######## block 1 ########
==> block_1/density.png <==
Drawn at 6 px/um. 7 x 7 tiles, from black (low) to pale yellow (high), 0 to 100% covered.
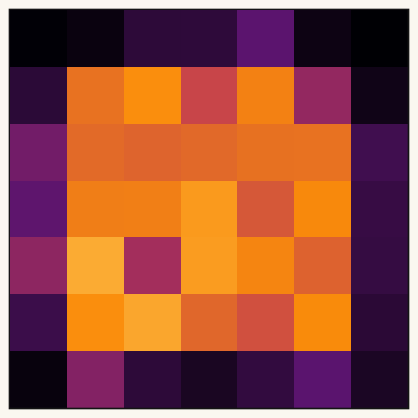

## src/rtl/spi_bridge.sv

```systemverilog
// -----------------------------------------------------------------------------
// spi_bridge
//   SPI slave front end: mode 0 (CPOL=0, CPHA=0), MSB first, 8-bit frames.
//   The SPI pins are oversampled in the clk domain. Each received byte is
//   presented on data_in with a one-cycle byte_sync strobe. data_out is
//   shifted back out on miso.
//
//   Optional feature macro: SPI_BRIDGE_FRAME_ERR_EN
//     defined   -> frame_err port pulses when a frame ends mid-byte
//     undefined -> no frame_err port; partial bytes are dropped silently
//
// Parameters
//   SYNC_STAGES  synchronizer depth on sclk/cs_n/mosi (2..3)
//
// Ports
//   clk        in   peripheral clock, f_clk >= 8*f_sclk
//   rst_n      in   asynchronous active-low reset
//   sclk       in   SPI clock (asynchronous)
//   cs_n       in   SPI chip select, active low (asynchronous)
//   mosi       in   SPI data master->slave
//   miso       out  SPI data slave->master (registered)
//   byte_sync  out  one-cycle strobe: data_in holds a new byte
//   data_in    out  last complete received byte
//   data_out   in   byte to transmit
//   frame_err  out  aborted partial byte (SPI_BRIDGE_FRAME_ERR_EN only)
// -----------------------------------------------------------------------------
module spi_bridge #(
   parameter int SYNC_STAGES = 2
) (
   input  logic       clk,
   input  logic       rst_n,
   input  logic       sclk,
   input  logic       cs_n,
   input  logic       mosi,
   output logic       miso,
   output logic       byte_sync,
   output logic [7:0] data_in,
   input  logic [7:0] data_out
`ifdef SPI_BRIDGE_FRAME_ERR_EN
   ,
   output logic       frame_err
`endif
);

   typedef enum logic {IDLE, ACTIVE} state_t;

   logic [SYNC_STAGES-1:0] sclk_sync_p0;
   logic [SYNC_STAGES-1:0] cs_sync_p0;
   logic [SYNC_STAGES-1:0] mosi_sync_p0;
   logic                   sclk_s;
   logic                   cs_s;
   logic                   mosi_s;

   logic                   sclk_d_p1;
   logic                   cs_d_p1;
   logic                   sclk_rise_p1;
   logic                   sclk_fall_p1;
   logic                   cs_rise_p1;
   logic                   cs_fall_p1;
   logic                   mosi_p1;

   state_t                 state;
   logic [2:0]             bit_cnt;
   logic [7:0]             rx_shift;
   logic [7:0]             tx_shift;

   // ---- stage p0: pin synchronizers ----
   // The cs_n chain resets to 0 so that a cs_n already held low when reset
   // releases never looks like a falling edge.
   always_ff @(posedge clk or negedge rst_n) begin
      if (!rst_n) begin
         sclk_sync_p0 <= '0;
         cs_sync_p0   <= '0;
         mosi_sync_p0 <= '0;
      end else begin
         sclk_sync_p0 <= {sclk_sync_p0[SYNC_STAGES-2:0], sclk};
         cs_sync_p0   <= {cs_sync_p0[SYNC_STAGES-2:0], cs_n};
         mosi_sync_p0 <= {mosi_sync_p0[SYNC_STAGES-2:0], mosi};
      end
   end

   assign sclk_s = sclk_sync_p0[SYNC_STAGES-1];
   assign cs_s   = cs_sync_p0[SYNC_STAGES-1];
   assign mosi_s = mosi_sync_p0[SYNC_STAGES-1];

   // ---- stage p1: registered edge flags ----
   // mosi is delayed alongside the flags so the sampled bit lines up with
   // the sclk_rise flag that consumes it.
   always_ff @(posedge clk or negedge rst_n) begin
      if (!rst_n) begin
         sclk_d_p1    <= 1'b0;
         cs_d_p1      <= 1'b0;
         sclk_rise_p1 <= 1'b0;
         sclk_fall_p1 <= 1'b0;
         cs_rise_p1   <= 1'b0;
         cs_fall_p1   <= 1'b0;
         mosi_p1      <= 1'b0;
      end else begin
         sclk_d_p1    <= sclk_s;
         cs_d_p1      <= cs_s;
         sclk_rise_p1 <= sclk_s & ~sclk_d_p1;
         sclk_fall_p1 <= ~sclk_s & sclk_d_p1;
         cs_rise_p1   <= cs_s & ~cs_d_p1;
         cs_fall_p1   <= ~cs_s & cs_d_p1;
         mosi_p1      <= mosi_s;
      end
   end

   // ---- stage p2: frame FSM, shift registers and registered outputs ----
   always_ff @(posedge clk or negedge rst_n) begin
      if (!rst_n) begin
         state     <= IDLE;
         bit_cnt   <= 3'd0;
         rx_shift  <= 8'h00;
         tx_shift  <= 8'h00;
         miso      <= 1'b0;
         byte_sync <= 1'b0;
         data_in   <= 8'h00;
`ifdef SPI_BRIDGE_FRAME_ERR_EN
         frame_err <= 1'b0;
`endif
      end else begin
         byte_sync <= 1'b0;
`ifdef SPI_BRIDGE_FRAME_ERR_EN
         frame_err <= 1'b0;
`endif
         case (state)
            IDLE: begin
               miso <= 1'b0;
               // sclk edges coinciding with cs_fall are ignored
               if (cs_fall_p1) begin
                  state    <= ACTIVE;
                  bit_cnt  <= 3'd0;
                  rx_shift <= 8'h00;
                  tx_shift <= data_out;
               end
            end
            ACTIVE: begin
               if (cs_rise_p1) begin
                  // End of frame wins over any simultaneous sclk edge;
                  // a partial byte is dropped.
                  state   <= IDLE;
                  bit_cnt <= 3'd0;
                  miso    <= 1'b0;
`ifdef SPI_BRIDGE_FRAME_ERR_EN
                  frame_err <= (bit_cnt != 3'd0);
`endif
               end else begin
                  if (sclk_rise_p1) begin
                     rx_shift <= {rx_shift[6:0], mosi_p1};
                     bit_cnt  <= bit_cnt + 3'd1;
                     if (bit_cnt == 3'd7) begin
                        data_in   <= {rx_shift[6:0], mosi_p1};
                        byte_sync <= 1'b1;
                     end
                  end else if (sclk_fall_p1) begin
                     // bit_cnt==0 on a fall means a byte just completed:
                     // pick up the decoder's next byte.
                     if (bit_cnt == 3'd0)
                        tx_shift <= data_out;
                     else
                        tx_shift <= {tx_shift[6:0], 1'b0};
                  end
                  miso <= tx_shift[7];
               end
            end
            default: state <= IDLE;
         endcase
      end
   end

endmodule

```

## config.mk

```make
export PLATFORM = sky130hd
export DESIGN_NAME = spi_bridge
export DESIGN_NICKNAME = d
export VERILOG_FILES = /design/src/rtl/spi_bridge.sv
export SDC_FILE = /design/constraint.sdc
export NUM_CORES = 1
export LEC_CHECK = 0
export ABC_AREA = 1
export CAP_MARGIN = 5
export CORE_MARGIN = 4
export CORE_UTILIZATION = 50
export DETAILED_ROUTE_END_ITERATION = 16
export DONT_BUFFER_PORTS = 1
export HOLD_SLACK_MARGIN = 0.12
export PLACE_DENSITY_LB_ADDON = 0.2
export SLEW_MARGIN = 20
export SYNTH_ARGS = -nofsm -noshare
export SYNTH_HDL_FRONTEND = slang
export SYNTH_SLANG_ARGS = --single-unit
```

## constraint.sdc

```tcl
create_clock -name clk -period 1.6 [get_ports clk]
set_clock_uncertainty 0.05 [all_clocks]
set_input_delay 0.48 -clock clk [delete_from_list [all_inputs] [get_ports clk]]
set_output_delay 0.48 -clock clk [all_outputs]
set_load 0.03 [all_outputs]
```

######## block 2 ########
[config.mk]
export PLATFORM = sky130hd
export DESIGN_NAME = vector_alu_driver
export DESIGN_NICKNAME = d
export VERILOG_FILES = /design/src/rtl/vector_alu_driver.sv
export SDC_FILE = /design/constraint.sdc
export NUM_CORES = 1
export LEC_CHECK = 0
export ABC_AREA = 1
export CAP_MARGIN = 10
export CORE_MARGIN = 3
export CORE_UTILIZATION = 51
export CTS_CLUSTER_DIAMETER = 120
export CTS_CLUSTER_SIZE = 14
export DETAILED_ROUTE_END_ITERATION = 7
export PLACE_DENSITY = 0.82
export SKIP_CTS_REPAIR_TIMING = 1
export SLEW_MARGIN = 20
export SYNTH_ARGS = -nofsm -noshare
export SYNTH_HDL_FRONTEND = slang
export SYNTH_SLANG_ARGS = --single-unit
[constraint.sdc]
create_clock -name clk -period 2.96 [get_ports clk]
set_input_delay 0.444 -clock clk [delete_from_list [all_inputs] [get_ports clk]]
set_output_delay 0.444 -clock clk [all_outputs]
set_load 0.05 [all_outputs]
[src/rtl/vector_alu_driver.sv]
// vector_alu_driver: initiator side of the 4-lane vector ALU interface.
// Gathers scalar operand pairs lane by lane and presents them to the ALU as
// packed vectors. After one execute cycle it captures the vector result, and
// then hands the lanes back out one at a time on a valid/ready stream.
module vector_alu_driver #(
  parameter int vector       = 4,
  parameter int bus          = 4,
  parameter int bus_selector = 4
) (
  input  logic                      clk,
  input  logic                      rst,
  input  logic                      in_valid,
  output logic                      in_ready,
  input  logic [bus-1:0]            in_a,
  input  logic [bus-1:0]            in_b,
  input  logic [bus_selector-1:0]   in_op,
  output logic [vector*bus-1:0]     alu_a,
  output logic [vector*bus-1:0]     alu_b,
  output logic [bus_selector-1:0]   alu_selector,
  input  logic [vector*bus-1:0]     alu_result,
  input  logic [vector-1:0]         alu_carry,
  output logic                      out_valid,
  input  logic                      out_ready,
  output logic [bus-1:0]            out_data,
  output logic                      out_carry,
  output logic [$clog2(vector)-1:0] out_lane,
  output logic                      out_last,
  output logic                      busy
);

  localparam int cnt_w = $clog2(vector);
  localparam logic [cnt_w-1:0] last_lane = cnt_w'(vector - 1);

  typedef enum logic [1:0] {
    LOAD  = 2'd0,
    EXEC  = 2'd1,
    DRAIN = 2'd2
  } state_e;

  state_e                    state_q, state_d;
  logic [cnt_w-1:0]          cnt_q, cnt_d;
  logic [vector*bus-1:0]     alu_a_q, alu_a_d;
  logic [vector*bus-1:0]     alu_b_q, alu_b_d;
  logic [bus_selector-1:0]   sel_q, sel_d;
  logic [vector*bus-1:0]     result_q, result_d;
  logic [vector-1:0]         carry_q, carry_d;

  logic draining;

  // Load and drain never overlap, so the upstream handshake is only open in LOAD.
  assign in_ready = (state_q == LOAD) && !rst;
  assign draining = (state_q == DRAIN);

  // Next-state logic: lane writes in LOAD, one-cycle result capture in EXEC,
  // and lane-by-lane handoff in DRAIN. The lane counter is shared by LOAD and DRAIN.
  always_comb begin
    state_d  = state_q;
    cnt_d    = cnt_q;
    alu_a_d  = alu_a_q;
    alu_b_d  = alu_b_q;
    sel_d    = sel_q;
    result_d = result_q;
    carry_d  = carry_q;
    case (state_q)
      LOAD: begin
        if (in_valid && in_ready) begin
          alu_a_d[int'(cnt_q)*bus +: bus] = in_a;
          alu_b_d[int'(cnt_q)*bus +: bus] = in_b;
          if (cnt_q == '0) begin
            sel_d = in_op;
          end
          if (cnt_q == last_lane) begin
            cnt_d   = '0;
            state_d = EXEC;
          end else begin
            cnt_d = cnt_q + cnt_w'(1);
          end
        end
      end
      EXEC: begin
        result_d = alu_result;
        for (int i = 0; i < vector; i++) begin
          carry_d[i] = alu_carry[vector-1-i];
        end
        state_d = DRAIN;
      end
      DRAIN: begin
        if (out_ready) begin
          if (cnt_q == last_lane) begin
            cnt_d   = '0;
            state_d = LOAD;
          end else begin
            cnt_d = cnt_q + cnt_w'(1);
          end
        end
      end
      default: begin
        state_d = LOAD;
        cnt_d   = '0;
      end
    endcase
  end

  // State registers; reset abandons any partial transaction and clears all operands and results.
  always_ff @(posedge clk) begin
    if (rst) begin
      state_q  <= LOAD;
      cnt_q    <= '0;
      alu_a_q  <= '0;
      alu_b_q  <= '0;
      sel_q    <= '0;
      result_q <= '0;
      carry_q  <= '0;
    end else begin
      state_q  <= state_d;
      cnt_q    <= cnt_d;
      alu_a_q  <= alu_a_d;
      alu_b_q  <= alu_b_d;
      sel_q    <= sel_d;
      result_q <= result_d;
      carry_q  <= carry_d;
    end
  end

  assign alu_a        = alu_a_q;
  assign alu_b        = alu_b_q;
  assign alu_selector = sel_q;

  // Downstream outputs are decoded purely from registers, so they hold steady under backpressure.
  assign out_valid = draining;
  assign out_data  = draining ? result_q[int'(cnt_q)*bus +: bus] : '0;
  assign out_carry = draining && carry_q[cnt_q];
  assign out_lane  = draining ? cnt_q : '0;
  assign out_last  = draining && (cnt_q == last_lane);
  assign busy      = (state_q != LOAD) || (cnt_q != '0);

endmodule

==> block_2/density.png <==
Drawn at 4 px/um. 8 x 8 tiles, from black (low) to pale yellow (high), 0 to 100% covered.
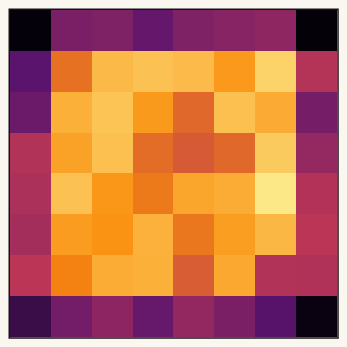
- tiles over 75% full: 41%
- fullest tile: 95%
- mean over tiles: 58%
- nearly empty tiles: 3.1%
core area: 0.00534 mm2
fin util: 0.746
Core Util at FP: 0.549

==> block_2/pins.png <==
Drawn at 4 px/um. Pins as bars across the die edge, other pins in gray.
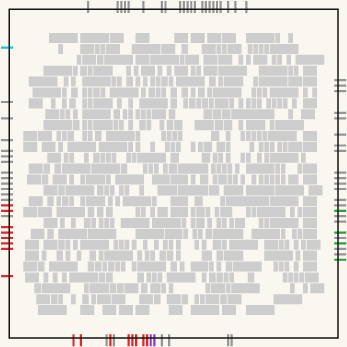
- purple: `out_lane` (pins 2; direction output; edge bottom)
- cyan: `clk` (pins 1; direction input; edge left)
- red: `alu_result` (pins 16; direction input; edge 8 left, 8 bottom)
- green: `alu_selector` (pins 4; direction output; edge right)
- all pins by edge: 23 right, 22 left, 22 top, 16 bottom

==> flow_metrics.tcl, block 2 <==
# metrics dict for downstream scripts
set metrics [dict create \
    ff_type "dfxtp_1" \
    peakVddDrop_mv 0.380 \
    overflow 0 \
    wl_per_cell_um 12.3 \
    buf_share 0.213 \
    grt_pass1_vias 2723 \
    ios 83 \
    dpl.hpwl_um 5190 \
    cp.arrival_ns 2.34 \
    slowest_delay_ns 0.83 \
    max_slew_margin 0.557 \
    clkTransAtPathRegs_ns 0.06 \
    power.switching_w 0.000611 \
    yosysTopAreaCell "dfxtp_1" \
    synth_stat.cells 441 \
    worstRegToRegCells 7 \
    finalSetupTns_ns 0 \
    num_vias 2948 \
    design_area_mm2 0.00398 \
    cts_inserted_buffers 9 \
    grt_pass1_wl_um 12000 \
    status "complete, no violations" \
    hold_path_class "flip-flop to flip-flop" \
    hold_depth 2 \
    reg2reg_from "cnt_q[0]" \
    endpoint "out_carry" \
    ff_count 60 \
    post-route-drc-count 0 \
    finalClockPeriodUsage 0.939 \
    place_inst 576 \
    grt_max_degree 32 \
    p_comb_w 0.000416 \
    whs_ns 0.482 \
    finalPower_w 0.00214 \
    yosys.area.top_type_share 0.410 \
    finClkSkew_ns 0.00412 \
    ys_ff 60 \
    syn2layout_area_growth_pct 35.8 \
    clk_share 0.0591 \
    internal_power_w 0.00152 \
    portBuffers 82 \
    crit_type "flip-flop to primary output" \
    n_all_buffers 85 \
]
-- block 2: logic make-up (layout without fill, tap and decap cells) --
logic type,Yosys count,after routing,share of synthesized area
adder cells (fa/ha/maj),6,6,0.0256
AND/OR/NAND/NOR,247,247,0.361
flip-flops,60,60,0.410
AND-OR/OR-AND,54,54,0.0935
buffers and inverters,74,155,0.111
-- block 2: routing by layer --
layer	share of wire	routed length (um)	vias up	global-route usage
li1	-	-	1515	-
met1	0.46	3340	1334	0.301
met2	0.46	3370	88	0.375
met3	0.063	456	11	0.0471
met4	0.015	112	0	0.0947
met5	0	0	-	0
==> block_1/pins.png <==
Drawn at 6 px/um. Pins as bars across the die edge, other pins in gray.
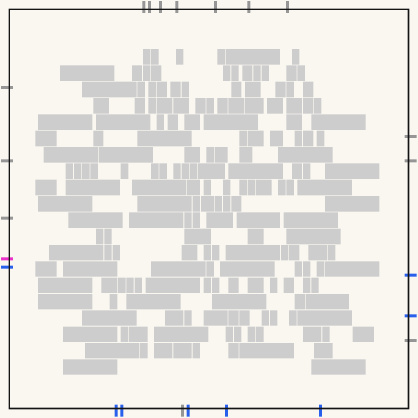
- blue: `data_in` (pins 8; direction output; edge 5 bottom, 2 right, 1 left)
- magenta: `mosi` (pins 1; direction input; edge left)
- all pins by edge: 7 top, 6 bottom, 5 left, 5 right

Notes on block_1/density.png above:
- nearly empty tiles: 4.1%
- tiles over 75% full: 12%
- mean over tiles: 41%
- fullest tile: 82%

==> flow_metrics.tcl, block 1 <==
# metrics dict for downstream scripts
set metrics [dict create \
    num_vias 1114 \
    crit_fanout 2 \
    syn2layout_area_growth_pct 10.3 \
    drtPass1Iterations 4 \
    ys_seq_frac 0.619 \
    cp.arrival_ns 0.90 \
    antenna_found_initial 0 \
    crit_start "data_in[7]" \
    ff_type "dfrtp_1" \
    peakVddDrop_mv 0.703 \
    tightest_slew_ns 0.402 \
    cts_inserted_buffers 5 \
    ys_top_logic_family "simple AND/OR/NAND/NOR gates" \
    most_common_cell "nand2_1" \
    setup_slack_ns 0.174 \
    status "complete, no violations" \
    cp.required_ns 1.07 \
    largest_class "sequential cells" \
    synth_cell_types 18 \
    hold_depth 2 \
    simple_gate_share 0.224 \
    buf_share 0.0441 \
    die_h_um 66.3 \
    rsz0062_at_grt "no" \
    max_cap_violations 0 \
    p_clk_frac 0.248 \
    die_w_um 66.3 \
    n_all_buffers 8 \
    comb-cell-share 0.280 \
    warnings 27 \
    portBuffers 0 \
    endpoint "data_in[7]" \
    final_cell_mix "nand2_1 (44), dfrtp_1 (42), inv_1 (25), nand3_1 (16)" \
    drtAntennaViolNets 0 \
    finalHoldViolations 0 \
    vias_per_cell 4.89 \
    finalSetupViolCount 0 \
    syn_avg_cell_area_um2 9.94 \
    post-route-drc-count 0 \
    overflow 0 \
    xor_area_frac 0 \
    cts_tree "built" \
    finalMaxSlewViolations 0 \
    power.switching_w 0.000585 \
    seq_share 0.561 \
    place_ws_ns 0.264 \
    synthTopCellsByCount "nand2_1 (44), dfrtp_1 (42), inv_1 (25)" \
    htreeDepth 2 \
    combGateArea_um2 526 \
    finalClockPeriodUsage 0.891 \
    drive_above_1_share 0.136 \
    powerDensity_mw_per_mm2 1100 \
    clk_latency_ns 0.35 \
    internal_power_w 0.00147 \
    insertedDiodeCount 0 \
]
## block 1: power by group through the flow
stage | Sequential, W | Clock [W] | Combinational (W)
floorplan | 0.00125 | 0 | 0.000216
global placement | 0.00126 | 0 | 0.000265
detailed placement | 0.00127 | 0 | 0.000268
CTS | 0.00125 | 0.000539 | 0.000304
global route | 0.00126 | 0.000590 | 0.000348
finish | 0.00125 | 0.000508 | 0.000298
## block 1: routing by layer
layer,routed length (um),vias to the layer above,GRT usage
met3,142,5,0.0578
li1,-,558,-
met2,1320,21,0.227
met1,1260,530,0.188
met4,50,0,0.0736
met5,0,-,0

## Gallery

Clock routing.
image #1
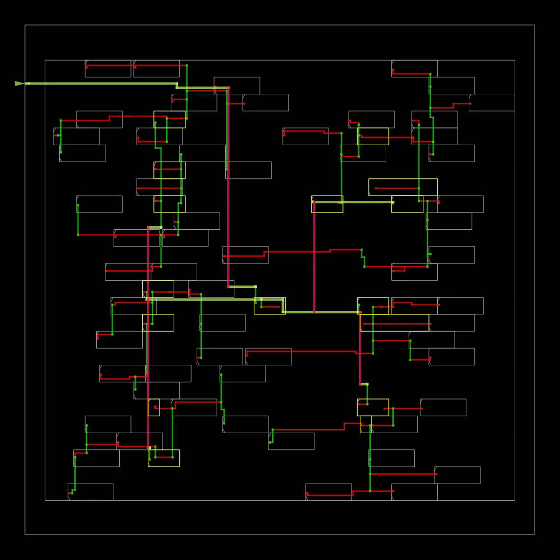
image #2
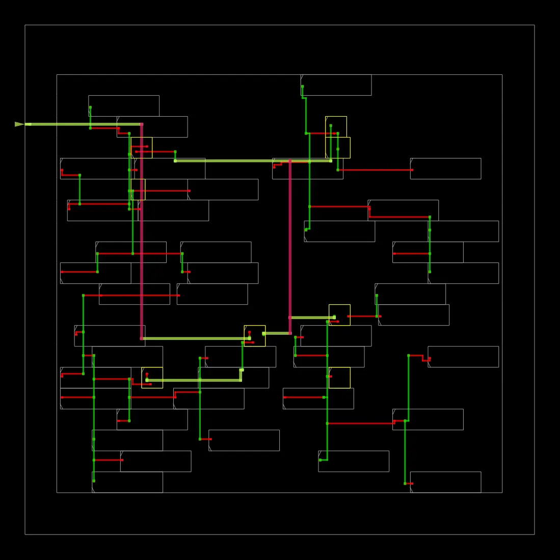
block 2: image #1
block 1: image #2
- most clock buffers: image #1


######## block 3 ########
==> block_3/density.png <==
Drawn at 6 px/um. 7 x 7 tiles, from black (low) to pale yellow (high), 0 to 100% covered.
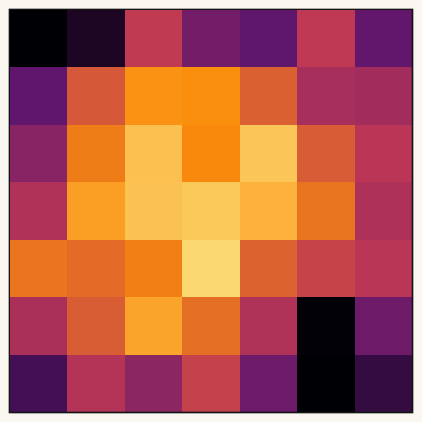

--- src/rtl/qam_pkg.sv ---
// Shared types, the 16-QAM Gray level mapping and the transmit FSM state enum.
// Latency: none, types and a pure function only.
// Backpressure: not applicable.
package qam_pkg;

  localparam int Q_FRAC = 12;

  typedef logic [3:0]          qam_sym_t;
  typedef logic signed [17:0]  sample_t;

  typedef enum logic [1:0] {IDLE, RUN, UNDERRUN} tx_state_e;

  // Gray order along the axis: 00 -> -3, 01 -> -1, 11 -> +1, 10 -> +3 (times amp).
  function automatic sample_t gray_dibit_to_level(input logic [1:0] dibit, input int amp);
    sample_t level;
    case (dibit)
      2'b00:   level = sample_t'(-3 * amp);
      2'b01:   level = sample_t'(-amp);
      2'b11:   level = sample_t'(amp);
      default: level = sample_t'(3 * amp);
    endcase
    return level;
  endfunction

endpackage

--- src/rtl/qam_sym_fifo.sv ---
// Small synchronous FIFO holding 4-bit QAM symbols, head word read combinationally.
// Latency: a pushed symbol is visible at the head one cycle after the push edge.
// Backpressure: full is a decode of the registered count; pushes when full and pops when empty are ignored.
module qam_sym_fifo
  import qam_pkg::*;
#(
  parameter int DEPTH = 4
) (
  input  logic     clk,
  input  logic     rst_n,
  input  logic     push,
  input  qam_sym_t push_dat,
  input  logic     pop,
  output qam_sym_t pop_dat,
  output logic     full,
  output logic     empty
);

  localparam int AW = (DEPTH > 1) ? $clog2(DEPTH) : 1;
  localparam int CW = AW + 1;

  qam_sym_t        mem [DEPTH];
  logic [AW-1:0]   wr_ptr;
  logic [AW-1:0]   rd_ptr;
  logic [CW-1:0]   count;
  logic            push_ok;
  logic            pop_ok;

  assign full    = (count == CW'(DEPTH));
  assign empty   = (count == '0);
  assign push_ok = push && !full;
  assign pop_ok  = pop && !empty;
  assign pop_dat = mem[rd_ptr];

  // Storage array; contents need no reset because count gates every read.
  always_ff @(posedge clk) begin
    if (push_ok) mem[wr_ptr] <= push_dat;
  end

  // Pointers wrap naturally at the power-of-two depth; count tracks occupancy.
  always_ff @(posedge clk or negedge rst_n) begin
    if (!rst_n) begin
      wr_ptr <= '0;
      rd_ptr <= '0;
      count  <= '0;
    end else begin
      if (push_ok) wr_ptr <= wr_ptr + 1'b1;
      if (pop_ok)  rd_ptr <= rd_ptr + 1'b1;
      case ({push_ok, pop_ok})
        2'b10:   count <= count + 1'b1;
        2'b01:   count <= count - 1'b1;
        default: count <= count;
      endcase
    end
  end

endmodule

--- src/rtl/qam_tx_shaper.sv ---
// 16-QAM transmit source: buffers symbols, Gray-maps to 5Q12 I/Q, holds each for SPS samples.
// Latency: symbol pushed at t into an idle, empty shaper with tx_en high is on mod_i/mod_q at t+2.
// Backpressure: sym_ready is !full of the registered FIFO count; output stream is never stalled.
module qam_tx_shaper
  import qam_pkg::*;
#(
  parameter int SPS        = 20,
  parameter int AMP        = 1 << Q_FRAC,
  parameter int FIFO_DEPTH = 4
) (
  input  logic        axi_clk,
  input  logic        axi_rstn,
  input  logic        tx_en,
  input  logic        sym_valid,
  output logic        sym_ready,
  input  logic [3:0]  sym_data,
  output logic        mod_valid,
  output logic [17:0] mod_i,
  output logic [17:0] mod_q,
  output logic        underflow,
  output logic        busy
);

  tx_state_e  state, state_n;
  logic [7:0] cnt, cnt_n;
  sample_t    i_n, q_n;
  logic       valid_n;
  logic       uf_n;
  logic       pop;
  logic       boundary;
  logic       fifo_full;
  logic       fifo_empty;
  qam_sym_t   head;

  qam_sym_fifo #(.DEPTH(FIFO_DEPTH)) u_fifo (
    .clk      (axi_clk),
    .rst_n    (axi_rstn),
    .push     (sym_valid && sym_ready),
    .push_dat (sym_data),
    .pop      (pop),
    .pop_dat  (head),
    .full     (fifo_full),
    .empty    (fifo_empty)
  );

  assign sym_ready = !fifo_full;
  assign busy      = (state != IDLE);
  assign boundary  = (state == IDLE) || (cnt == 8'(SPS - 1));

  // Next state and next output values; decisions are only taken at a symbol boundary.
  always_comb begin
    state_n = state;
    cnt_n   = boundary ? 8'd0 : cnt + 8'd1;
    i_n     = sample_t'(mod_i);
    q_n     = sample_t'(mod_q);
    valid_n = mod_valid;
    uf_n    = 1'b0;
    pop     = 1'b0;
    if (boundary) begin
      state_n = IDLE;
      i_n     = '0;
      q_n     = '0;
      valid_n = 1'b0;
      if (tx_en && !fifo_empty) begin
        pop     = 1'b1;
        i_n     = gray_dibit_to_level(head[3:2], AMP);
        q_n     = gray_dibit_to_level(head[1:0], AMP);
        valid_n = 1'b1;
        state_n = RUN;
      end else if (tx_en && state != IDLE) begin
        // Starved while transmitting: send a zero symbol to keep symbol timing.
        valid_n = 1'b1;
        uf_n    = 1'b1;
        state_n = UNDERRUN;
      end
    end
  end

  // State, sample counter and the registered output stream.
  always_ff @(posedge axi_clk or negedge axi_rstn) begin
    if (!axi_rstn) begin
      state     <= IDLE;
      cnt       <= '0;
      mod_i     <= '0;
      mod_q     <= '0;
      mod_valid <= 1'b0;
      underflow <= 1'b0;
    end else begin
      state     <= state_n;
      cnt       <= cnt_n;
      mod_i     <= i_n;
      mod_q     <= q_n;
      mod_valid <= valid_n;
      underflow <= uf_n;
    end
  end

endmodule

--- config.mk ---
export PLATFORM = sky130hd
export DESIGN_NAME = qam_tx_shaper
export DESIGN_NICKNAME = d
export VERILOG_FILES = /design/src/rtl/qam_pkg.sv /design/src/rtl/qam_sym_fifo.sv /design/src/rtl/qam_tx_shaper.sv
export SDC_FILE = /design/constraint.sdc
export NUM_CORES = 1
export LEC_CHECK = 0
export CAP_MARGIN = 20
export CORE_MARGIN = 2
export CORE_UTILIZATION = 54
export DETAILED_ROUTE_END_ITERATION = 8
export PLACE_DENSITY_LB_ADDON = 0.3
export SYNTH_ARGS = -nofsm -noshare
export SYNTH_HDL_FRONTEND = slang
export SYNTH_SLANG_ARGS = --single-unit
--- constraint.sdc ---
create_clock -name axi_clk -period 5.7 [get_ports axi_clk]
set_input_delay 1.71 -clock axi_clk [delete_from_list [all_inputs] [get_ports axi_clk]]
set_output_delay 1.71 -clock axi_clk [all_outputs]
set_load 0.005 [all_outputs]
######## block 4 ########
--- config.mk ---
export PLATFORM = sky130hd
export DESIGN_NAME = ps2_kbd_tx
export DESIGN_NICKNAME = d
export VERILOG_FILES = /design/src/rtl/ps2_kbd_tx_pkg.sv /design/src/rtl/ps2_byte_fifo.sv /design/src/rtl/ps2_kbd_tx.sv
export SDC_FILE = /design/constraint.sdc
export NUM_CORES = 1
export LEC_CHECK = 0
export ABC_AREA = 1
export CORE_MARGIN = 5
export CORE_UTILIZATION = 50
export DETAILED_ROUTE_END_ITERATION = 16
export MAX_ROUTING_LAYER = met4
export PLACE_DENSITY_LB_ADDON = 0.05
export SYNTH_ARGS = -nofsm -noshare
export SYNTH_HDL_FRONTEND = slang
export SYNTH_SLANG_ARGS = --single-unit
--- constraint.sdc ---
create_clock -name clk -period 5 [get_ports clk]
set_clock_uncertainty 0.2 [all_clocks]
set_input_delay 1 -clock clk [delete_from_list [all_inputs] [get_ports clk]]
set_output_delay 1 -clock clk [all_outputs]
set_load 0.02 [all_outputs]
--- src/rtl/ps2_kbd_tx_pkg.sv ---
// Shared definitions for the PS/2 keyboard-side transmitter: FSM encoding,
// frame length and default timing.
package ps2_kbd_tx_pkg;

    typedef enum logic [1:0] {
        IDLE   = 2'd0,
        BIT_HI = 2'd1,
        BIT_LO = 2'd2,
        GAP    = 2'd3
    } state_t;

    localparam int unsigned FRAME_BITS   = 11;
    localparam int unsigned DEF_HALF_CYC = 4000;
    localparam int unsigned DEF_GAP_CYC  = 8000;

    // Frame as shifted out LSB first: start 0, data, odd parity, stop 1.
    function automatic logic [FRAME_BITS-1:0] make_frame(input logic [7:0] b);
        return {1'b1, ~^b, b, 1'b0};
    endfunction

endpackage

--- src/rtl/ps2_byte_fifo.sv ---
// Byte FIFO for queued scan codes; power-of-two depth, registered status flags.
module ps2_byte_fifo #(
    parameter int unsigned DEPTH = 4
) (
    input  logic                     clk,
    input  logic                     rst,
    input  logic                     push,
    input  logic [7:0]               push_data,
    input  logic                     pop,
    output logic [7:0]               pop_data,
    output logic                     full,
    output logic                     empty,
    output logic [$clog2(DEPTH):0]   count
);

    localparam int unsigned AW = $clog2(DEPTH);
    localparam int unsigned CW = AW + 1;

    logic [7:0]    mem_q [DEPTH];
    logic [AW-1:0] wr_ptr_q, wr_ptr_d;
    logic [AW-1:0] rd_ptr_q, rd_ptr_d;
    logic [CW-1:0] count_q, count_d;
    logic          full_q, full_d;
    logic          empty_q, empty_d;
    logic          do_push, do_pop;

    always_comb begin
        do_push  = push && !full_q;
        do_pop   = pop && !empty_q;
        wr_ptr_d = wr_ptr_q;
        rd_ptr_d = rd_ptr_q;
        count_d  = count_q;
        if (do_push) wr_ptr_d = wr_ptr_q + 1'b1;
        if (do_pop)  rd_ptr_d = rd_ptr_q + 1'b1;
        case ({do_push, do_pop})
            2'b10:   count_d = count_q + 1'b1;
            2'b01:   count_d = count_q - 1'b1;
            default: count_d = count_q;
        endcase
        full_d  = (count_d == CW'(DEPTH));
        empty_d = (count_d == '0);
    end

    always_ff @(posedge clk) begin
        if (rst) begin
            wr_ptr_q <= '0;
            rd_ptr_q <= '0;
            count_q  <= '0;
            full_q   <= 1'b0;
            empty_q  <= 1'b1;
        end else begin
            wr_ptr_q <= wr_ptr_d;
            rd_ptr_q <= rd_ptr_d;
            count_q  <= count_d;
            full_q   <= full_d;
            empty_q  <= empty_d;
        end
    end

    always_ff @(posedge clk) begin
        if (do_push) mem_q[wr_ptr_q] <= push_data;
    end

    assign pop_data = mem_q[rd_ptr_q];
    assign full     = full_q;
    assign empty    = empty_q;
    assign count    = count_q;

endmodule

--- src/rtl/ps2_kbd_tx.sv ---
// PS/2 device-to-host transmitter: queues scan-code bytes and clocks them out
// as 11-bit frames with a fixed idle gap between frames.
module ps2_kbd_tx
    import ps2_kbd_tx_pkg::*;
#(
    parameter int unsigned HALF_CYC   = DEF_HALF_CYC,
    parameter int unsigned GAP_CYC    = DEF_GAP_CYC,
    parameter int unsigned FIFO_DEPTH = 4
) (
    input  logic       clk,
    input  logic       rst,
    input  logic [7:0] tx_data,
    input  logic       tx_valid,
    output logic       tx_ready,
    output logic       ps2_clk,
    output logic       ps2_data,
    output logic       busy,
    output logic       frame_done
);

    localparam int unsigned TMAX = (HALF_CYC > GAP_CYC) ? HALF_CYC : GAP_CYC;
    localparam int unsigned TW   = $clog2(TMAX + 1);
    localparam logic [TW-1:0] HALF_LAST = TW'(HALF_CYC - 1);
    localparam logic [TW-1:0] GAP_LAST  = TW'(GAP_CYC - 1);
    localparam logic [3:0]    LAST_IDX  = 4'(FRAME_BITS - 1);

    state_t                  state_q, state_d;
    logic [TW-1:0]           timer_q, timer_d;
    logic [3:0]              bit_idx_q, bit_idx_d;
    logic [FRAME_BITS-1:0]   shift_q, shift_d;
    logic                    ps2_clk_q, ps2_clk_d;
    logic                    ps2_data_q, ps2_data_d;
    logic                    frame_done_q, frame_done_d;
    logic                    busy_q, busy_d;

    logic                    fifo_pop;
    logic [7:0]              fifo_dout;
    logic                    fifo_full;
    logic                    fifo_empty;
    logic [$clog2(FIFO_DEPTH):0] unused_count;

    ps2_byte_fifo #(
        .DEPTH(FIFO_DEPTH)
    ) u_fifo (
        .clk      (clk),
        .rst      (rst),
        .push     (tx_valid),
        .push_data(tx_data),
        .pop      (fifo_pop),
        .pop_data (fifo_dout),
        .full     (fifo_full),
        .empty    (fifo_empty),
        .count    (unused_count)
    );

    always_comb begin
        state_d      = state_q;
        timer_d      = timer_q;
        bit_idx_d    = bit_idx_q;
        shift_d      = shift_q;
        ps2_clk_d    = ps2_clk_q;
        ps2_data_d   = ps2_data_q;
        frame_done_d = 1'b0;
        fifo_pop     = 1'b0;
        case (state_q)
            IDLE: begin
                if (!fifo_empty) begin
                    fifo_pop   = 1'b1;
                    shift_d    = make_frame(fifo_dout);
                    bit_idx_d  = '0;
                    timer_d    = '0;
                    ps2_clk_d  = 1'b1;
                    ps2_data_d = shift_d[0];
                    state_d    = BIT_HI;
                end
            end
            BIT_HI: begin
                if (timer_q == HALF_LAST) begin
                    timer_d   = '0;
                    ps2_clk_d = 1'b0;
                    state_d   = BIT_LO;
                end else begin
                    timer_d = timer_q + 1'b1;
                end
            end
            BIT_LO: begin
                if (timer_q == HALF_LAST) begin
                    timer_d   = '0;
                    ps2_clk_d = 1'b1;
                    // Data only moves on the rising edge, i.e. entry to BIT_HI.
                    if (bit_idx_q < LAST_IDX) begin
                        bit_idx_d  = bit_idx_q + 1'b1;
                        shift_d    = {1'b1, shift_q[FRAME_BITS-1:1]};
                        ps2_data_d = shift_d[0];
                        state_d    = BIT_HI;
                    end else begin
                        ps2_data_d   = 1'b1;
                        frame_done_d = 1'b1;
                        state_d      = GAP;
                    end
                end else begin
                    timer_d = timer_q + 1'b1;
                end
            end
            GAP: begin
                if (timer_q == GAP_LAST) begin
                    timer_d = '0;
                    state_d = IDLE;
                end else begin
                    timer_d = timer_q + 1'b1;
                end
            end
            default: state_d = IDLE;
        endcase
        busy_d = (state_d != IDLE);
    end

    always_ff @(posedge clk) begin
        if (rst) begin
            state_q      <= IDLE;
            timer_q      <= '0;
            bit_idx_q    <= '0;
            shift_q      <= '1;
            ps2_clk_q    <= 1'b1;
            ps2_data_q   <= 1'b1;
            frame_done_q <= 1'b0;
            busy_q       <= 1'b0;
        end else begin
            state_q      <= state_d;
            timer_q      <= timer_d;
            bit_idx_q    <= bit_idx_d;
            shift_q      <= shift_d;
            ps2_clk_q    <= ps2_clk_d;
            ps2_data_q   <= ps2_data_d;
            frame_done_q <= frame_done_d;
            busy_q       <= busy_d;
        end
    end

    assign tx_ready   = !fifo_full;
    assign ps2_clk    = ps2_clk_q;
    assign ps2_data   = ps2_data_q;
    assign busy       = busy_q;
    assign frame_done = frame_done_q;

endmodule

==> block_3/final_clocks.png <==
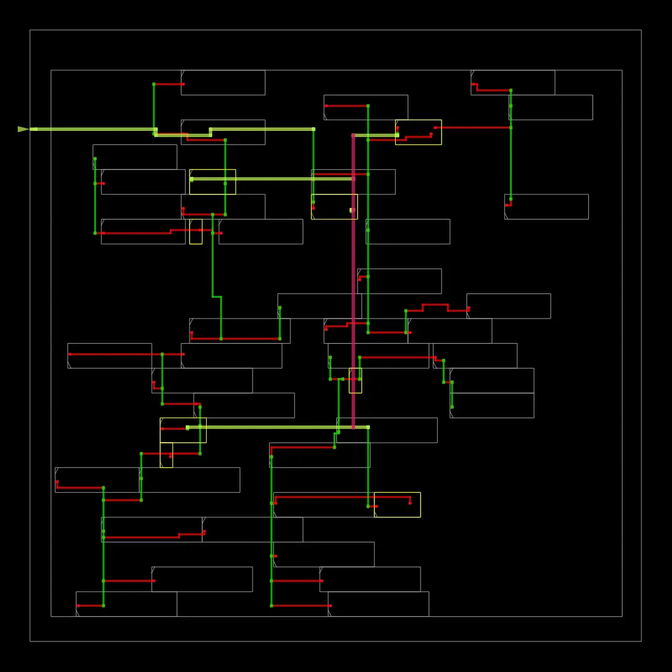
Insertion Delay late pin: 0.29 ns
CTS sink count: 39

==> block_3/metal_stack.png <==
Drawn at 4 px/um.
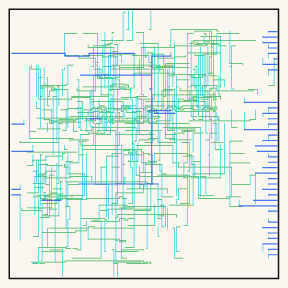
- green: met1 (wire length 1540 um)
- cyan: met2 (wire length 1820 um)
- magenta: met4 (wire length 32.0 um)
- blue: met3 (wire length 224 um)
routed len/inst: 14.3 um
via count: 1371
routed wire length: 3620 um
Total GRT Usage: 0.190

About block_3/density.png:
- emptiest ninth of the die: lower right
- nearly empty tiles: 6.1%
- densest ninth of the die: center
- fullest tile: 92%
Core Util at FP: 0.572
core area: 0.00374 mm2
fin util: 0.636

==> flow_metrics.tcl, block 3 <==
# metrics dict for downstream scripts
set metrics [dict create \
    highest_layer "met4" \
    drtAntennaViolNets 0 \
    yosysTopAreaCell "dfrtp_1" \
    worstRegToRegCells 10 \
    drtPass1Iterations 4 \
    clkbuf_count 8 \
    place_congestion 0.855 \
    drive_above_1_share 0.0829 \
    place_inst 244 \
    max_slew_margin 0.613 \
    status "complete, no violations" \
    crit_fanout 8 \
    cp.arrival_ns 2.05 \
    seq_share 0.444 \
    whs_ns 0.469 \
    power_clock_w 0.000179 \
    die_w_um 67.0 \
    tightest_slew_ns 0.579 \
    place_ws_ns 1.97 \
    ys_seq_frac 0.493 \
    min-delay-start "cnt[0]" \
    ys_ff 39 \
    top_power_group "sequential cells" \
    warnings 33 \
    cp_cell_sequence "nor2_1 -> clkinv_1 -> clkdlybuf4s50_1" \
    synth_cell_types 43 \
    cts_inserted_buffers 5 \
    largest_class "sequential cells" \
    rsz0062_at_grt "no" \
    p_clk_frac 0.171 \
    powerDensity_mw_per_mm2 439 \
    crit_start "state[0]" \
]
==> block 3: registers in the layout, indices dropped and copies added, names as in the netlist <==
register       flops
cnt                8
mod_i              2
mod_q              2
mod_valid          1
state              2
u_fifo.count       3
u_fifo.mem        16
u_fifo.rd_ptr      2
u_fifo.wr_ptr      2
underflow          1
==> block 3: cells by family after synthesis <==
group	synth area share
compound gates	0.0894
other cells	0.00175
mux	0.0614
buf+inv	0.135
fa+ha+maj	0.0795
xor+xnor	0.0245
flops	0.493
simple gates	0.115
==> block_4/pins.png <==
Drawn at 4 px/um. Pins as bars across the die edge, other pins in gray.
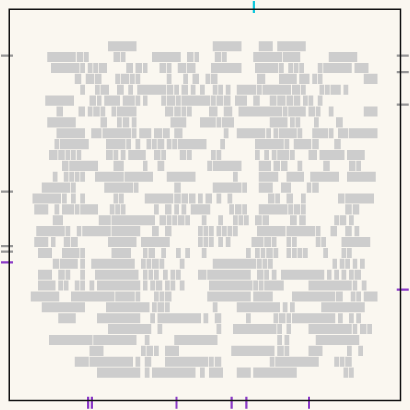
- cyan: `frame_done` (pins 1; direction output; edge top)
- purple: `tx_data` (pins 8; direction input; edge 6 bottom, 1 right, 1 left)
Die Ht: 97.5 um
number of port buffers: 15
Die Wd: 97.5 um

==> flow_metrics.tcl, block 4 <==
# metrics dict for downstream scripts
set metrics [dict create \
    status "complete, no violations" \
    htreeDepth 3 \
    comb_cells 337 \
    yosys.area.top_type_share 0.251 \
    seq_share 0.430 \
    final_nets 522 \
    met2_length_um 3270 \
    n_all_buffers 16 \
    reg2reg_from "state_q[0]" \
    end_kind "flip-flop" \
    peakVddDrop_mv 0.249 \
    fin_util 0.577 \
    cts_tree "built" \
    wl_per_cell_um 12.5 \
    hold_path_class "flip-flop to flip-flop" \
    clk_share 0.0514 \
    drive_above_1_share 0.0677 \
    clk_path_buf_depth 2 \
    drtAntennaViolNets 0 \
    internal_power_w 0.00127 \
    syn2layout_area_growth_pct 10.7 \
    cp-start-kind "flip-flop" \
    cts_hold_buf 0 \
    largest_reg_flops 32 \
    place_ws_ns 1.74 \
]
## block 4: cell families (layout without fill, tap and decap cells)
logic type	Yosys count	count (layout)	share of synthesized area
fa+ha+maj	14	14	0.0478
buf+inv	73	90	0.0811
xor+xnor	6	6	0.0137
compound gates	62	62	0.0913
simple gates	255	255	0.290
flops	75	75	0.476
## block 4: routing by layer
metal,global-route usage,vias up
li1,-,1590
met1,0.250,1362
met2,0.239,60
met3,0.0316,13
met4,0.0799,0
met5,-,-

######## block 5 ########
## config.mk

```make
export PLATFORM = sky130hd
export DESIGN_NAME = uart_rx_deserializer
export DESIGN_NICKNAME = d
export VERILOG_FILES = /design/src/rtl/uart_rx_deserializer.sv
export SDC_FILE = /design/constraint.sdc
export NUM_CORES = 1
export LEC_CHECK = 0
export ABC_AREA = 0
export CAP_MARGIN = 5
export CORE_ASPECT_RATIO = 1.1
export CORE_MARGIN = 4
export CORE_UTILIZATION = 50
export DETAILED_ROUTE_END_ITERATION = 10
export GPL_TIMING_DRIVEN = 0
export PLACE_DENSITY = 0.75
export SLEW_MARGIN = 40
export SYNTH_ARGS = -nofsm -noshare
export SYNTH_HDL_FRONTEND = slang
export SYNTH_SLANG_ARGS = --single-unit
```

## constraint.sdc

```tcl
create_clock -name clk -period 2.75 [get_ports clk]
set_clock_uncertainty 0.1 [all_clocks]
set_input_delay 0.6875 -clock clk [delete_from_list [all_inputs] [get_ports clk]]
set_output_delay 0.6875 -clock clk [all_outputs]
set_load 0.02 [all_outputs]
```

## src/rtl/uart_rx_deserializer.sv

```systemverilog
// UART receive front end: 16x oversample tick, rx synchroniser, start/data/parity/stop
// framing and a one-deep holding register presented through a valid/ready handshake.
module uart_rx_deserializer #(
  parameter int SYNC_STAGES = 2,
  parameter int OVERSAMPLE  = 16
) (
  input  logic        clk,
  input  logic        rst,
  input  logic [15:0] divisor_i,
  input  logic [1:0]  wlen_i,
  input  logic        par_en_i,
  input  logic        par_even_i,
  input  logic        par_stick_i,
  input  logic        rx_i,
  output logic [7:0]  data_o,
  output logic        valid_o,
  input  logic        ready_i,
  output logic        par_err_o,
  output logic        frame_err_o,
  output logic        break_o,
  output logic        overrun_o,
  output logic        busy_o
);

  localparam int SCNT_W = $clog2(OVERSAMPLE);
  localparam logic [SCNT_W-1:0] MID_IDX  = SCNT_W'(OVERSAMPLE / 2 - 1);
  localparam logic [SCNT_W-1:0] LAST_IDX = SCNT_W'(OVERSAMPLE - 1);

  typedef enum logic [2:0] {
    ST_IDLE,
    ST_START,
    ST_DATA,
    ST_PARITY,
    ST_STOP,
    ST_BRKWAIT
  } state_t;

  state_t                  state;
  logic [SYNC_STAGES-1:0]  sync_q;
  logic                    rx_s;
  logic [15:0]             tick_cnt;
  logic                    tick;
  logic [SCNT_W-1:0]       scnt;
  logic [2:0]              bitcnt;
  logic [2:0]              last_bit;
  logic [7:0]              shreg;
  logic                    par_bit;
  logic [7:0]              data_mask;
  logic [7:0]              rx_data;
  logic                    par_expect;

  // NOTE: every register here uses non-blocking assignments so all flops see
  // pre-edge values and simulation matches the synthesized netlist.
  always_ff @(posedge clk) begin
    if (rst) sync_q <= '1;
    else     sync_q <= {sync_q[SYNC_STAGES-2:0], rx_i};
  end
  assign rx_s = sync_q[SYNC_STAGES-1];

  // Divisor 0 parks the counter at 0 with no tick; a new divisor is picked up at reload.
  assign tick = (divisor_i != 16'd0) && (tick_cnt == 16'd0);

  always_ff @(posedge clk) begin
    if (rst || divisor_i == 16'd0) tick_cnt <= 16'd0;
    else if (tick)                 tick_cnt <= divisor_i - 16'd1;
    else                           tick_cnt <= tick_cnt - 16'd1;
  end

  assign last_bit = {1'b0, wlen_i} + 3'd4;

  always_comb begin
    case (wlen_i)
      2'b00:   data_mask = 8'h1F;
      2'b01:   data_mask = 8'h3F;
      2'b10:   data_mask = 8'h7F;
      default: data_mask = 8'hFF;
    endcase
    rx_data = shreg & data_mask;
    if (par_stick_i)     par_expect = ~par_even_i;
    else if (par_even_i) par_expect = ^rx_data;
    else                 par_expect = ~^rx_data;
  end

  always_ff @(posedge clk) begin
    if (rst) begin
      state       <= ST_IDLE;
      scnt        <= '0;
      bitcnt      <= 3'd0;
      shreg       <= 8'h00;
      par_bit     <= 1'b0;
      busy_o      <= 1'b0;
      data_o      <= 8'h00;
      valid_o     <= 1'b0;
      par_err_o   <= 1'b0;
      frame_err_o <= 1'b0;
      break_o     <= 1'b0;
      overrun_o   <= 1'b0;
    end else begin
      overrun_o <= 1'b0;
      if (valid_o && ready_i) valid_o <= 1'b0;

      if (divisor_i == 16'd0) begin
        state  <= ST_IDLE;
        busy_o <= 1'b0;
        scnt   <= '0;
      end else begin
        case (state)
          ST_IDLE: begin
            if (tick && !rx_s) begin
              state  <= ST_START;
              scnt   <= '0;
              busy_o <= 1'b1;
            end
          end
          ST_START: begin
            if (tick) begin
              if (scnt == MID_IDX) begin
                if (rx_s) begin
                  state  <= ST_IDLE;
                  busy_o <= 1'b0;
                end else begin
                  state  <= ST_DATA;
                  scnt   <= '0;
                  bitcnt <= 3'd0;
                  shreg  <= 8'h00;
                end
              end else begin
                scnt <= scnt + 1'b1;
              end
            end
          end
          ST_DATA: begin
            if (tick) begin
              scnt <= (scnt == LAST_IDX) ? '0 : scnt + 1'b1;
              if (scnt == LAST_IDX) begin
                shreg[bitcnt] <= rx_s;
                // >= rather than == so a mid-frame word-length change cannot strand the FSM.
                if (bitcnt >= last_bit) state <= par_en_i ? ST_PARITY : ST_STOP;
                else                    bitcnt <= bitcnt + 3'd1;
              end
            end
          end
          ST_PARITY: begin
            if (tick) begin
              scnt <= (scnt == LAST_IDX) ? '0 : scnt + 1'b1;
              if (scnt == LAST_IDX) begin
                par_bit <= rx_s;
                state   <= ST_STOP;
              end
            end
          end
          ST_STOP: begin
            if (tick) begin
              scnt <= (scnt == LAST_IDX) ? '0 : scnt + 1'b1;
              if (scnt == LAST_IDX) begin
                state  <= rx_s ? ST_IDLE : ST_BRKWAIT;
                busy_o <= ~rx_s;
                // Holding register accepts if empty or being drained this very cycle.
                if (!valid_o || ready_i) begin
                  data_o      <= rx_data;
                  valid_o     <= 1'b1;
                  par_err_o   <= par_en_i && (par_bit != par_expect);
                  frame_err_o <= ~rx_s;
                  break_o     <= ~rx_s && (rx_data == 8'h00) && !(par_en_i && par_bit);
                end else begin
                  overrun_o <= 1'b1;
                end
              end
            end
          end
          ST_BRKWAIT: begin
            if (rx_s) begin
              state  <= ST_IDLE;
              busy_o <= 1'b0;
            end
          end
          default: begin
            state  <= ST_IDLE;
            busy_o <= 1'b0;
          end
        endcase
      end
    end
  end

endmodule
```

######## block 6 ########
--- config.mk ---
export PLATFORM = sky130hd
export DESIGN_NAME = calc_controller
export DESIGN_NICKNAME = d
export VERILOG_FILES = /design/src/rtl/calc_controller.sv
export SDC_FILE = /design/constraint.sdc
export NUM_CORES = 1
export LEC_CHECK = 0
export CAP_MARGIN = 15
export CORE_ASPECT_RATIO = 0.75
export CORE_MARGIN = 8
export CORE_UTILIZATION = 50
export CTS_CLUSTER_DIAMETER = 40
export DETAILED_ROUTE_END_ITERATION = 6
export PLACE_DENSITY_LB_ADDON = 0.15
export SLEW_MARGIN = 5
export SYNTH_ARGS = -nofsm -noshare
export SYNTH_HDL_FRONTEND = slang
export SYNTH_SLANG_ARGS = --single-unit
export TNS_END_PERCENT = 10
--- constraint.sdc ---
create_clock -name clk_i -period 8.3 [get_ports clk_i]
set_clock_uncertainty 0.15 [all_clocks]
set_input_delay 1.245 -clock clk_i [delete_from_list [all_inputs] [get_ports clk_i]]
set_output_delay 1.245 -clock clk_i [all_outputs]
set_load 0.01 [all_outputs]
--- src/rtl/calc_controller.sv ---
// Calculator keypad/operation sequencer: builds BCD operands, issues ALU requests, drives display value.
// Optional repeated-equals support is compiled in with CALC_REPEAT_EQ_EN.

package calc_pkg;
  localparam int NumDigits = 8;
  localparam int SigW      = 4 * NumDigits;

  typedef struct packed {
    logic            sign;
    logic            error;
    logic [2:0]      exponent;
    logic [SigW-1:0] significand;
  } num_t;

  typedef enum logic [2:0] {
    OP_NONE = 3'd0,
    OP_ADD  = 3'd1,
    OP_SUB  = 3'd2,
    OP_MUL  = 3'd3,
    OP_DIV  = 3'd4
  } op_t;

  typedef enum logic [4:0] {
    B_NONE       = 5'd0,
    B_0          = 5'd1,
    B_1          = 5'd2,
    B_2          = 5'd3,
    B_3          = 5'd4,
    B_4          = 5'd5,
    B_5          = 5'd6,
    B_6          = 5'd7,
    B_7          = 5'd8,
    B_8          = 5'd9,
    B_9          = 5'd10,
    B_DOT        = 5'd11,
    B_OP_ADD     = 5'd12,
    B_OP_SUB     = 5'd13,
    B_OP_MUL     = 5'd14,
    B_OP_DIV     = 5'd15,
    B_OP_EQ      = 5'd16,
    B_CLEAR      = 5'd17,
    B_MEM_ADD    = 5'd18,
    B_MEM_SUB    = 5'd19,
    B_MEM_RECALL = 5'd20,
    B_MEM_CLEAR  = 5'd21,
    B_SQRT       = 5'd22,
    B_PERCENT    = 5'd23,
    B_UNKNOWN    = 5'd31
  } active_button_t;
endpackage

module calc_controller #(
  parameter int NumDigits = calc_pkg::NumDigits
) (
  input  logic                     clk_i,
  input  logic                     rst_ni,
  input  logic                     button_valid_i,
  input  calc_pkg::active_button_t button_i,
  output logic                     alu_req_valid_o,
  input  logic                     alu_req_ready_i,
  output calc_pkg::num_t           alu_a_o,
  output calc_pkg::num_t           alu_b_o,
  output calc_pkg::op_t            alu_op_o,
  input  logic                     alu_rsp_valid_i,
  input  calc_pkg::num_t           alu_rsp_i,
  output calc_pkg::num_t           display_o,
  output logic                     busy_o
);
  import calc_pkg::*;

  localparam int              CntW     = $clog2(NumDigits + 1);
  localparam logic [CntW-1:0] MaxCount = CntW'(NumDigits);
  localparam logic [2:0]      MaxExp   = 3'(NumDigits - 1);

  typedef enum logic [2:0] {
    S_ENTRY_A, S_OP_WAIT, S_ENTRY_B, S_REQ, S_RSP, S_RESULT, S_ERROR
  } state_t;

  function automatic op_t button2op(active_button_t b);
    case (b)
      B_OP_ADD: return OP_ADD;
      B_OP_SUB: return OP_SUB;
      B_OP_MUL: return OP_MUL;
      B_OP_DIV: return OP_DIV;
      default:  return OP_NONE;
    endcase
  endfunction

  state_t          r_state, w_nextState;
  num_t            r_entry, w_nextEntry, r_a, w_nextA, r_b, w_nextB;
  num_t            r_result, w_nextResult, r_display, w_nextDisplay;
  num_t            w_baseEntry, w_keyEntry;
  logic [CntW-1:0] r_count, w_nextCount, w_baseCount, w_keyCount;
  logic            r_dot, w_nextDot, w_baseDot, w_keyDot;
  op_t             r_op, w_nextOp, r_pendingOp, w_nextPendingOp;
  logic            r_clearPending, w_nextClearPending;
  logic            w_doReset, w_isDigit, w_isOp;
  logic [3:0]      w_digit;
`ifdef CALC_REPEAT_EQ_EN
  num_t            r_lastB, w_nextLastB;
  op_t             r_lastOp, w_nextLastOp;
`endif

  always_comb begin
    w_nextState        = r_state;
    w_nextEntry        = r_entry;
    w_nextCount        = r_count;
    w_nextDot          = r_dot;
    w_nextA            = r_a;
    w_nextB            = r_b;
    w_nextOp           = r_op;
    w_nextPendingOp    = r_pendingOp;
    w_nextResult       = r_result;
    w_nextClearPending = r_clearPending;
    w_nextDisplay      = r_display;
`ifdef CALC_REPEAT_EQ_EN
    w_nextLastB        = r_lastB;
    w_nextLastOp       = r_lastOp;
`endif
    w_doReset = 1'b0;
    w_isDigit = button_i inside {[B_0:B_9]};
    w_digit   = 4'(button_i - B_0);
    w_isOp    = (button2op(button_i) != OP_NONE);

    // A keypress after an operator or a finished result starts a fresh operand.
    w_baseEntry = r_entry;
    w_baseCount = r_count;
    w_baseDot   = r_dot;
    if (r_state == S_OP_WAIT || r_state == S_RESULT) begin
      w_baseEntry = '0;
      w_baseCount = '0;
      w_baseDot   = 1'b0;
    end
    w_keyEntry = w_baseEntry;
    w_keyCount = w_baseCount;
    w_keyDot   = w_baseDot;
    if (w_isDigit) begin
      if (!(w_digit == 4'd0 && w_baseEntry.significand == '0 && !w_baseDot) &&
          w_baseCount != MaxCount && !(w_baseDot && w_baseEntry.exponent == MaxExp)) begin
        w_keyEntry.significand = {w_baseEntry.significand[SigW-5:0], w_digit};
        w_keyCount             = w_baseCount + CntW'(1);
        if (w_baseDot) w_keyEntry.exponent = w_baseEntry.exponent + 3'd1;
      end
    end else if (button_i == B_DOT) begin
      w_keyDot = 1'b1;
    end

    case (r_state)
      S_ENTRY_A, S_OP_WAIT, S_ENTRY_B, S_RESULT: begin
        if (button_valid_i) begin
          if (button_i == B_CLEAR) begin
            w_doReset = 1'b1;
          end else if (w_isDigit || button_i == B_DOT) begin
            w_nextEntry = w_keyEntry;
            w_nextCount = w_keyCount;
            w_nextDot   = w_keyDot;
            w_nextState = (r_state == S_ENTRY_A || r_state == S_RESULT) ? S_ENTRY_A : S_ENTRY_B;
          end else if (w_isOp) begin
            case (r_state)
              S_ENTRY_A: begin
                w_nextA     = r_entry;
                w_nextOp    = button2op(button_i);
                w_nextState = S_OP_WAIT;
              end
              S_OP_WAIT: w_nextOp = button2op(button_i);
              S_RESULT: begin
                w_nextA     = r_result;
                w_nextOp    = button2op(button_i);
                w_nextState = S_OP_WAIT;
              end
              default: begin
                w_nextB         = r_entry;
                w_nextPendingOp = button2op(button_i);
                w_nextState     = S_REQ;
`ifdef CALC_REPEAT_EQ_EN
                w_nextLastB     = r_entry;
                w_nextLastOp    = r_op;
`endif
              end
            endcase
          end else if (button_i == B_OP_EQ) begin
            if (r_state == S_ENTRY_B) begin
              w_nextB         = r_entry;
              w_nextPendingOp = OP_NONE;
              w_nextState     = S_REQ;
`ifdef CALC_REPEAT_EQ_EN
              w_nextLastB     = r_entry;
              w_nextLastOp    = r_op;
            end else if (r_state == S_RESULT) begin
              w_nextA         = r_result;
              w_nextB         = r_lastB;
              w_nextOp        = r_lastOp;
              w_nextPendingOp = OP_NONE;
              w_nextState     = S_REQ;
`endif
            end
          end
        end
      end
      S_REQ: begin
        if (button_valid_i && button_i == B_CLEAR) w_nextClearPending = 1'b1;
        if (alu_req_ready_i) w_nextState = S_RSP;
      end
      S_RSP: begin
        // A clear during the transaction only takes effect once the response is consumed.
        w_nextClearPending = r_clearPending | (button_valid_i && button_i == B_CLEAR);
        if (alu_rsp_valid_i) begin
          if (w_nextClearPending) begin
            w_doReset = 1'b1;
          end else if (alu_rsp_i.error) begin
            w_nextResult       = alu_rsp_i;
            w_nextResult.error = 1'b1;
            w_nextState        = S_ERROR;
          end else if (r_pendingOp != OP_NONE) begin
            w_nextA     = alu_rsp_i;
            w_nextOp    = r_pendingOp;
            w_nextState = S_OP_WAIT;
          end else begin
            w_nextResult = alu_rsp_i;
            w_nextState  = S_RESULT;
          end
        end
      end
      S_ERROR: if (button_valid_i && button_i == B_CLEAR) w_doReset = 1'b1;
      default: w_nextState = S_ENTRY_A;
    endcase

    if (w_doReset) begin
      w_nextState        = S_ENTRY_A;
      w_nextEntry        = '0;
      w_nextCount        = '0;
      w_nextDot          = 1'b0;
      w_nextA            = '0;
      w_nextB            = '0;
      w_nextOp           = OP_NONE;
      w_nextPendingOp    = OP_NONE;
      w_nextResult       = '0;
      w_nextClearPending = 1'b0;
`ifdef CALC_REPEAT_EQ_EN
      w_nextLastB        = '0;
      w_nextLastOp       = OP_NONE;
`endif
    end

    case (w_nextState)
      S_ENTRY_A, S_ENTRY_B: w_nextDisplay = w_nextEntry;
      S_OP_WAIT:            w_nextDisplay = w_nextA;
      S_RESULT, S_ERROR:    w_nextDisplay = w_nextResult;
      default:              w_nextDisplay = r_display;
    endcase
  end

  always_ff @(posedge clk_i or negedge rst_ni) begin
    if (!rst_ni) begin
      r_state        <= S_ENTRY_A;
      r_entry        <= '0;
      r_count        <= '0;
      r_dot          <= 1'b0;
      r_a            <= '0;
      r_b            <= '0;
      r_op           <= OP_NONE;
      r_pendingOp    <= OP_NONE;
      r_result       <= '0;
      r_clearPending <= 1'b0;
      r_display      <= '0;
`ifdef CALC_REPEAT_EQ_EN
      r_lastB        <= '0;
      r_lastOp       <= OP_NONE;
`endif
    end else begin
      r_state        <= w_nextState;
      r_entry        <= w_nextEntry;
      r_count        <= w_nextCount;
      r_dot          <= w_nextDot;
      r_a            <= w_nextA;
      r_b            <= w_nextB;
      r_op           <= w_nextOp;
      r_pendingOp    <= w_nextPendingOp;
      r_result       <= w_nextResult;
      r_clearPending <= w_nextClearPending;
      r_display      <= w_nextDisplay;
`ifdef CALC_REPEAT_EQ_EN
      r_lastB        <= w_nextLastB;
      r_lastOp       <= w_nextLastOp;
`endif
    end
  end

  assign alu_req_valid_o = (r_state == S_REQ);
  assign busy_o          = (r_state == S_REQ) || (r_state == S_RSP);
  assign alu_a_o         = r_a;
  assign alu_b_o         = r_b;
  assign alu_op_o        = r_op;
  assign display_o       = r_display;

endmodule

######## block 7 ########
$ cat config.mk
export PLATFORM = sky130hd
export DESIGN_NAME = vga_digit_renderer
export DESIGN_NICKNAME = d
export VERILOG_FILES = /design/src/rtl/vga_pkg.sv /design/src/rtl/digit_glyph_rom.sv /design/src/rtl/vga_digit_renderer.sv
export SDC_FILE = /design/constraint.sdc
export NUM_CORES = 1
export LEC_CHECK = 0
export CAP_MARGIN = 20
export CORE_UTILIZATION = 60
export DETAILED_ROUTE_END_ITERATION = 8
export GPL_TIMING_DRIVEN = 0
export HOLD_SLACK_MARGIN = 0.05
export PLACE_DENSITY_LB_ADDON = 0.2
export SLEW_MARGIN = 30
export SYNTH_ARGS = -nofsm -noshare
export SYNTH_HDL_FRONTEND = slang
export SYNTH_SLANG_ARGS = --single-unit
$ cat constraint.sdc
create_clock -name clk -period 4.5 [get_ports clk]
set_input_delay 0.9 -clock clk [delete_from_list [all_inputs] [get_ports clk]]
set_output_delay 0.9 -clock clk [all_outputs]
set_load 0.005 [all_outputs]
$ cat src/rtl/vga_pkg.sv
// ---------------------------------------------------------------------------
// vga_pkg
// Shared constants for the VGA digit renderer:
//   - 640x480@60 raster timing (800 x 525 total, 25 MHz pixel clock)
//   - text-box geometry (8 cells of 8x16 glyphs scaled x4)
//   - the 10-entry 8x16 digit glyph bitmap table
//   - a packed bundle for the sync/enable flags that travel down the pipeline
// ---------------------------------------------------------------------------
package vga_pkg;

    // Horizontal timing, in pixel clocks
    localparam int H_VISIBLE = 640;
    localparam int H_FRONT   = 16;
    localparam int H_SYNC    = 96;
    localparam int H_BACK    = 48;
    localparam int H_TOTAL   = H_VISIBLE + H_FRONT + H_SYNC + H_BACK;

    // Vertical timing, in lines
    localparam int V_VISIBLE = 480;
    localparam int V_FRONT   = 10;
    localparam int V_SYNC    = 2;
    localparam int V_BACK    = 33;
    localparam int V_TOTAL   = V_VISIBLE + V_FRONT + V_SYNC + V_BACK;

    // Counter-width versions of the timing points
    localparam logic [9:0] H_LAST       = 10'(H_TOTAL - 1);
    localparam logic [9:0] V_LAST       = 10'(V_TOTAL - 1);
    localparam logic [9:0] H_ACTIVE     = 10'(H_VISIBLE);
    localparam logic [9:0] V_ACTIVE     = 10'(V_VISIBLE);
    localparam logic [9:0] H_SYNC_FIRST = 10'(H_VISIBLE + H_FRONT);
    localparam logic [9:0] H_SYNC_LAST  = 10'(H_VISIBLE + H_FRONT + H_SYNC - 1);
    localparam logic [9:0] V_SYNC_FIRST = 10'(V_VISIBLE + V_FRONT);
    localparam logic [9:0] V_SYNC_LAST  = 10'(V_VISIBLE + V_FRONT + V_SYNC - 1);

    // The shadow buffer is published on the first pixel of vertical blanking
    localparam logic [9:0] COPY_LINE = 10'(V_VISIBLE);

    // Text-box geometry
    localparam int NUM_CELLS   = 8;
    localparam int GLYPH_W     = 8;
    localparam int GLYPH_ROWS  = 16;
    localparam int GLYPH_COUNT = 10;
    localparam int GLYPH_SCALE = 4;
    localparam int CELL_W      = GLYPH_W * GLYPH_SCALE;
    localparam int CELL_H      = GLYPH_ROWS * GLYPH_SCALE;
    localparam int BOX_W       = NUM_CELLS * CELL_W;
    localparam int BOX_H       = CELL_H;
    localparam int CELL_SHIFT  = $clog2(CELL_W);
    localparam int SCALE_SHIFT = $clog2(GLYPH_SCALE);

    localparam logic [3:0] BLANK_CODE = 4'hF;

    // Digit glyphs, 16 rows of 8 bits per digit, bit 7 is the leftmost pixel.
    // Seven-segment style strokes two rows / two columns thick.
    localparam logic [7:0] GLYPH_TABLE [0:GLYPH_COUNT*GLYPH_ROWS-1] = '{
        // 0
        8'h00, 8'hFF, 8'hFF, 8'hC3, 8'hC3, 8'hC3, 8'hC3, 8'h00,
        8'h00, 8'hC3, 8'hC3, 8'hC3, 8'hC3, 8'hFF, 8'hFF, 8'h00,
        // 1
        8'h00, 8'h00, 8'h00, 8'h03, 8'h03, 8'h03, 8'h03, 8'h00,
        8'h00, 8'h03, 8'h03, 8'h03, 8'h03, 8'h00, 8'h00, 8'h00,
        // 2
        8'h00, 8'hFF, 8'hFF, 8'h03, 8'h03, 8'h03, 8'h03, 8'hFF,
        8'hFF, 8'hC0, 8'hC0, 8'hC0, 8'hC0, 8'hFF, 8'hFF, 8'h00,
        // 3
        8'h00, 8'hFF, 8'hFF, 8'h03, 8'h03, 8'h03, 8'h03, 8'hFF,
        8'hFF, 8'h03, 8'h03, 8'h03, 8'h03, 8'hFF, 8'hFF, 8'h00,
        // 4
        8'h00, 8'h00, 8'h00, 8'hC3, 8'hC3, 8'hC3, 8'hC3, 8'hFF,
        8'hFF, 8'h03, 8'h03, 8'h03, 8'h03, 8'h00, 8'h00, 8'h00,
        // 5
        8'h00, 8'hFF, 8'hFF, 8'hC0, 8'hC0, 8'hC0, 8'hC0, 8'hFF,
        8'hFF, 8'h03, 8'h03, 8'h03, 8'h03, 8'hFF, 8'hFF, 8'h00,
        // 6
        8'h00, 8'hFF, 8'hFF, 8'hC0, 8'hC0, 8'hC0, 8'hC0, 8'hFF,
        8'hFF, 8'hC3, 8'hC3, 8'hC3, 8'hC3, 8'hFF, 8'hFF, 8'h00,
        // 7
        8'h00, 8'hFF, 8'hFF, 8'h03, 8'h03, 8'h03, 8'h03, 8'h00,
        8'h00, 8'h03, 8'h03, 8'h03, 8'h03, 8'h00, 8'h00, 8'h00,
        // 8
        8'h00, 8'hFF, 8'hFF, 8'hC3, 8'hC3, 8'hC3, 8'hC3, 8'hFF,
        8'hFF, 8'hC3, 8'hC3, 8'hC3, 8'hC3, 8'hFF, 8'hFF, 8'h00,
        // 9
        8'h00, 8'hFF, 8'hFF, 8'hC3, 8'hC3, 8'hC3, 8'hC3, 8'hFF,
        8'hFF, 8'h03, 8'h03, 8'h03, 8'h03, 8'hFF, 8'hFF, 8'h00
    };

    // Sync/enable flags for one pixel; delayed alongside the colour path
    typedef struct packed {
        logic hs;
        logic vs;
        logic de;
        logic fs;
    } sync_t;

    // Idle values: syncs inactive (high), nothing visible, no frame pulse
    localparam sync_t SYNC_RESET = '{hs: 1'b1, vs: 1'b1, de: 1'b0, fs: 1'b0};

    // Raster flags for a given counter position
    function automatic sync_t timing_flags(input logic [9:0] h, input logic [9:0] v);
        sync_t s;
        s.hs = !((h >= H_SYNC_FIRST) && (h <= H_SYNC_LAST));
        s.vs = !((v >= V_SYNC_FIRST) && (v <= V_SYNC_LAST));
        s.de = (h < H_ACTIVE) && (v < V_ACTIVE);
        s.fs = (h == 10'd0) && (v == 10'd0);
        return s;
    endfunction

endpackage

$ cat src/rtl/digit_glyph_rom.sv
// ---------------------------------------------------------------------------
// digit_glyph_rom
// Combinational lookup of one glyph pixel.
//   i_code : digit code, 0-9 draw a glyph, 10-15 are blank
//   i_row  : glyph row 0-15 (top to bottom)
//   i_col  : glyph column 0-7, column 0 is the MSB of the row
//   o_bit  : 1 when the pixel belongs to the glyph stroke
// ---------------------------------------------------------------------------
module digit_glyph_rom
    import vga_pkg::*;
(
    input  logic [3:0] i_code,
    input  logic [3:0] i_row,
    input  logic [2:0] i_col,
    output logic       o_bit
);

    logic [7:0] w_rowBits;

    // Codes past the last digit fall back to an empty row
    always_comb begin
        w_rowBits = 8'h00;
        if (i_code < 4'(GLYPH_COUNT)) begin
            w_rowBits = GLYPH_TABLE[{i_code, i_row}];
        end
    end

    assign o_bit = w_rowBits[3'd7 - i_col];

endmodule

$ cat src/rtl/vga_digit_renderer.sv
// ---------------------------------------------------------------------------
// vga_digit_renderer
// 640x480@60 raster generator that draws an 8-digit text box.
//   clk, rst_n          : 25 MHz pixel clock, async active-low reset
//   wr_valid/wr_ready   : host write handshake into the shadow buffer
//   wr_addr, wr_data    : digit slot (0 = leftmost) and digit code
//   vga_hs, vga_vs      : active-low syncs
//   vga_de              : visible-area enable
//   vga_r/g/b           : 4-bit colour channels
//   frame_start         : one-cycle pulse for pixel (0,0) on the pins
// Counter position to pins is three registers deep; the sync flags ride
// along with the colour so everything leaves aligned.
// ---------------------------------------------------------------------------
module vga_digit_renderer
    import vga_pkg::*;
#(
    parameter logic [11:0] FG_RGB = 12'hFFF,
    parameter logic [11:0] BG_RGB = 12'h000,
    parameter int          X0     = 192,
    parameter int          Y0     = 208
) (
    input  logic       clk,
    input  logic       rst_n,
    input  logic       wr_valid,
    output logic       wr_ready,
    input  logic [2:0] wr_addr,
    input  logic [3:0] wr_data,
    output logic       vga_hs,
    output logic       vga_vs,
    output logic       vga_de,
    output logic [3:0] vga_r,
    output logic [3:0] vga_g,
    output logic [3:0] vga_b,
    output logic       frame_start
);

    // Box edges in counter width; the right/bottom edges are exclusive
    localparam logic [9:0] BOX_X0 = 10'(X0);
    localparam logic [9:0] BOX_X1 = 10'(X0 + BOX_W);
    localparam logic [9:0] BOX_Y0 = 10'(Y0);
    localparam logic [9:0] BOX_Y1 = 10'(Y0 + BOX_H);

    logic [9:0]  r_hCount;
    logic [9:0]  r_vCount;
    logic        r_readyEn;
    logic        w_copyCycle;
    logic        w_writeFire;
    logic [3:0]  r_shadow  [NUM_CELLS];
    logic [3:0]  r_display [NUM_CELLS];

    logic [9:0]  r_s1H;
    logic [9:0]  r_s1V;
    sync_t       r_s1Sync;

    logic        w_inBox;
    logic [2:0]  w_cell;
    logic [2:0]  w_col;
    logic [3:0]  w_row;
    logic [3:0]  r_s2Code;
    logic [3:0]  r_s2Row;
    logic [2:0]  r_s2Col;
    logic        r_s2InBox;
    sync_t       r_s2Sync;

    logic        w_glyphBit;
    sync_t       r_outSync;
    logic [11:0] r_rgb;

    // Raster counters: h wraps at the end of a line and carries into v
    always_ff @(posedge clk or negedge rst_n) begin
        if (!rst_n) begin
            r_hCount <= '0;
            r_vCount <= '0;
        end else if (r_hCount == H_LAST) begin
            r_hCount <= '0;
            r_vCount <= (r_vCount == V_LAST) ? 10'd0 : r_vCount + 10'd1;
        end else begin
            r_hCount <= r_hCount + 10'd1;
        end
    end

    // The copy cycle is the single counter position (0, first blank line)
    assign w_copyCycle = (r_hCount == 10'd0) && (r_vCount == COPY_LINE);

    // Ready comes up on the first edge out of reset and drops only while
    // the shadow is being published, so a held write simply slips a cycle
    always_ff @(posedge clk or negedge rst_n) begin
        if (!rst_n) begin
            r_readyEn <= 1'b0;
        end else begin
            r_readyEn <= 1'b1;
        end
    end

    assign wr_ready    = r_readyEn && !w_copyCycle;
    assign w_writeFire = wr_valid && wr_ready;

    // Host writes collect in the shadow; repeated writes to a slot overwrite
    always_ff @(posedge clk or negedge rst_n) begin
        if (!rst_n) begin
            for (int i = 0; i < NUM_CELLS; i++) begin
                r_shadow[i] <= BLANK_CODE;
            end
        end else if (w_writeFire) begin
            r_shadow[wr_addr] <= wr_data;
        end
    end

    // The display copy only changes at the start of vertical blanking, so a
    // frame never shows a mix of old and new digits
    always_ff @(posedge clk or negedge rst_n) begin
        if (!rst_n) begin
            for (int i = 0; i < NUM_CELLS; i++) begin
                r_display[i] <= BLANK_CODE;
            end
        end else if (w_copyCycle) begin
            for (int i = 0; i < NUM_CELLS; i++) begin
                r_display[i] <= r_shadow[i];
            end
        end
    end

    // Stage 1: snapshot the counters and derive their raster flags
    always_ff @(posedge clk or negedge rst_n) begin
        if (!rst_n) begin
            r_s1H    <= '0;
            r_s1V    <= '0;
            r_s1Sync <= SYNC_RESET;
        end else begin
            r_s1H    <= r_hCount;
            r_s1V    <= r_vCount;
            r_s1Sync <= timing_flags(r_hCount, r_vCount);
        end
    end

    // Box-relative decode; offsets are only meaningful when w_inBox is set
    assign w_inBox = (r_s1H >= BOX_X0) && (r_s1H < BOX_X1) &&
                     (r_s1V >= BOX_Y0) && (r_s1V < BOX_Y1);
    assign w_cell  = 3'((r_s1H - BOX_X0) >> CELL_SHIFT);
    assign w_col   = 3'((r_s1H - BOX_X0) >> SCALE_SHIFT);
    assign w_row   = 4'((r_s1V - BOX_Y0) >> SCALE_SHIFT);

    // Stage 2: cell lookup in the display buffer plus glyph row/column
    always_ff @(posedge clk or negedge rst_n) begin
        if (!rst_n) begin
            r_s2Code  <= BLANK_CODE;
            r_s2Row   <= '0;
            r_s2Col   <= '0;
            r_s2InBox <= 1'b0;
            r_s2Sync  <= SYNC_RESET;
        end else begin
            r_s2Code  <= r_display[w_cell];
            r_s2Row   <= w_row;
            r_s2Col   <= w_col;
            r_s2InBox <= w_inBox;
            r_s2Sync  <= r_s1Sync;
        end
    end

    digit_glyph_rom u_glyphRom (
        .i_code (r_s2Code),
        .i_row  (r_s2Row),
        .i_col  (r_s2Col),
        .o_bit  (w_glyphBit)
    );

    // Stage 3: colour select; anything outside the visible area is black
    always_ff @(posedge clk or negedge rst_n) begin
        if (!rst_n) begin
            r_outSync <= SYNC_RESET;
            r_rgb     <= '0;
        end else begin
            r_outSync <= r_s2Sync;
            if (!r_s2Sync.de) begin
                r_rgb <= '0;
            end else if (r_s2InBox && w_glyphBit) begin
                r_rgb <= FG_RGB;
            end else begin
                r_rgb <= BG_RGB;
            end
        end
    end

    assign vga_hs      = r_outSync.hs;
    assign vga_vs      = r_outSync.vs;
    assign vga_de      = r_outSync.de;
    assign frame_start = r_outSync.fs;
    assign vga_r       = r_rgb[11:8];
    assign vga_g       = r_rgb[7:4];
    assign vga_b       = r_rgb[3:0];

endmodule

==> block_5/final_clocks.png <==
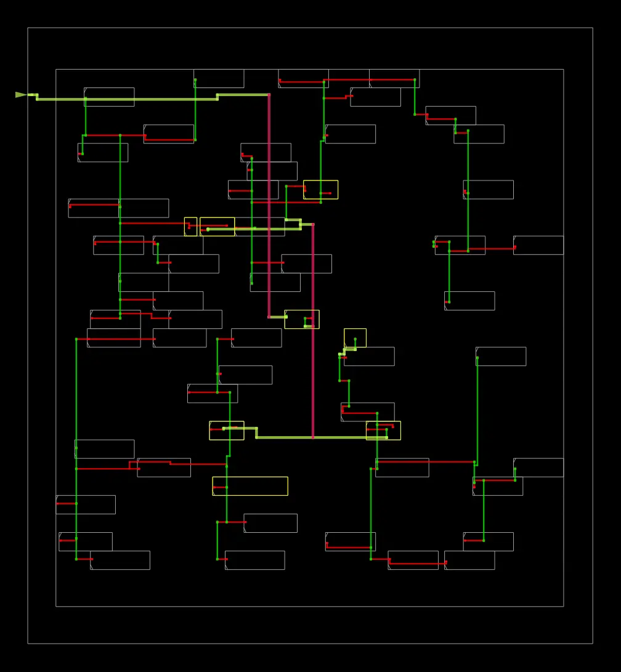
registers: 51
CTS sink count: 51

==> block_5/density.png <==
Drawn at 4 px/um. 8 x 9 tiles, from black (low) to pale yellow (high), 0 to 100% covered.
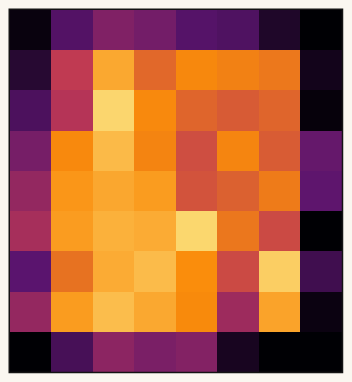
- fullest tile: 91%
- mean over tiles: 50%
- densest ninth of the die: center
- nearly empty tiles: 8.3%
- tiles over 75% full: 25%

==> flow_metrics.tcl, block 5 <==
# metrics dict for downstream scripts
set metrics [dict create \
    synth_cell_types 58 \
    fp_util 0.525 \
    wl_met3_um 528 \
    synthAoiAreaFrac 0.199 \
    antenna_found_initial 0 \
    timing.rr.end "tick_cnt[12]" \
    htreeDepth 2 \
    crit_start "tick_cnt[7]" \
    largest_class "multi-input combinational cells" \
    cts_tree "built" \
    max_flop_register "tick_cnt" \
    syn_avg_cell_area_um2 8.02 \
    status "complete, no violations" \
    fin_util 0.652 \
    critPathTopFamily "simple AND/OR/NAND/NOR gates" \
    power.switching_w 0.000932 \
    internal_power_w 0.00153 \
    wirelength_um 8280 \
    place_ws_ns -0.465 \
    whs_endpoint "sync_q[1]" \
    design_area_mm2 0.00383 \
    drtPass1Iterations 4 \
    final_nets 470 \
    comb_cells 304 \
    die_w_um 82.9 \
    syn_inst 385 \
    dpl.hpwl_um 5800 \
    mux_area_frac 0.0421 \
    finalSetupViolCount 0 \
    final_cell_mix "a21oi_1 (42), nor2_1 (38), dfxtp_1 (38), nand2_1 (34), clkdlybuf4s50_1 (33)" \
    powerDensity_mw_per_mm2 642 \
    ios 39 \
    highest_layer "met4" \
    cts_setup_buffers 0 \
    crit_type "flip-flop to flip-flop" \
    finalClockPeriodUsage 0.995 \
    fillers 526 \
    hold_path_class "flip-flop to flip-flop" \
    drtIter0Drc 268 \
    finalSetupTns_ns 0 \
    whs_ns 0.315 \
    synth-area-yosys_mm2 0.00309 \
]
-- block 5: synth_stat cells, drive strengths merged, types with 2 or more instances --
master / n
and4: 3
a21o: 6
a31oi: 3
nand3b: 2
nand2: 38
or3: 5
or4: 5
o21ai: 21
nand2b: 6
mux2i: 13
a21oi: 44
and3: 8
xnor2: 7
nor2: 39
or2: 4
nor3b: 3
clkbuf: 7
inv: 14
and2: 3
a2111oi: 2
nand4: 16
o211ai: 3
xor2: 5
a211o: 3
nor3: 23
buf: 8
nand3: 12
ha: 9
dfxtp: 51
o22ai: 2
nor4: 5
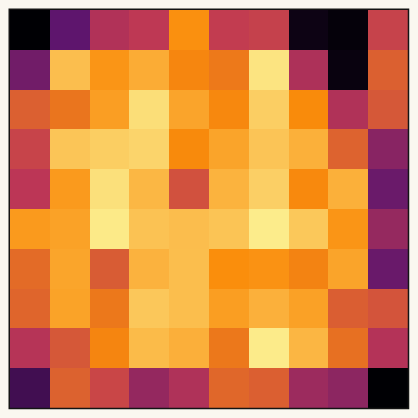
(block_7/density.png)
Drawn at 4 px/um. 10 x 10 tiles, from black (low) to pale yellow (high), 0 to 100% covered.
- tiles over 75% full: 46%
- mean over tiles: 66%
- nearly empty tiles: 3.0%
- fullest tile: 96%

==> flow_metrics.tcl, block 7 <==
# metrics dict for downstream scripts
set metrics [dict create \
    status "complete, no violations" \
    cp_cell_sequence "nor4_1 -> and3_1 -> nand4_4 -> buf_2 -> and2_1 -> clkdlybuf4s50_1" \
    chipArea_mm2 0.00989 \
    clk_share 0.0782 \
    p_comb_w 0.000111 \
    switching_share 0.224 \
    whs_ns 0.310 \
    syn_inst 428 \
    power_clock_w 0.00119 \
    placed_area_mm2 0.00615 \
    comb-cell-share 0.335 \
    ys_top_logic_family "multiplexers" \
    cts_inserted_buffers 17 \
    antenna_found_initial 0 \
    p_clk_frac 0.460 \
    wirelength_um 10700 \
    ff_count 126 \
    finalSetupTns_ns 0 \
    critical-path-slowest-cell "dfrtp_1" \
    root_buffer "clkbuf_8" \
    min_period_ns 3.62 \
    syn_nets 452 \
    num_vias 3476 \
    most_common_cell "dfstp_2" \
    synth-edff-count 0 \
    timing.rr.end "r_shadow[12]" \
    peakVddDrop_mv 0.430 \
    n_all_buffers 52 \
    ios 27 \
    drtAntennaViolNets 0 \
    synthTopCellsByCount "dfstp_2 (74), mux2_2 (57), dfrtp_1 (52)" \
    dpl.hpwl_um 6840 \
    cts_tree "built" \
    cp.arrival_ns 2.72 \
    fin_util 0.722 \
    topCellsByArea "dfstp_2 (34%), dfrtp_1 (23%), mux2_2 (11%)" \
    grt_max_degree 69 \
    cts_setup_buffers 0 \
    clkbuf_count 20 \
    inv_count 18 \
    warnings 34 \
    die_h_um 99.4 \
    overflow 0 \
    grt_pass1_vias 3645 \
    flop_area_mm2 0.00325 \
    powerDensity_mw_per_mm2 387 \
    synth-area-yosys_mm2 0.00570 \
    hold_path_class "input port to asynchronous set/reset pin" \
    buf_share 0.0658 \
    p_comb_frac 0.043 \
    seq_power_share 0.497 \
    final_nets 498 \
    final_cell_mix "dfstp_2 (74), mux2_2 (57), dfrtp_1 (52), clkdlybuf4s50_1 (25), nor2_1 (22)" \
    ys_seq_frac 0.570 \
    vias_per_cell 5.64 \
    syn_avg_cell_area_um2 13.3 \
    finalMaxSlewViolations 0 \
    endpoint "wr_ready" \
    place_inst 584 \
    drive_above_1_share 0.419 \
    cp.required_ns 3.60 \
    clk_latency_ns 0.52 \
    yosysTopAreaCell "dfstp_2" \
]
block 7: metal layers:
layer / track usage / part of all wire / vias up
met5: 0 / 0 / -
met4: 0.0848 / 0.014 / 0
met3: 0.0541 / 0.029 / 13
met2: 0.393 / 0.50 / 73
met1: 0.328 / 0.45 / 1768
li1: - / - / 1622
block 7: sequential cells by signal (all words and copies together) (netlist names), 7 cells and up:
register and cells:
r_display 32, r_hCount 10, r_s1H 7, r_s1V 10
r_shadow 32, r_vCount 10
block 7: critical path: cells and delay by family, from the launching register on:
kind	cells	cell delay [ns]
buf+inv	2	0.70
flops	1	0.50
simple gates	4	1.00
==> block_6/cell_classes.png <==
Drawn at 1.5 px/um.
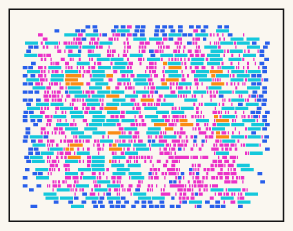
- orange: clock drivers and dummy loads (cells 32)
- magenta: all other logic (cells 824)
- blue: other buffers and delay cells (cells 181)
- cyan: flip-flops (cells 200)

==> flow_metrics.tcl, block 6 <==
# metrics dict for downstream scripts
set metrics [dict create \
    clk_path_buf_depth 2 \
    root_buffer "clkbuf_16" \
    ios 163 \
    clkbuf_count 18 \
    fillers 1732 \
    power.switching_w 0.00185 \
    status "complete, no violations" \
    grt_max_degree 88 \
    power_leakage_nw 5.31 \
    topCellsByArea "dfrtp_1 (49%), nand2_1 (6.8%), o21ai_0 (5.7%)" \
    comb_cells 812 \
    power_clock_w 0.000855 \
    highest_layer "met4" \
    lay_top_count "dfrtp_1" \
    max_clock_freq_mhz 198 \
    min_period_ns 5.05 \
    ff_type "dfrtp_1" \
    simple_gate_share 0.166 \
    tightest_slew_ns 1.04 \
    finalPower_w 0.00436 \
    wirelength_um 36900 \
    powerDensity_mw_per_mm2 345 \
    fin_util 0.626 \
    finalHoldViolations 0 \
    final_cells 1495 \
    wl_met3_um 4370 \
    post-route-drc-count 0 \
    dpl.hpwl_um 24700 \
    cp_cell_sequence "clkdlybuf4s50_1 -> inv_1 -> ha_1 -> and2_1 -> a211o_2 -> buf_4 -> a22o_1 -> a211o_1 -> nand2_1 -> o32a_2 -> a21bo_1 -> o32a_1" \
    grtUsageMet3 0.0747 \
    top_power_group "combinational logic" \
    drive_above_1_share 0.0679 \
    cts_hold_buf 0 \
    buf_share 0.140 \
    antenna_found_initial 0 \
    finalClockPeriodUsage 0.609 \
    most_common_cell "dfrtp_1" \
    syn_inst 1116 \
    busiest_layer "met1" \
    wl_per_cell_um 24.7 \
    place_inst 1463 \
    grt_use_met2 0.384 \
    placed_area_mm2 0.0121 \
    final_cell_mix "dfrtp_1 (200), nand2_1 (186), clkdlybuf4s50_1 (161), o21ai_0 (118), nor2_1 (84)" \
    async_flop_share 1.00 \
    finalSetupViolCount 0 \
    yosys.area.top_type_share 0.485 \
    critPathTopFamily "AND-OR/OR-AND gates" \
    insertedDiodeCount 0 \
    synth-area-yosys_mm2 0.0103 \
    finalMaxSlewViolations 0 \
    overflow 0 \
    sequentialPower_w 0.00151 \
    finalSetupTns_ns 0 \
    grt_pass1_vias 9396 \
    cts_inserted_buffers 17 \
    n_all_buffers 181 \
    warnings 32 \
    design_area_mm2 0.0127 \
    seq_share 0.395 \
    core_mm2 0.0202 \
    synth_cell_types 76 \
]
block 6: final timing paths:
| kind | startpoint | endpoint | slack, ns | cells past startpoint |
|---|---|---|---|---|
| max | button_i[1] | display_o[33] | 3.25 | 12 |
| max in group asynchronous | rst_ni | alu_b_o[29] | 5.97 | 2 |
| min | alu_b_o[23] | alu_b_o[23] | 0.33 | 2 |
| min reg2reg | alu_b_o[23] | alu_b_o[23] | 0.33 | 2 |
| max reg2reg | r_state[0] | display_o[33] | 4.20 | 7 |
| min in group asynchronous | rst_ni | r_result[26] | 0.71 | 1 |

==> screenshots <==
Pin map.
shot_01.png
Drawn at 4 px/um. Pins as bars across the die edge, other pins in gray.
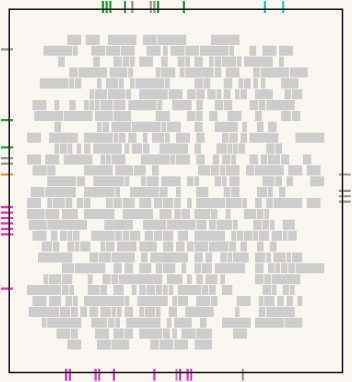
shot_02.png
Drawn at 2 px/um. Pins as bars across the die edge, other pins in gray.
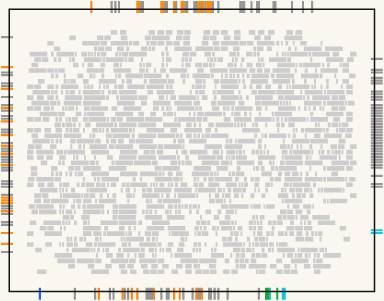
shot_03.png
Drawn at 4 px/um. Pins as bars across the die edge, other pins in gray.
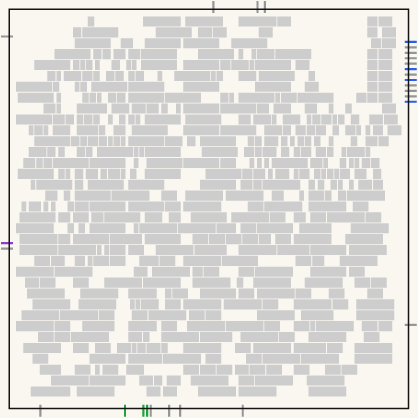
| from | picture |
|---|---|
| block 6 | shot_02.png |
| block 5 | shot_01.png |
| block 7 | shot_03.png |



==> gallery <==
Wiring by layer.
(a)
Drawn at 4 px/um.
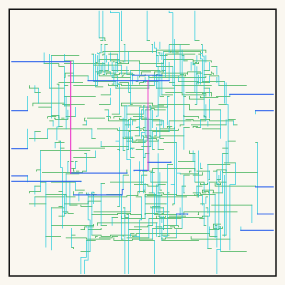
(b)
Drawn at 3 px/um.
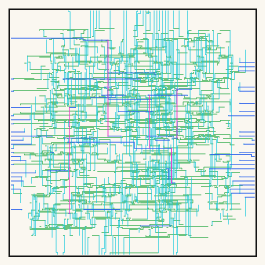
(c)
Drawn at 3 px/um.
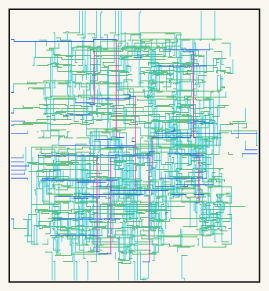
(d)
Drawn at 1.5 px/um.
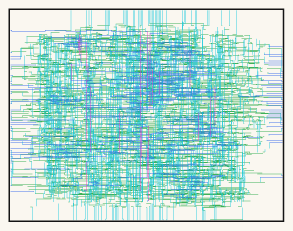
(e)
Drawn at 3 px/um.
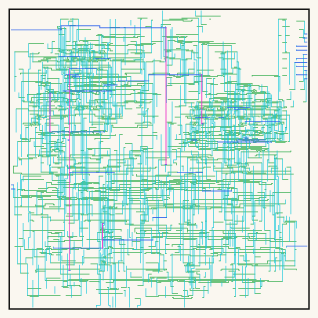
(f)
Drawn at 3 px/um.
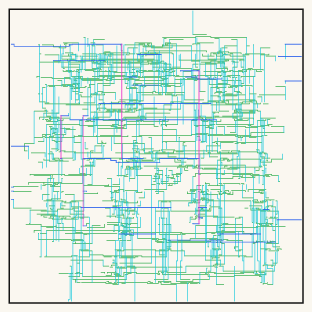
Of these, most wire: (d)
block 2: (b)
block 7: (e)
block 6: (d)
block 1: (a)
block 4: (f)
block 5: (c)


==> gallery <==
Clock routing.
panel A
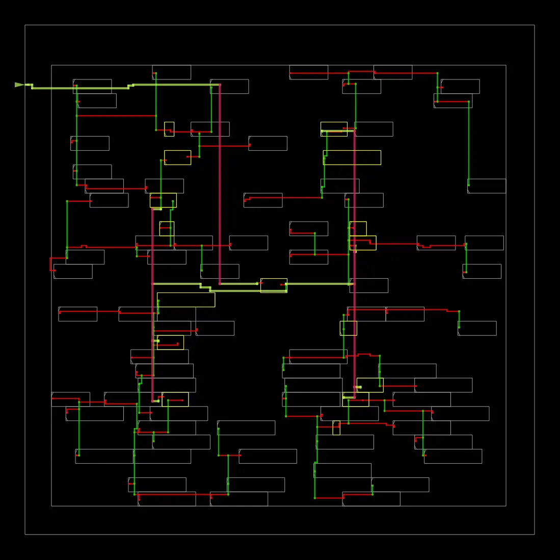
panel B
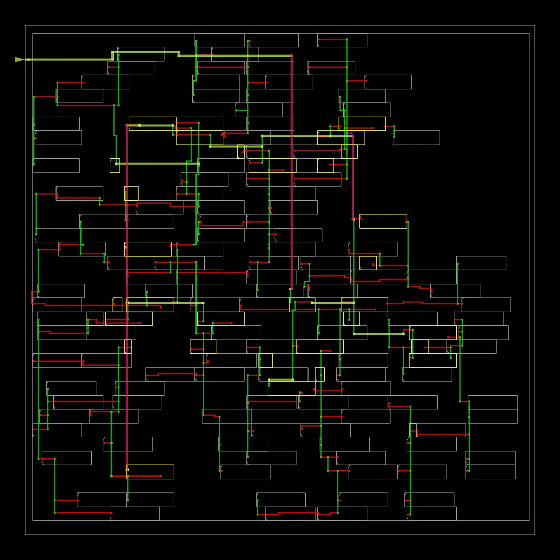
panel C
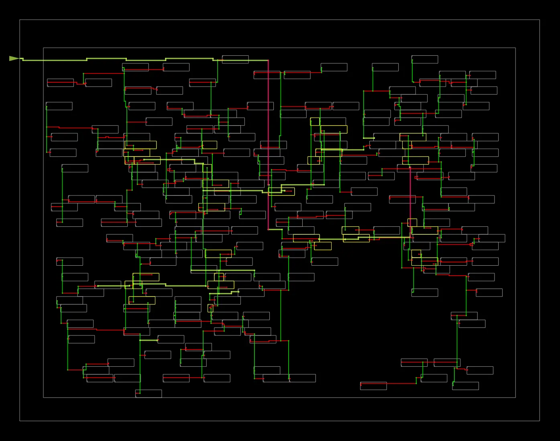
block 6: panel C
block 7: panel B
block 4: panel A
Of these, fewest clock buffers: panel A

Power is estimated from default activity; no workload was simulated.
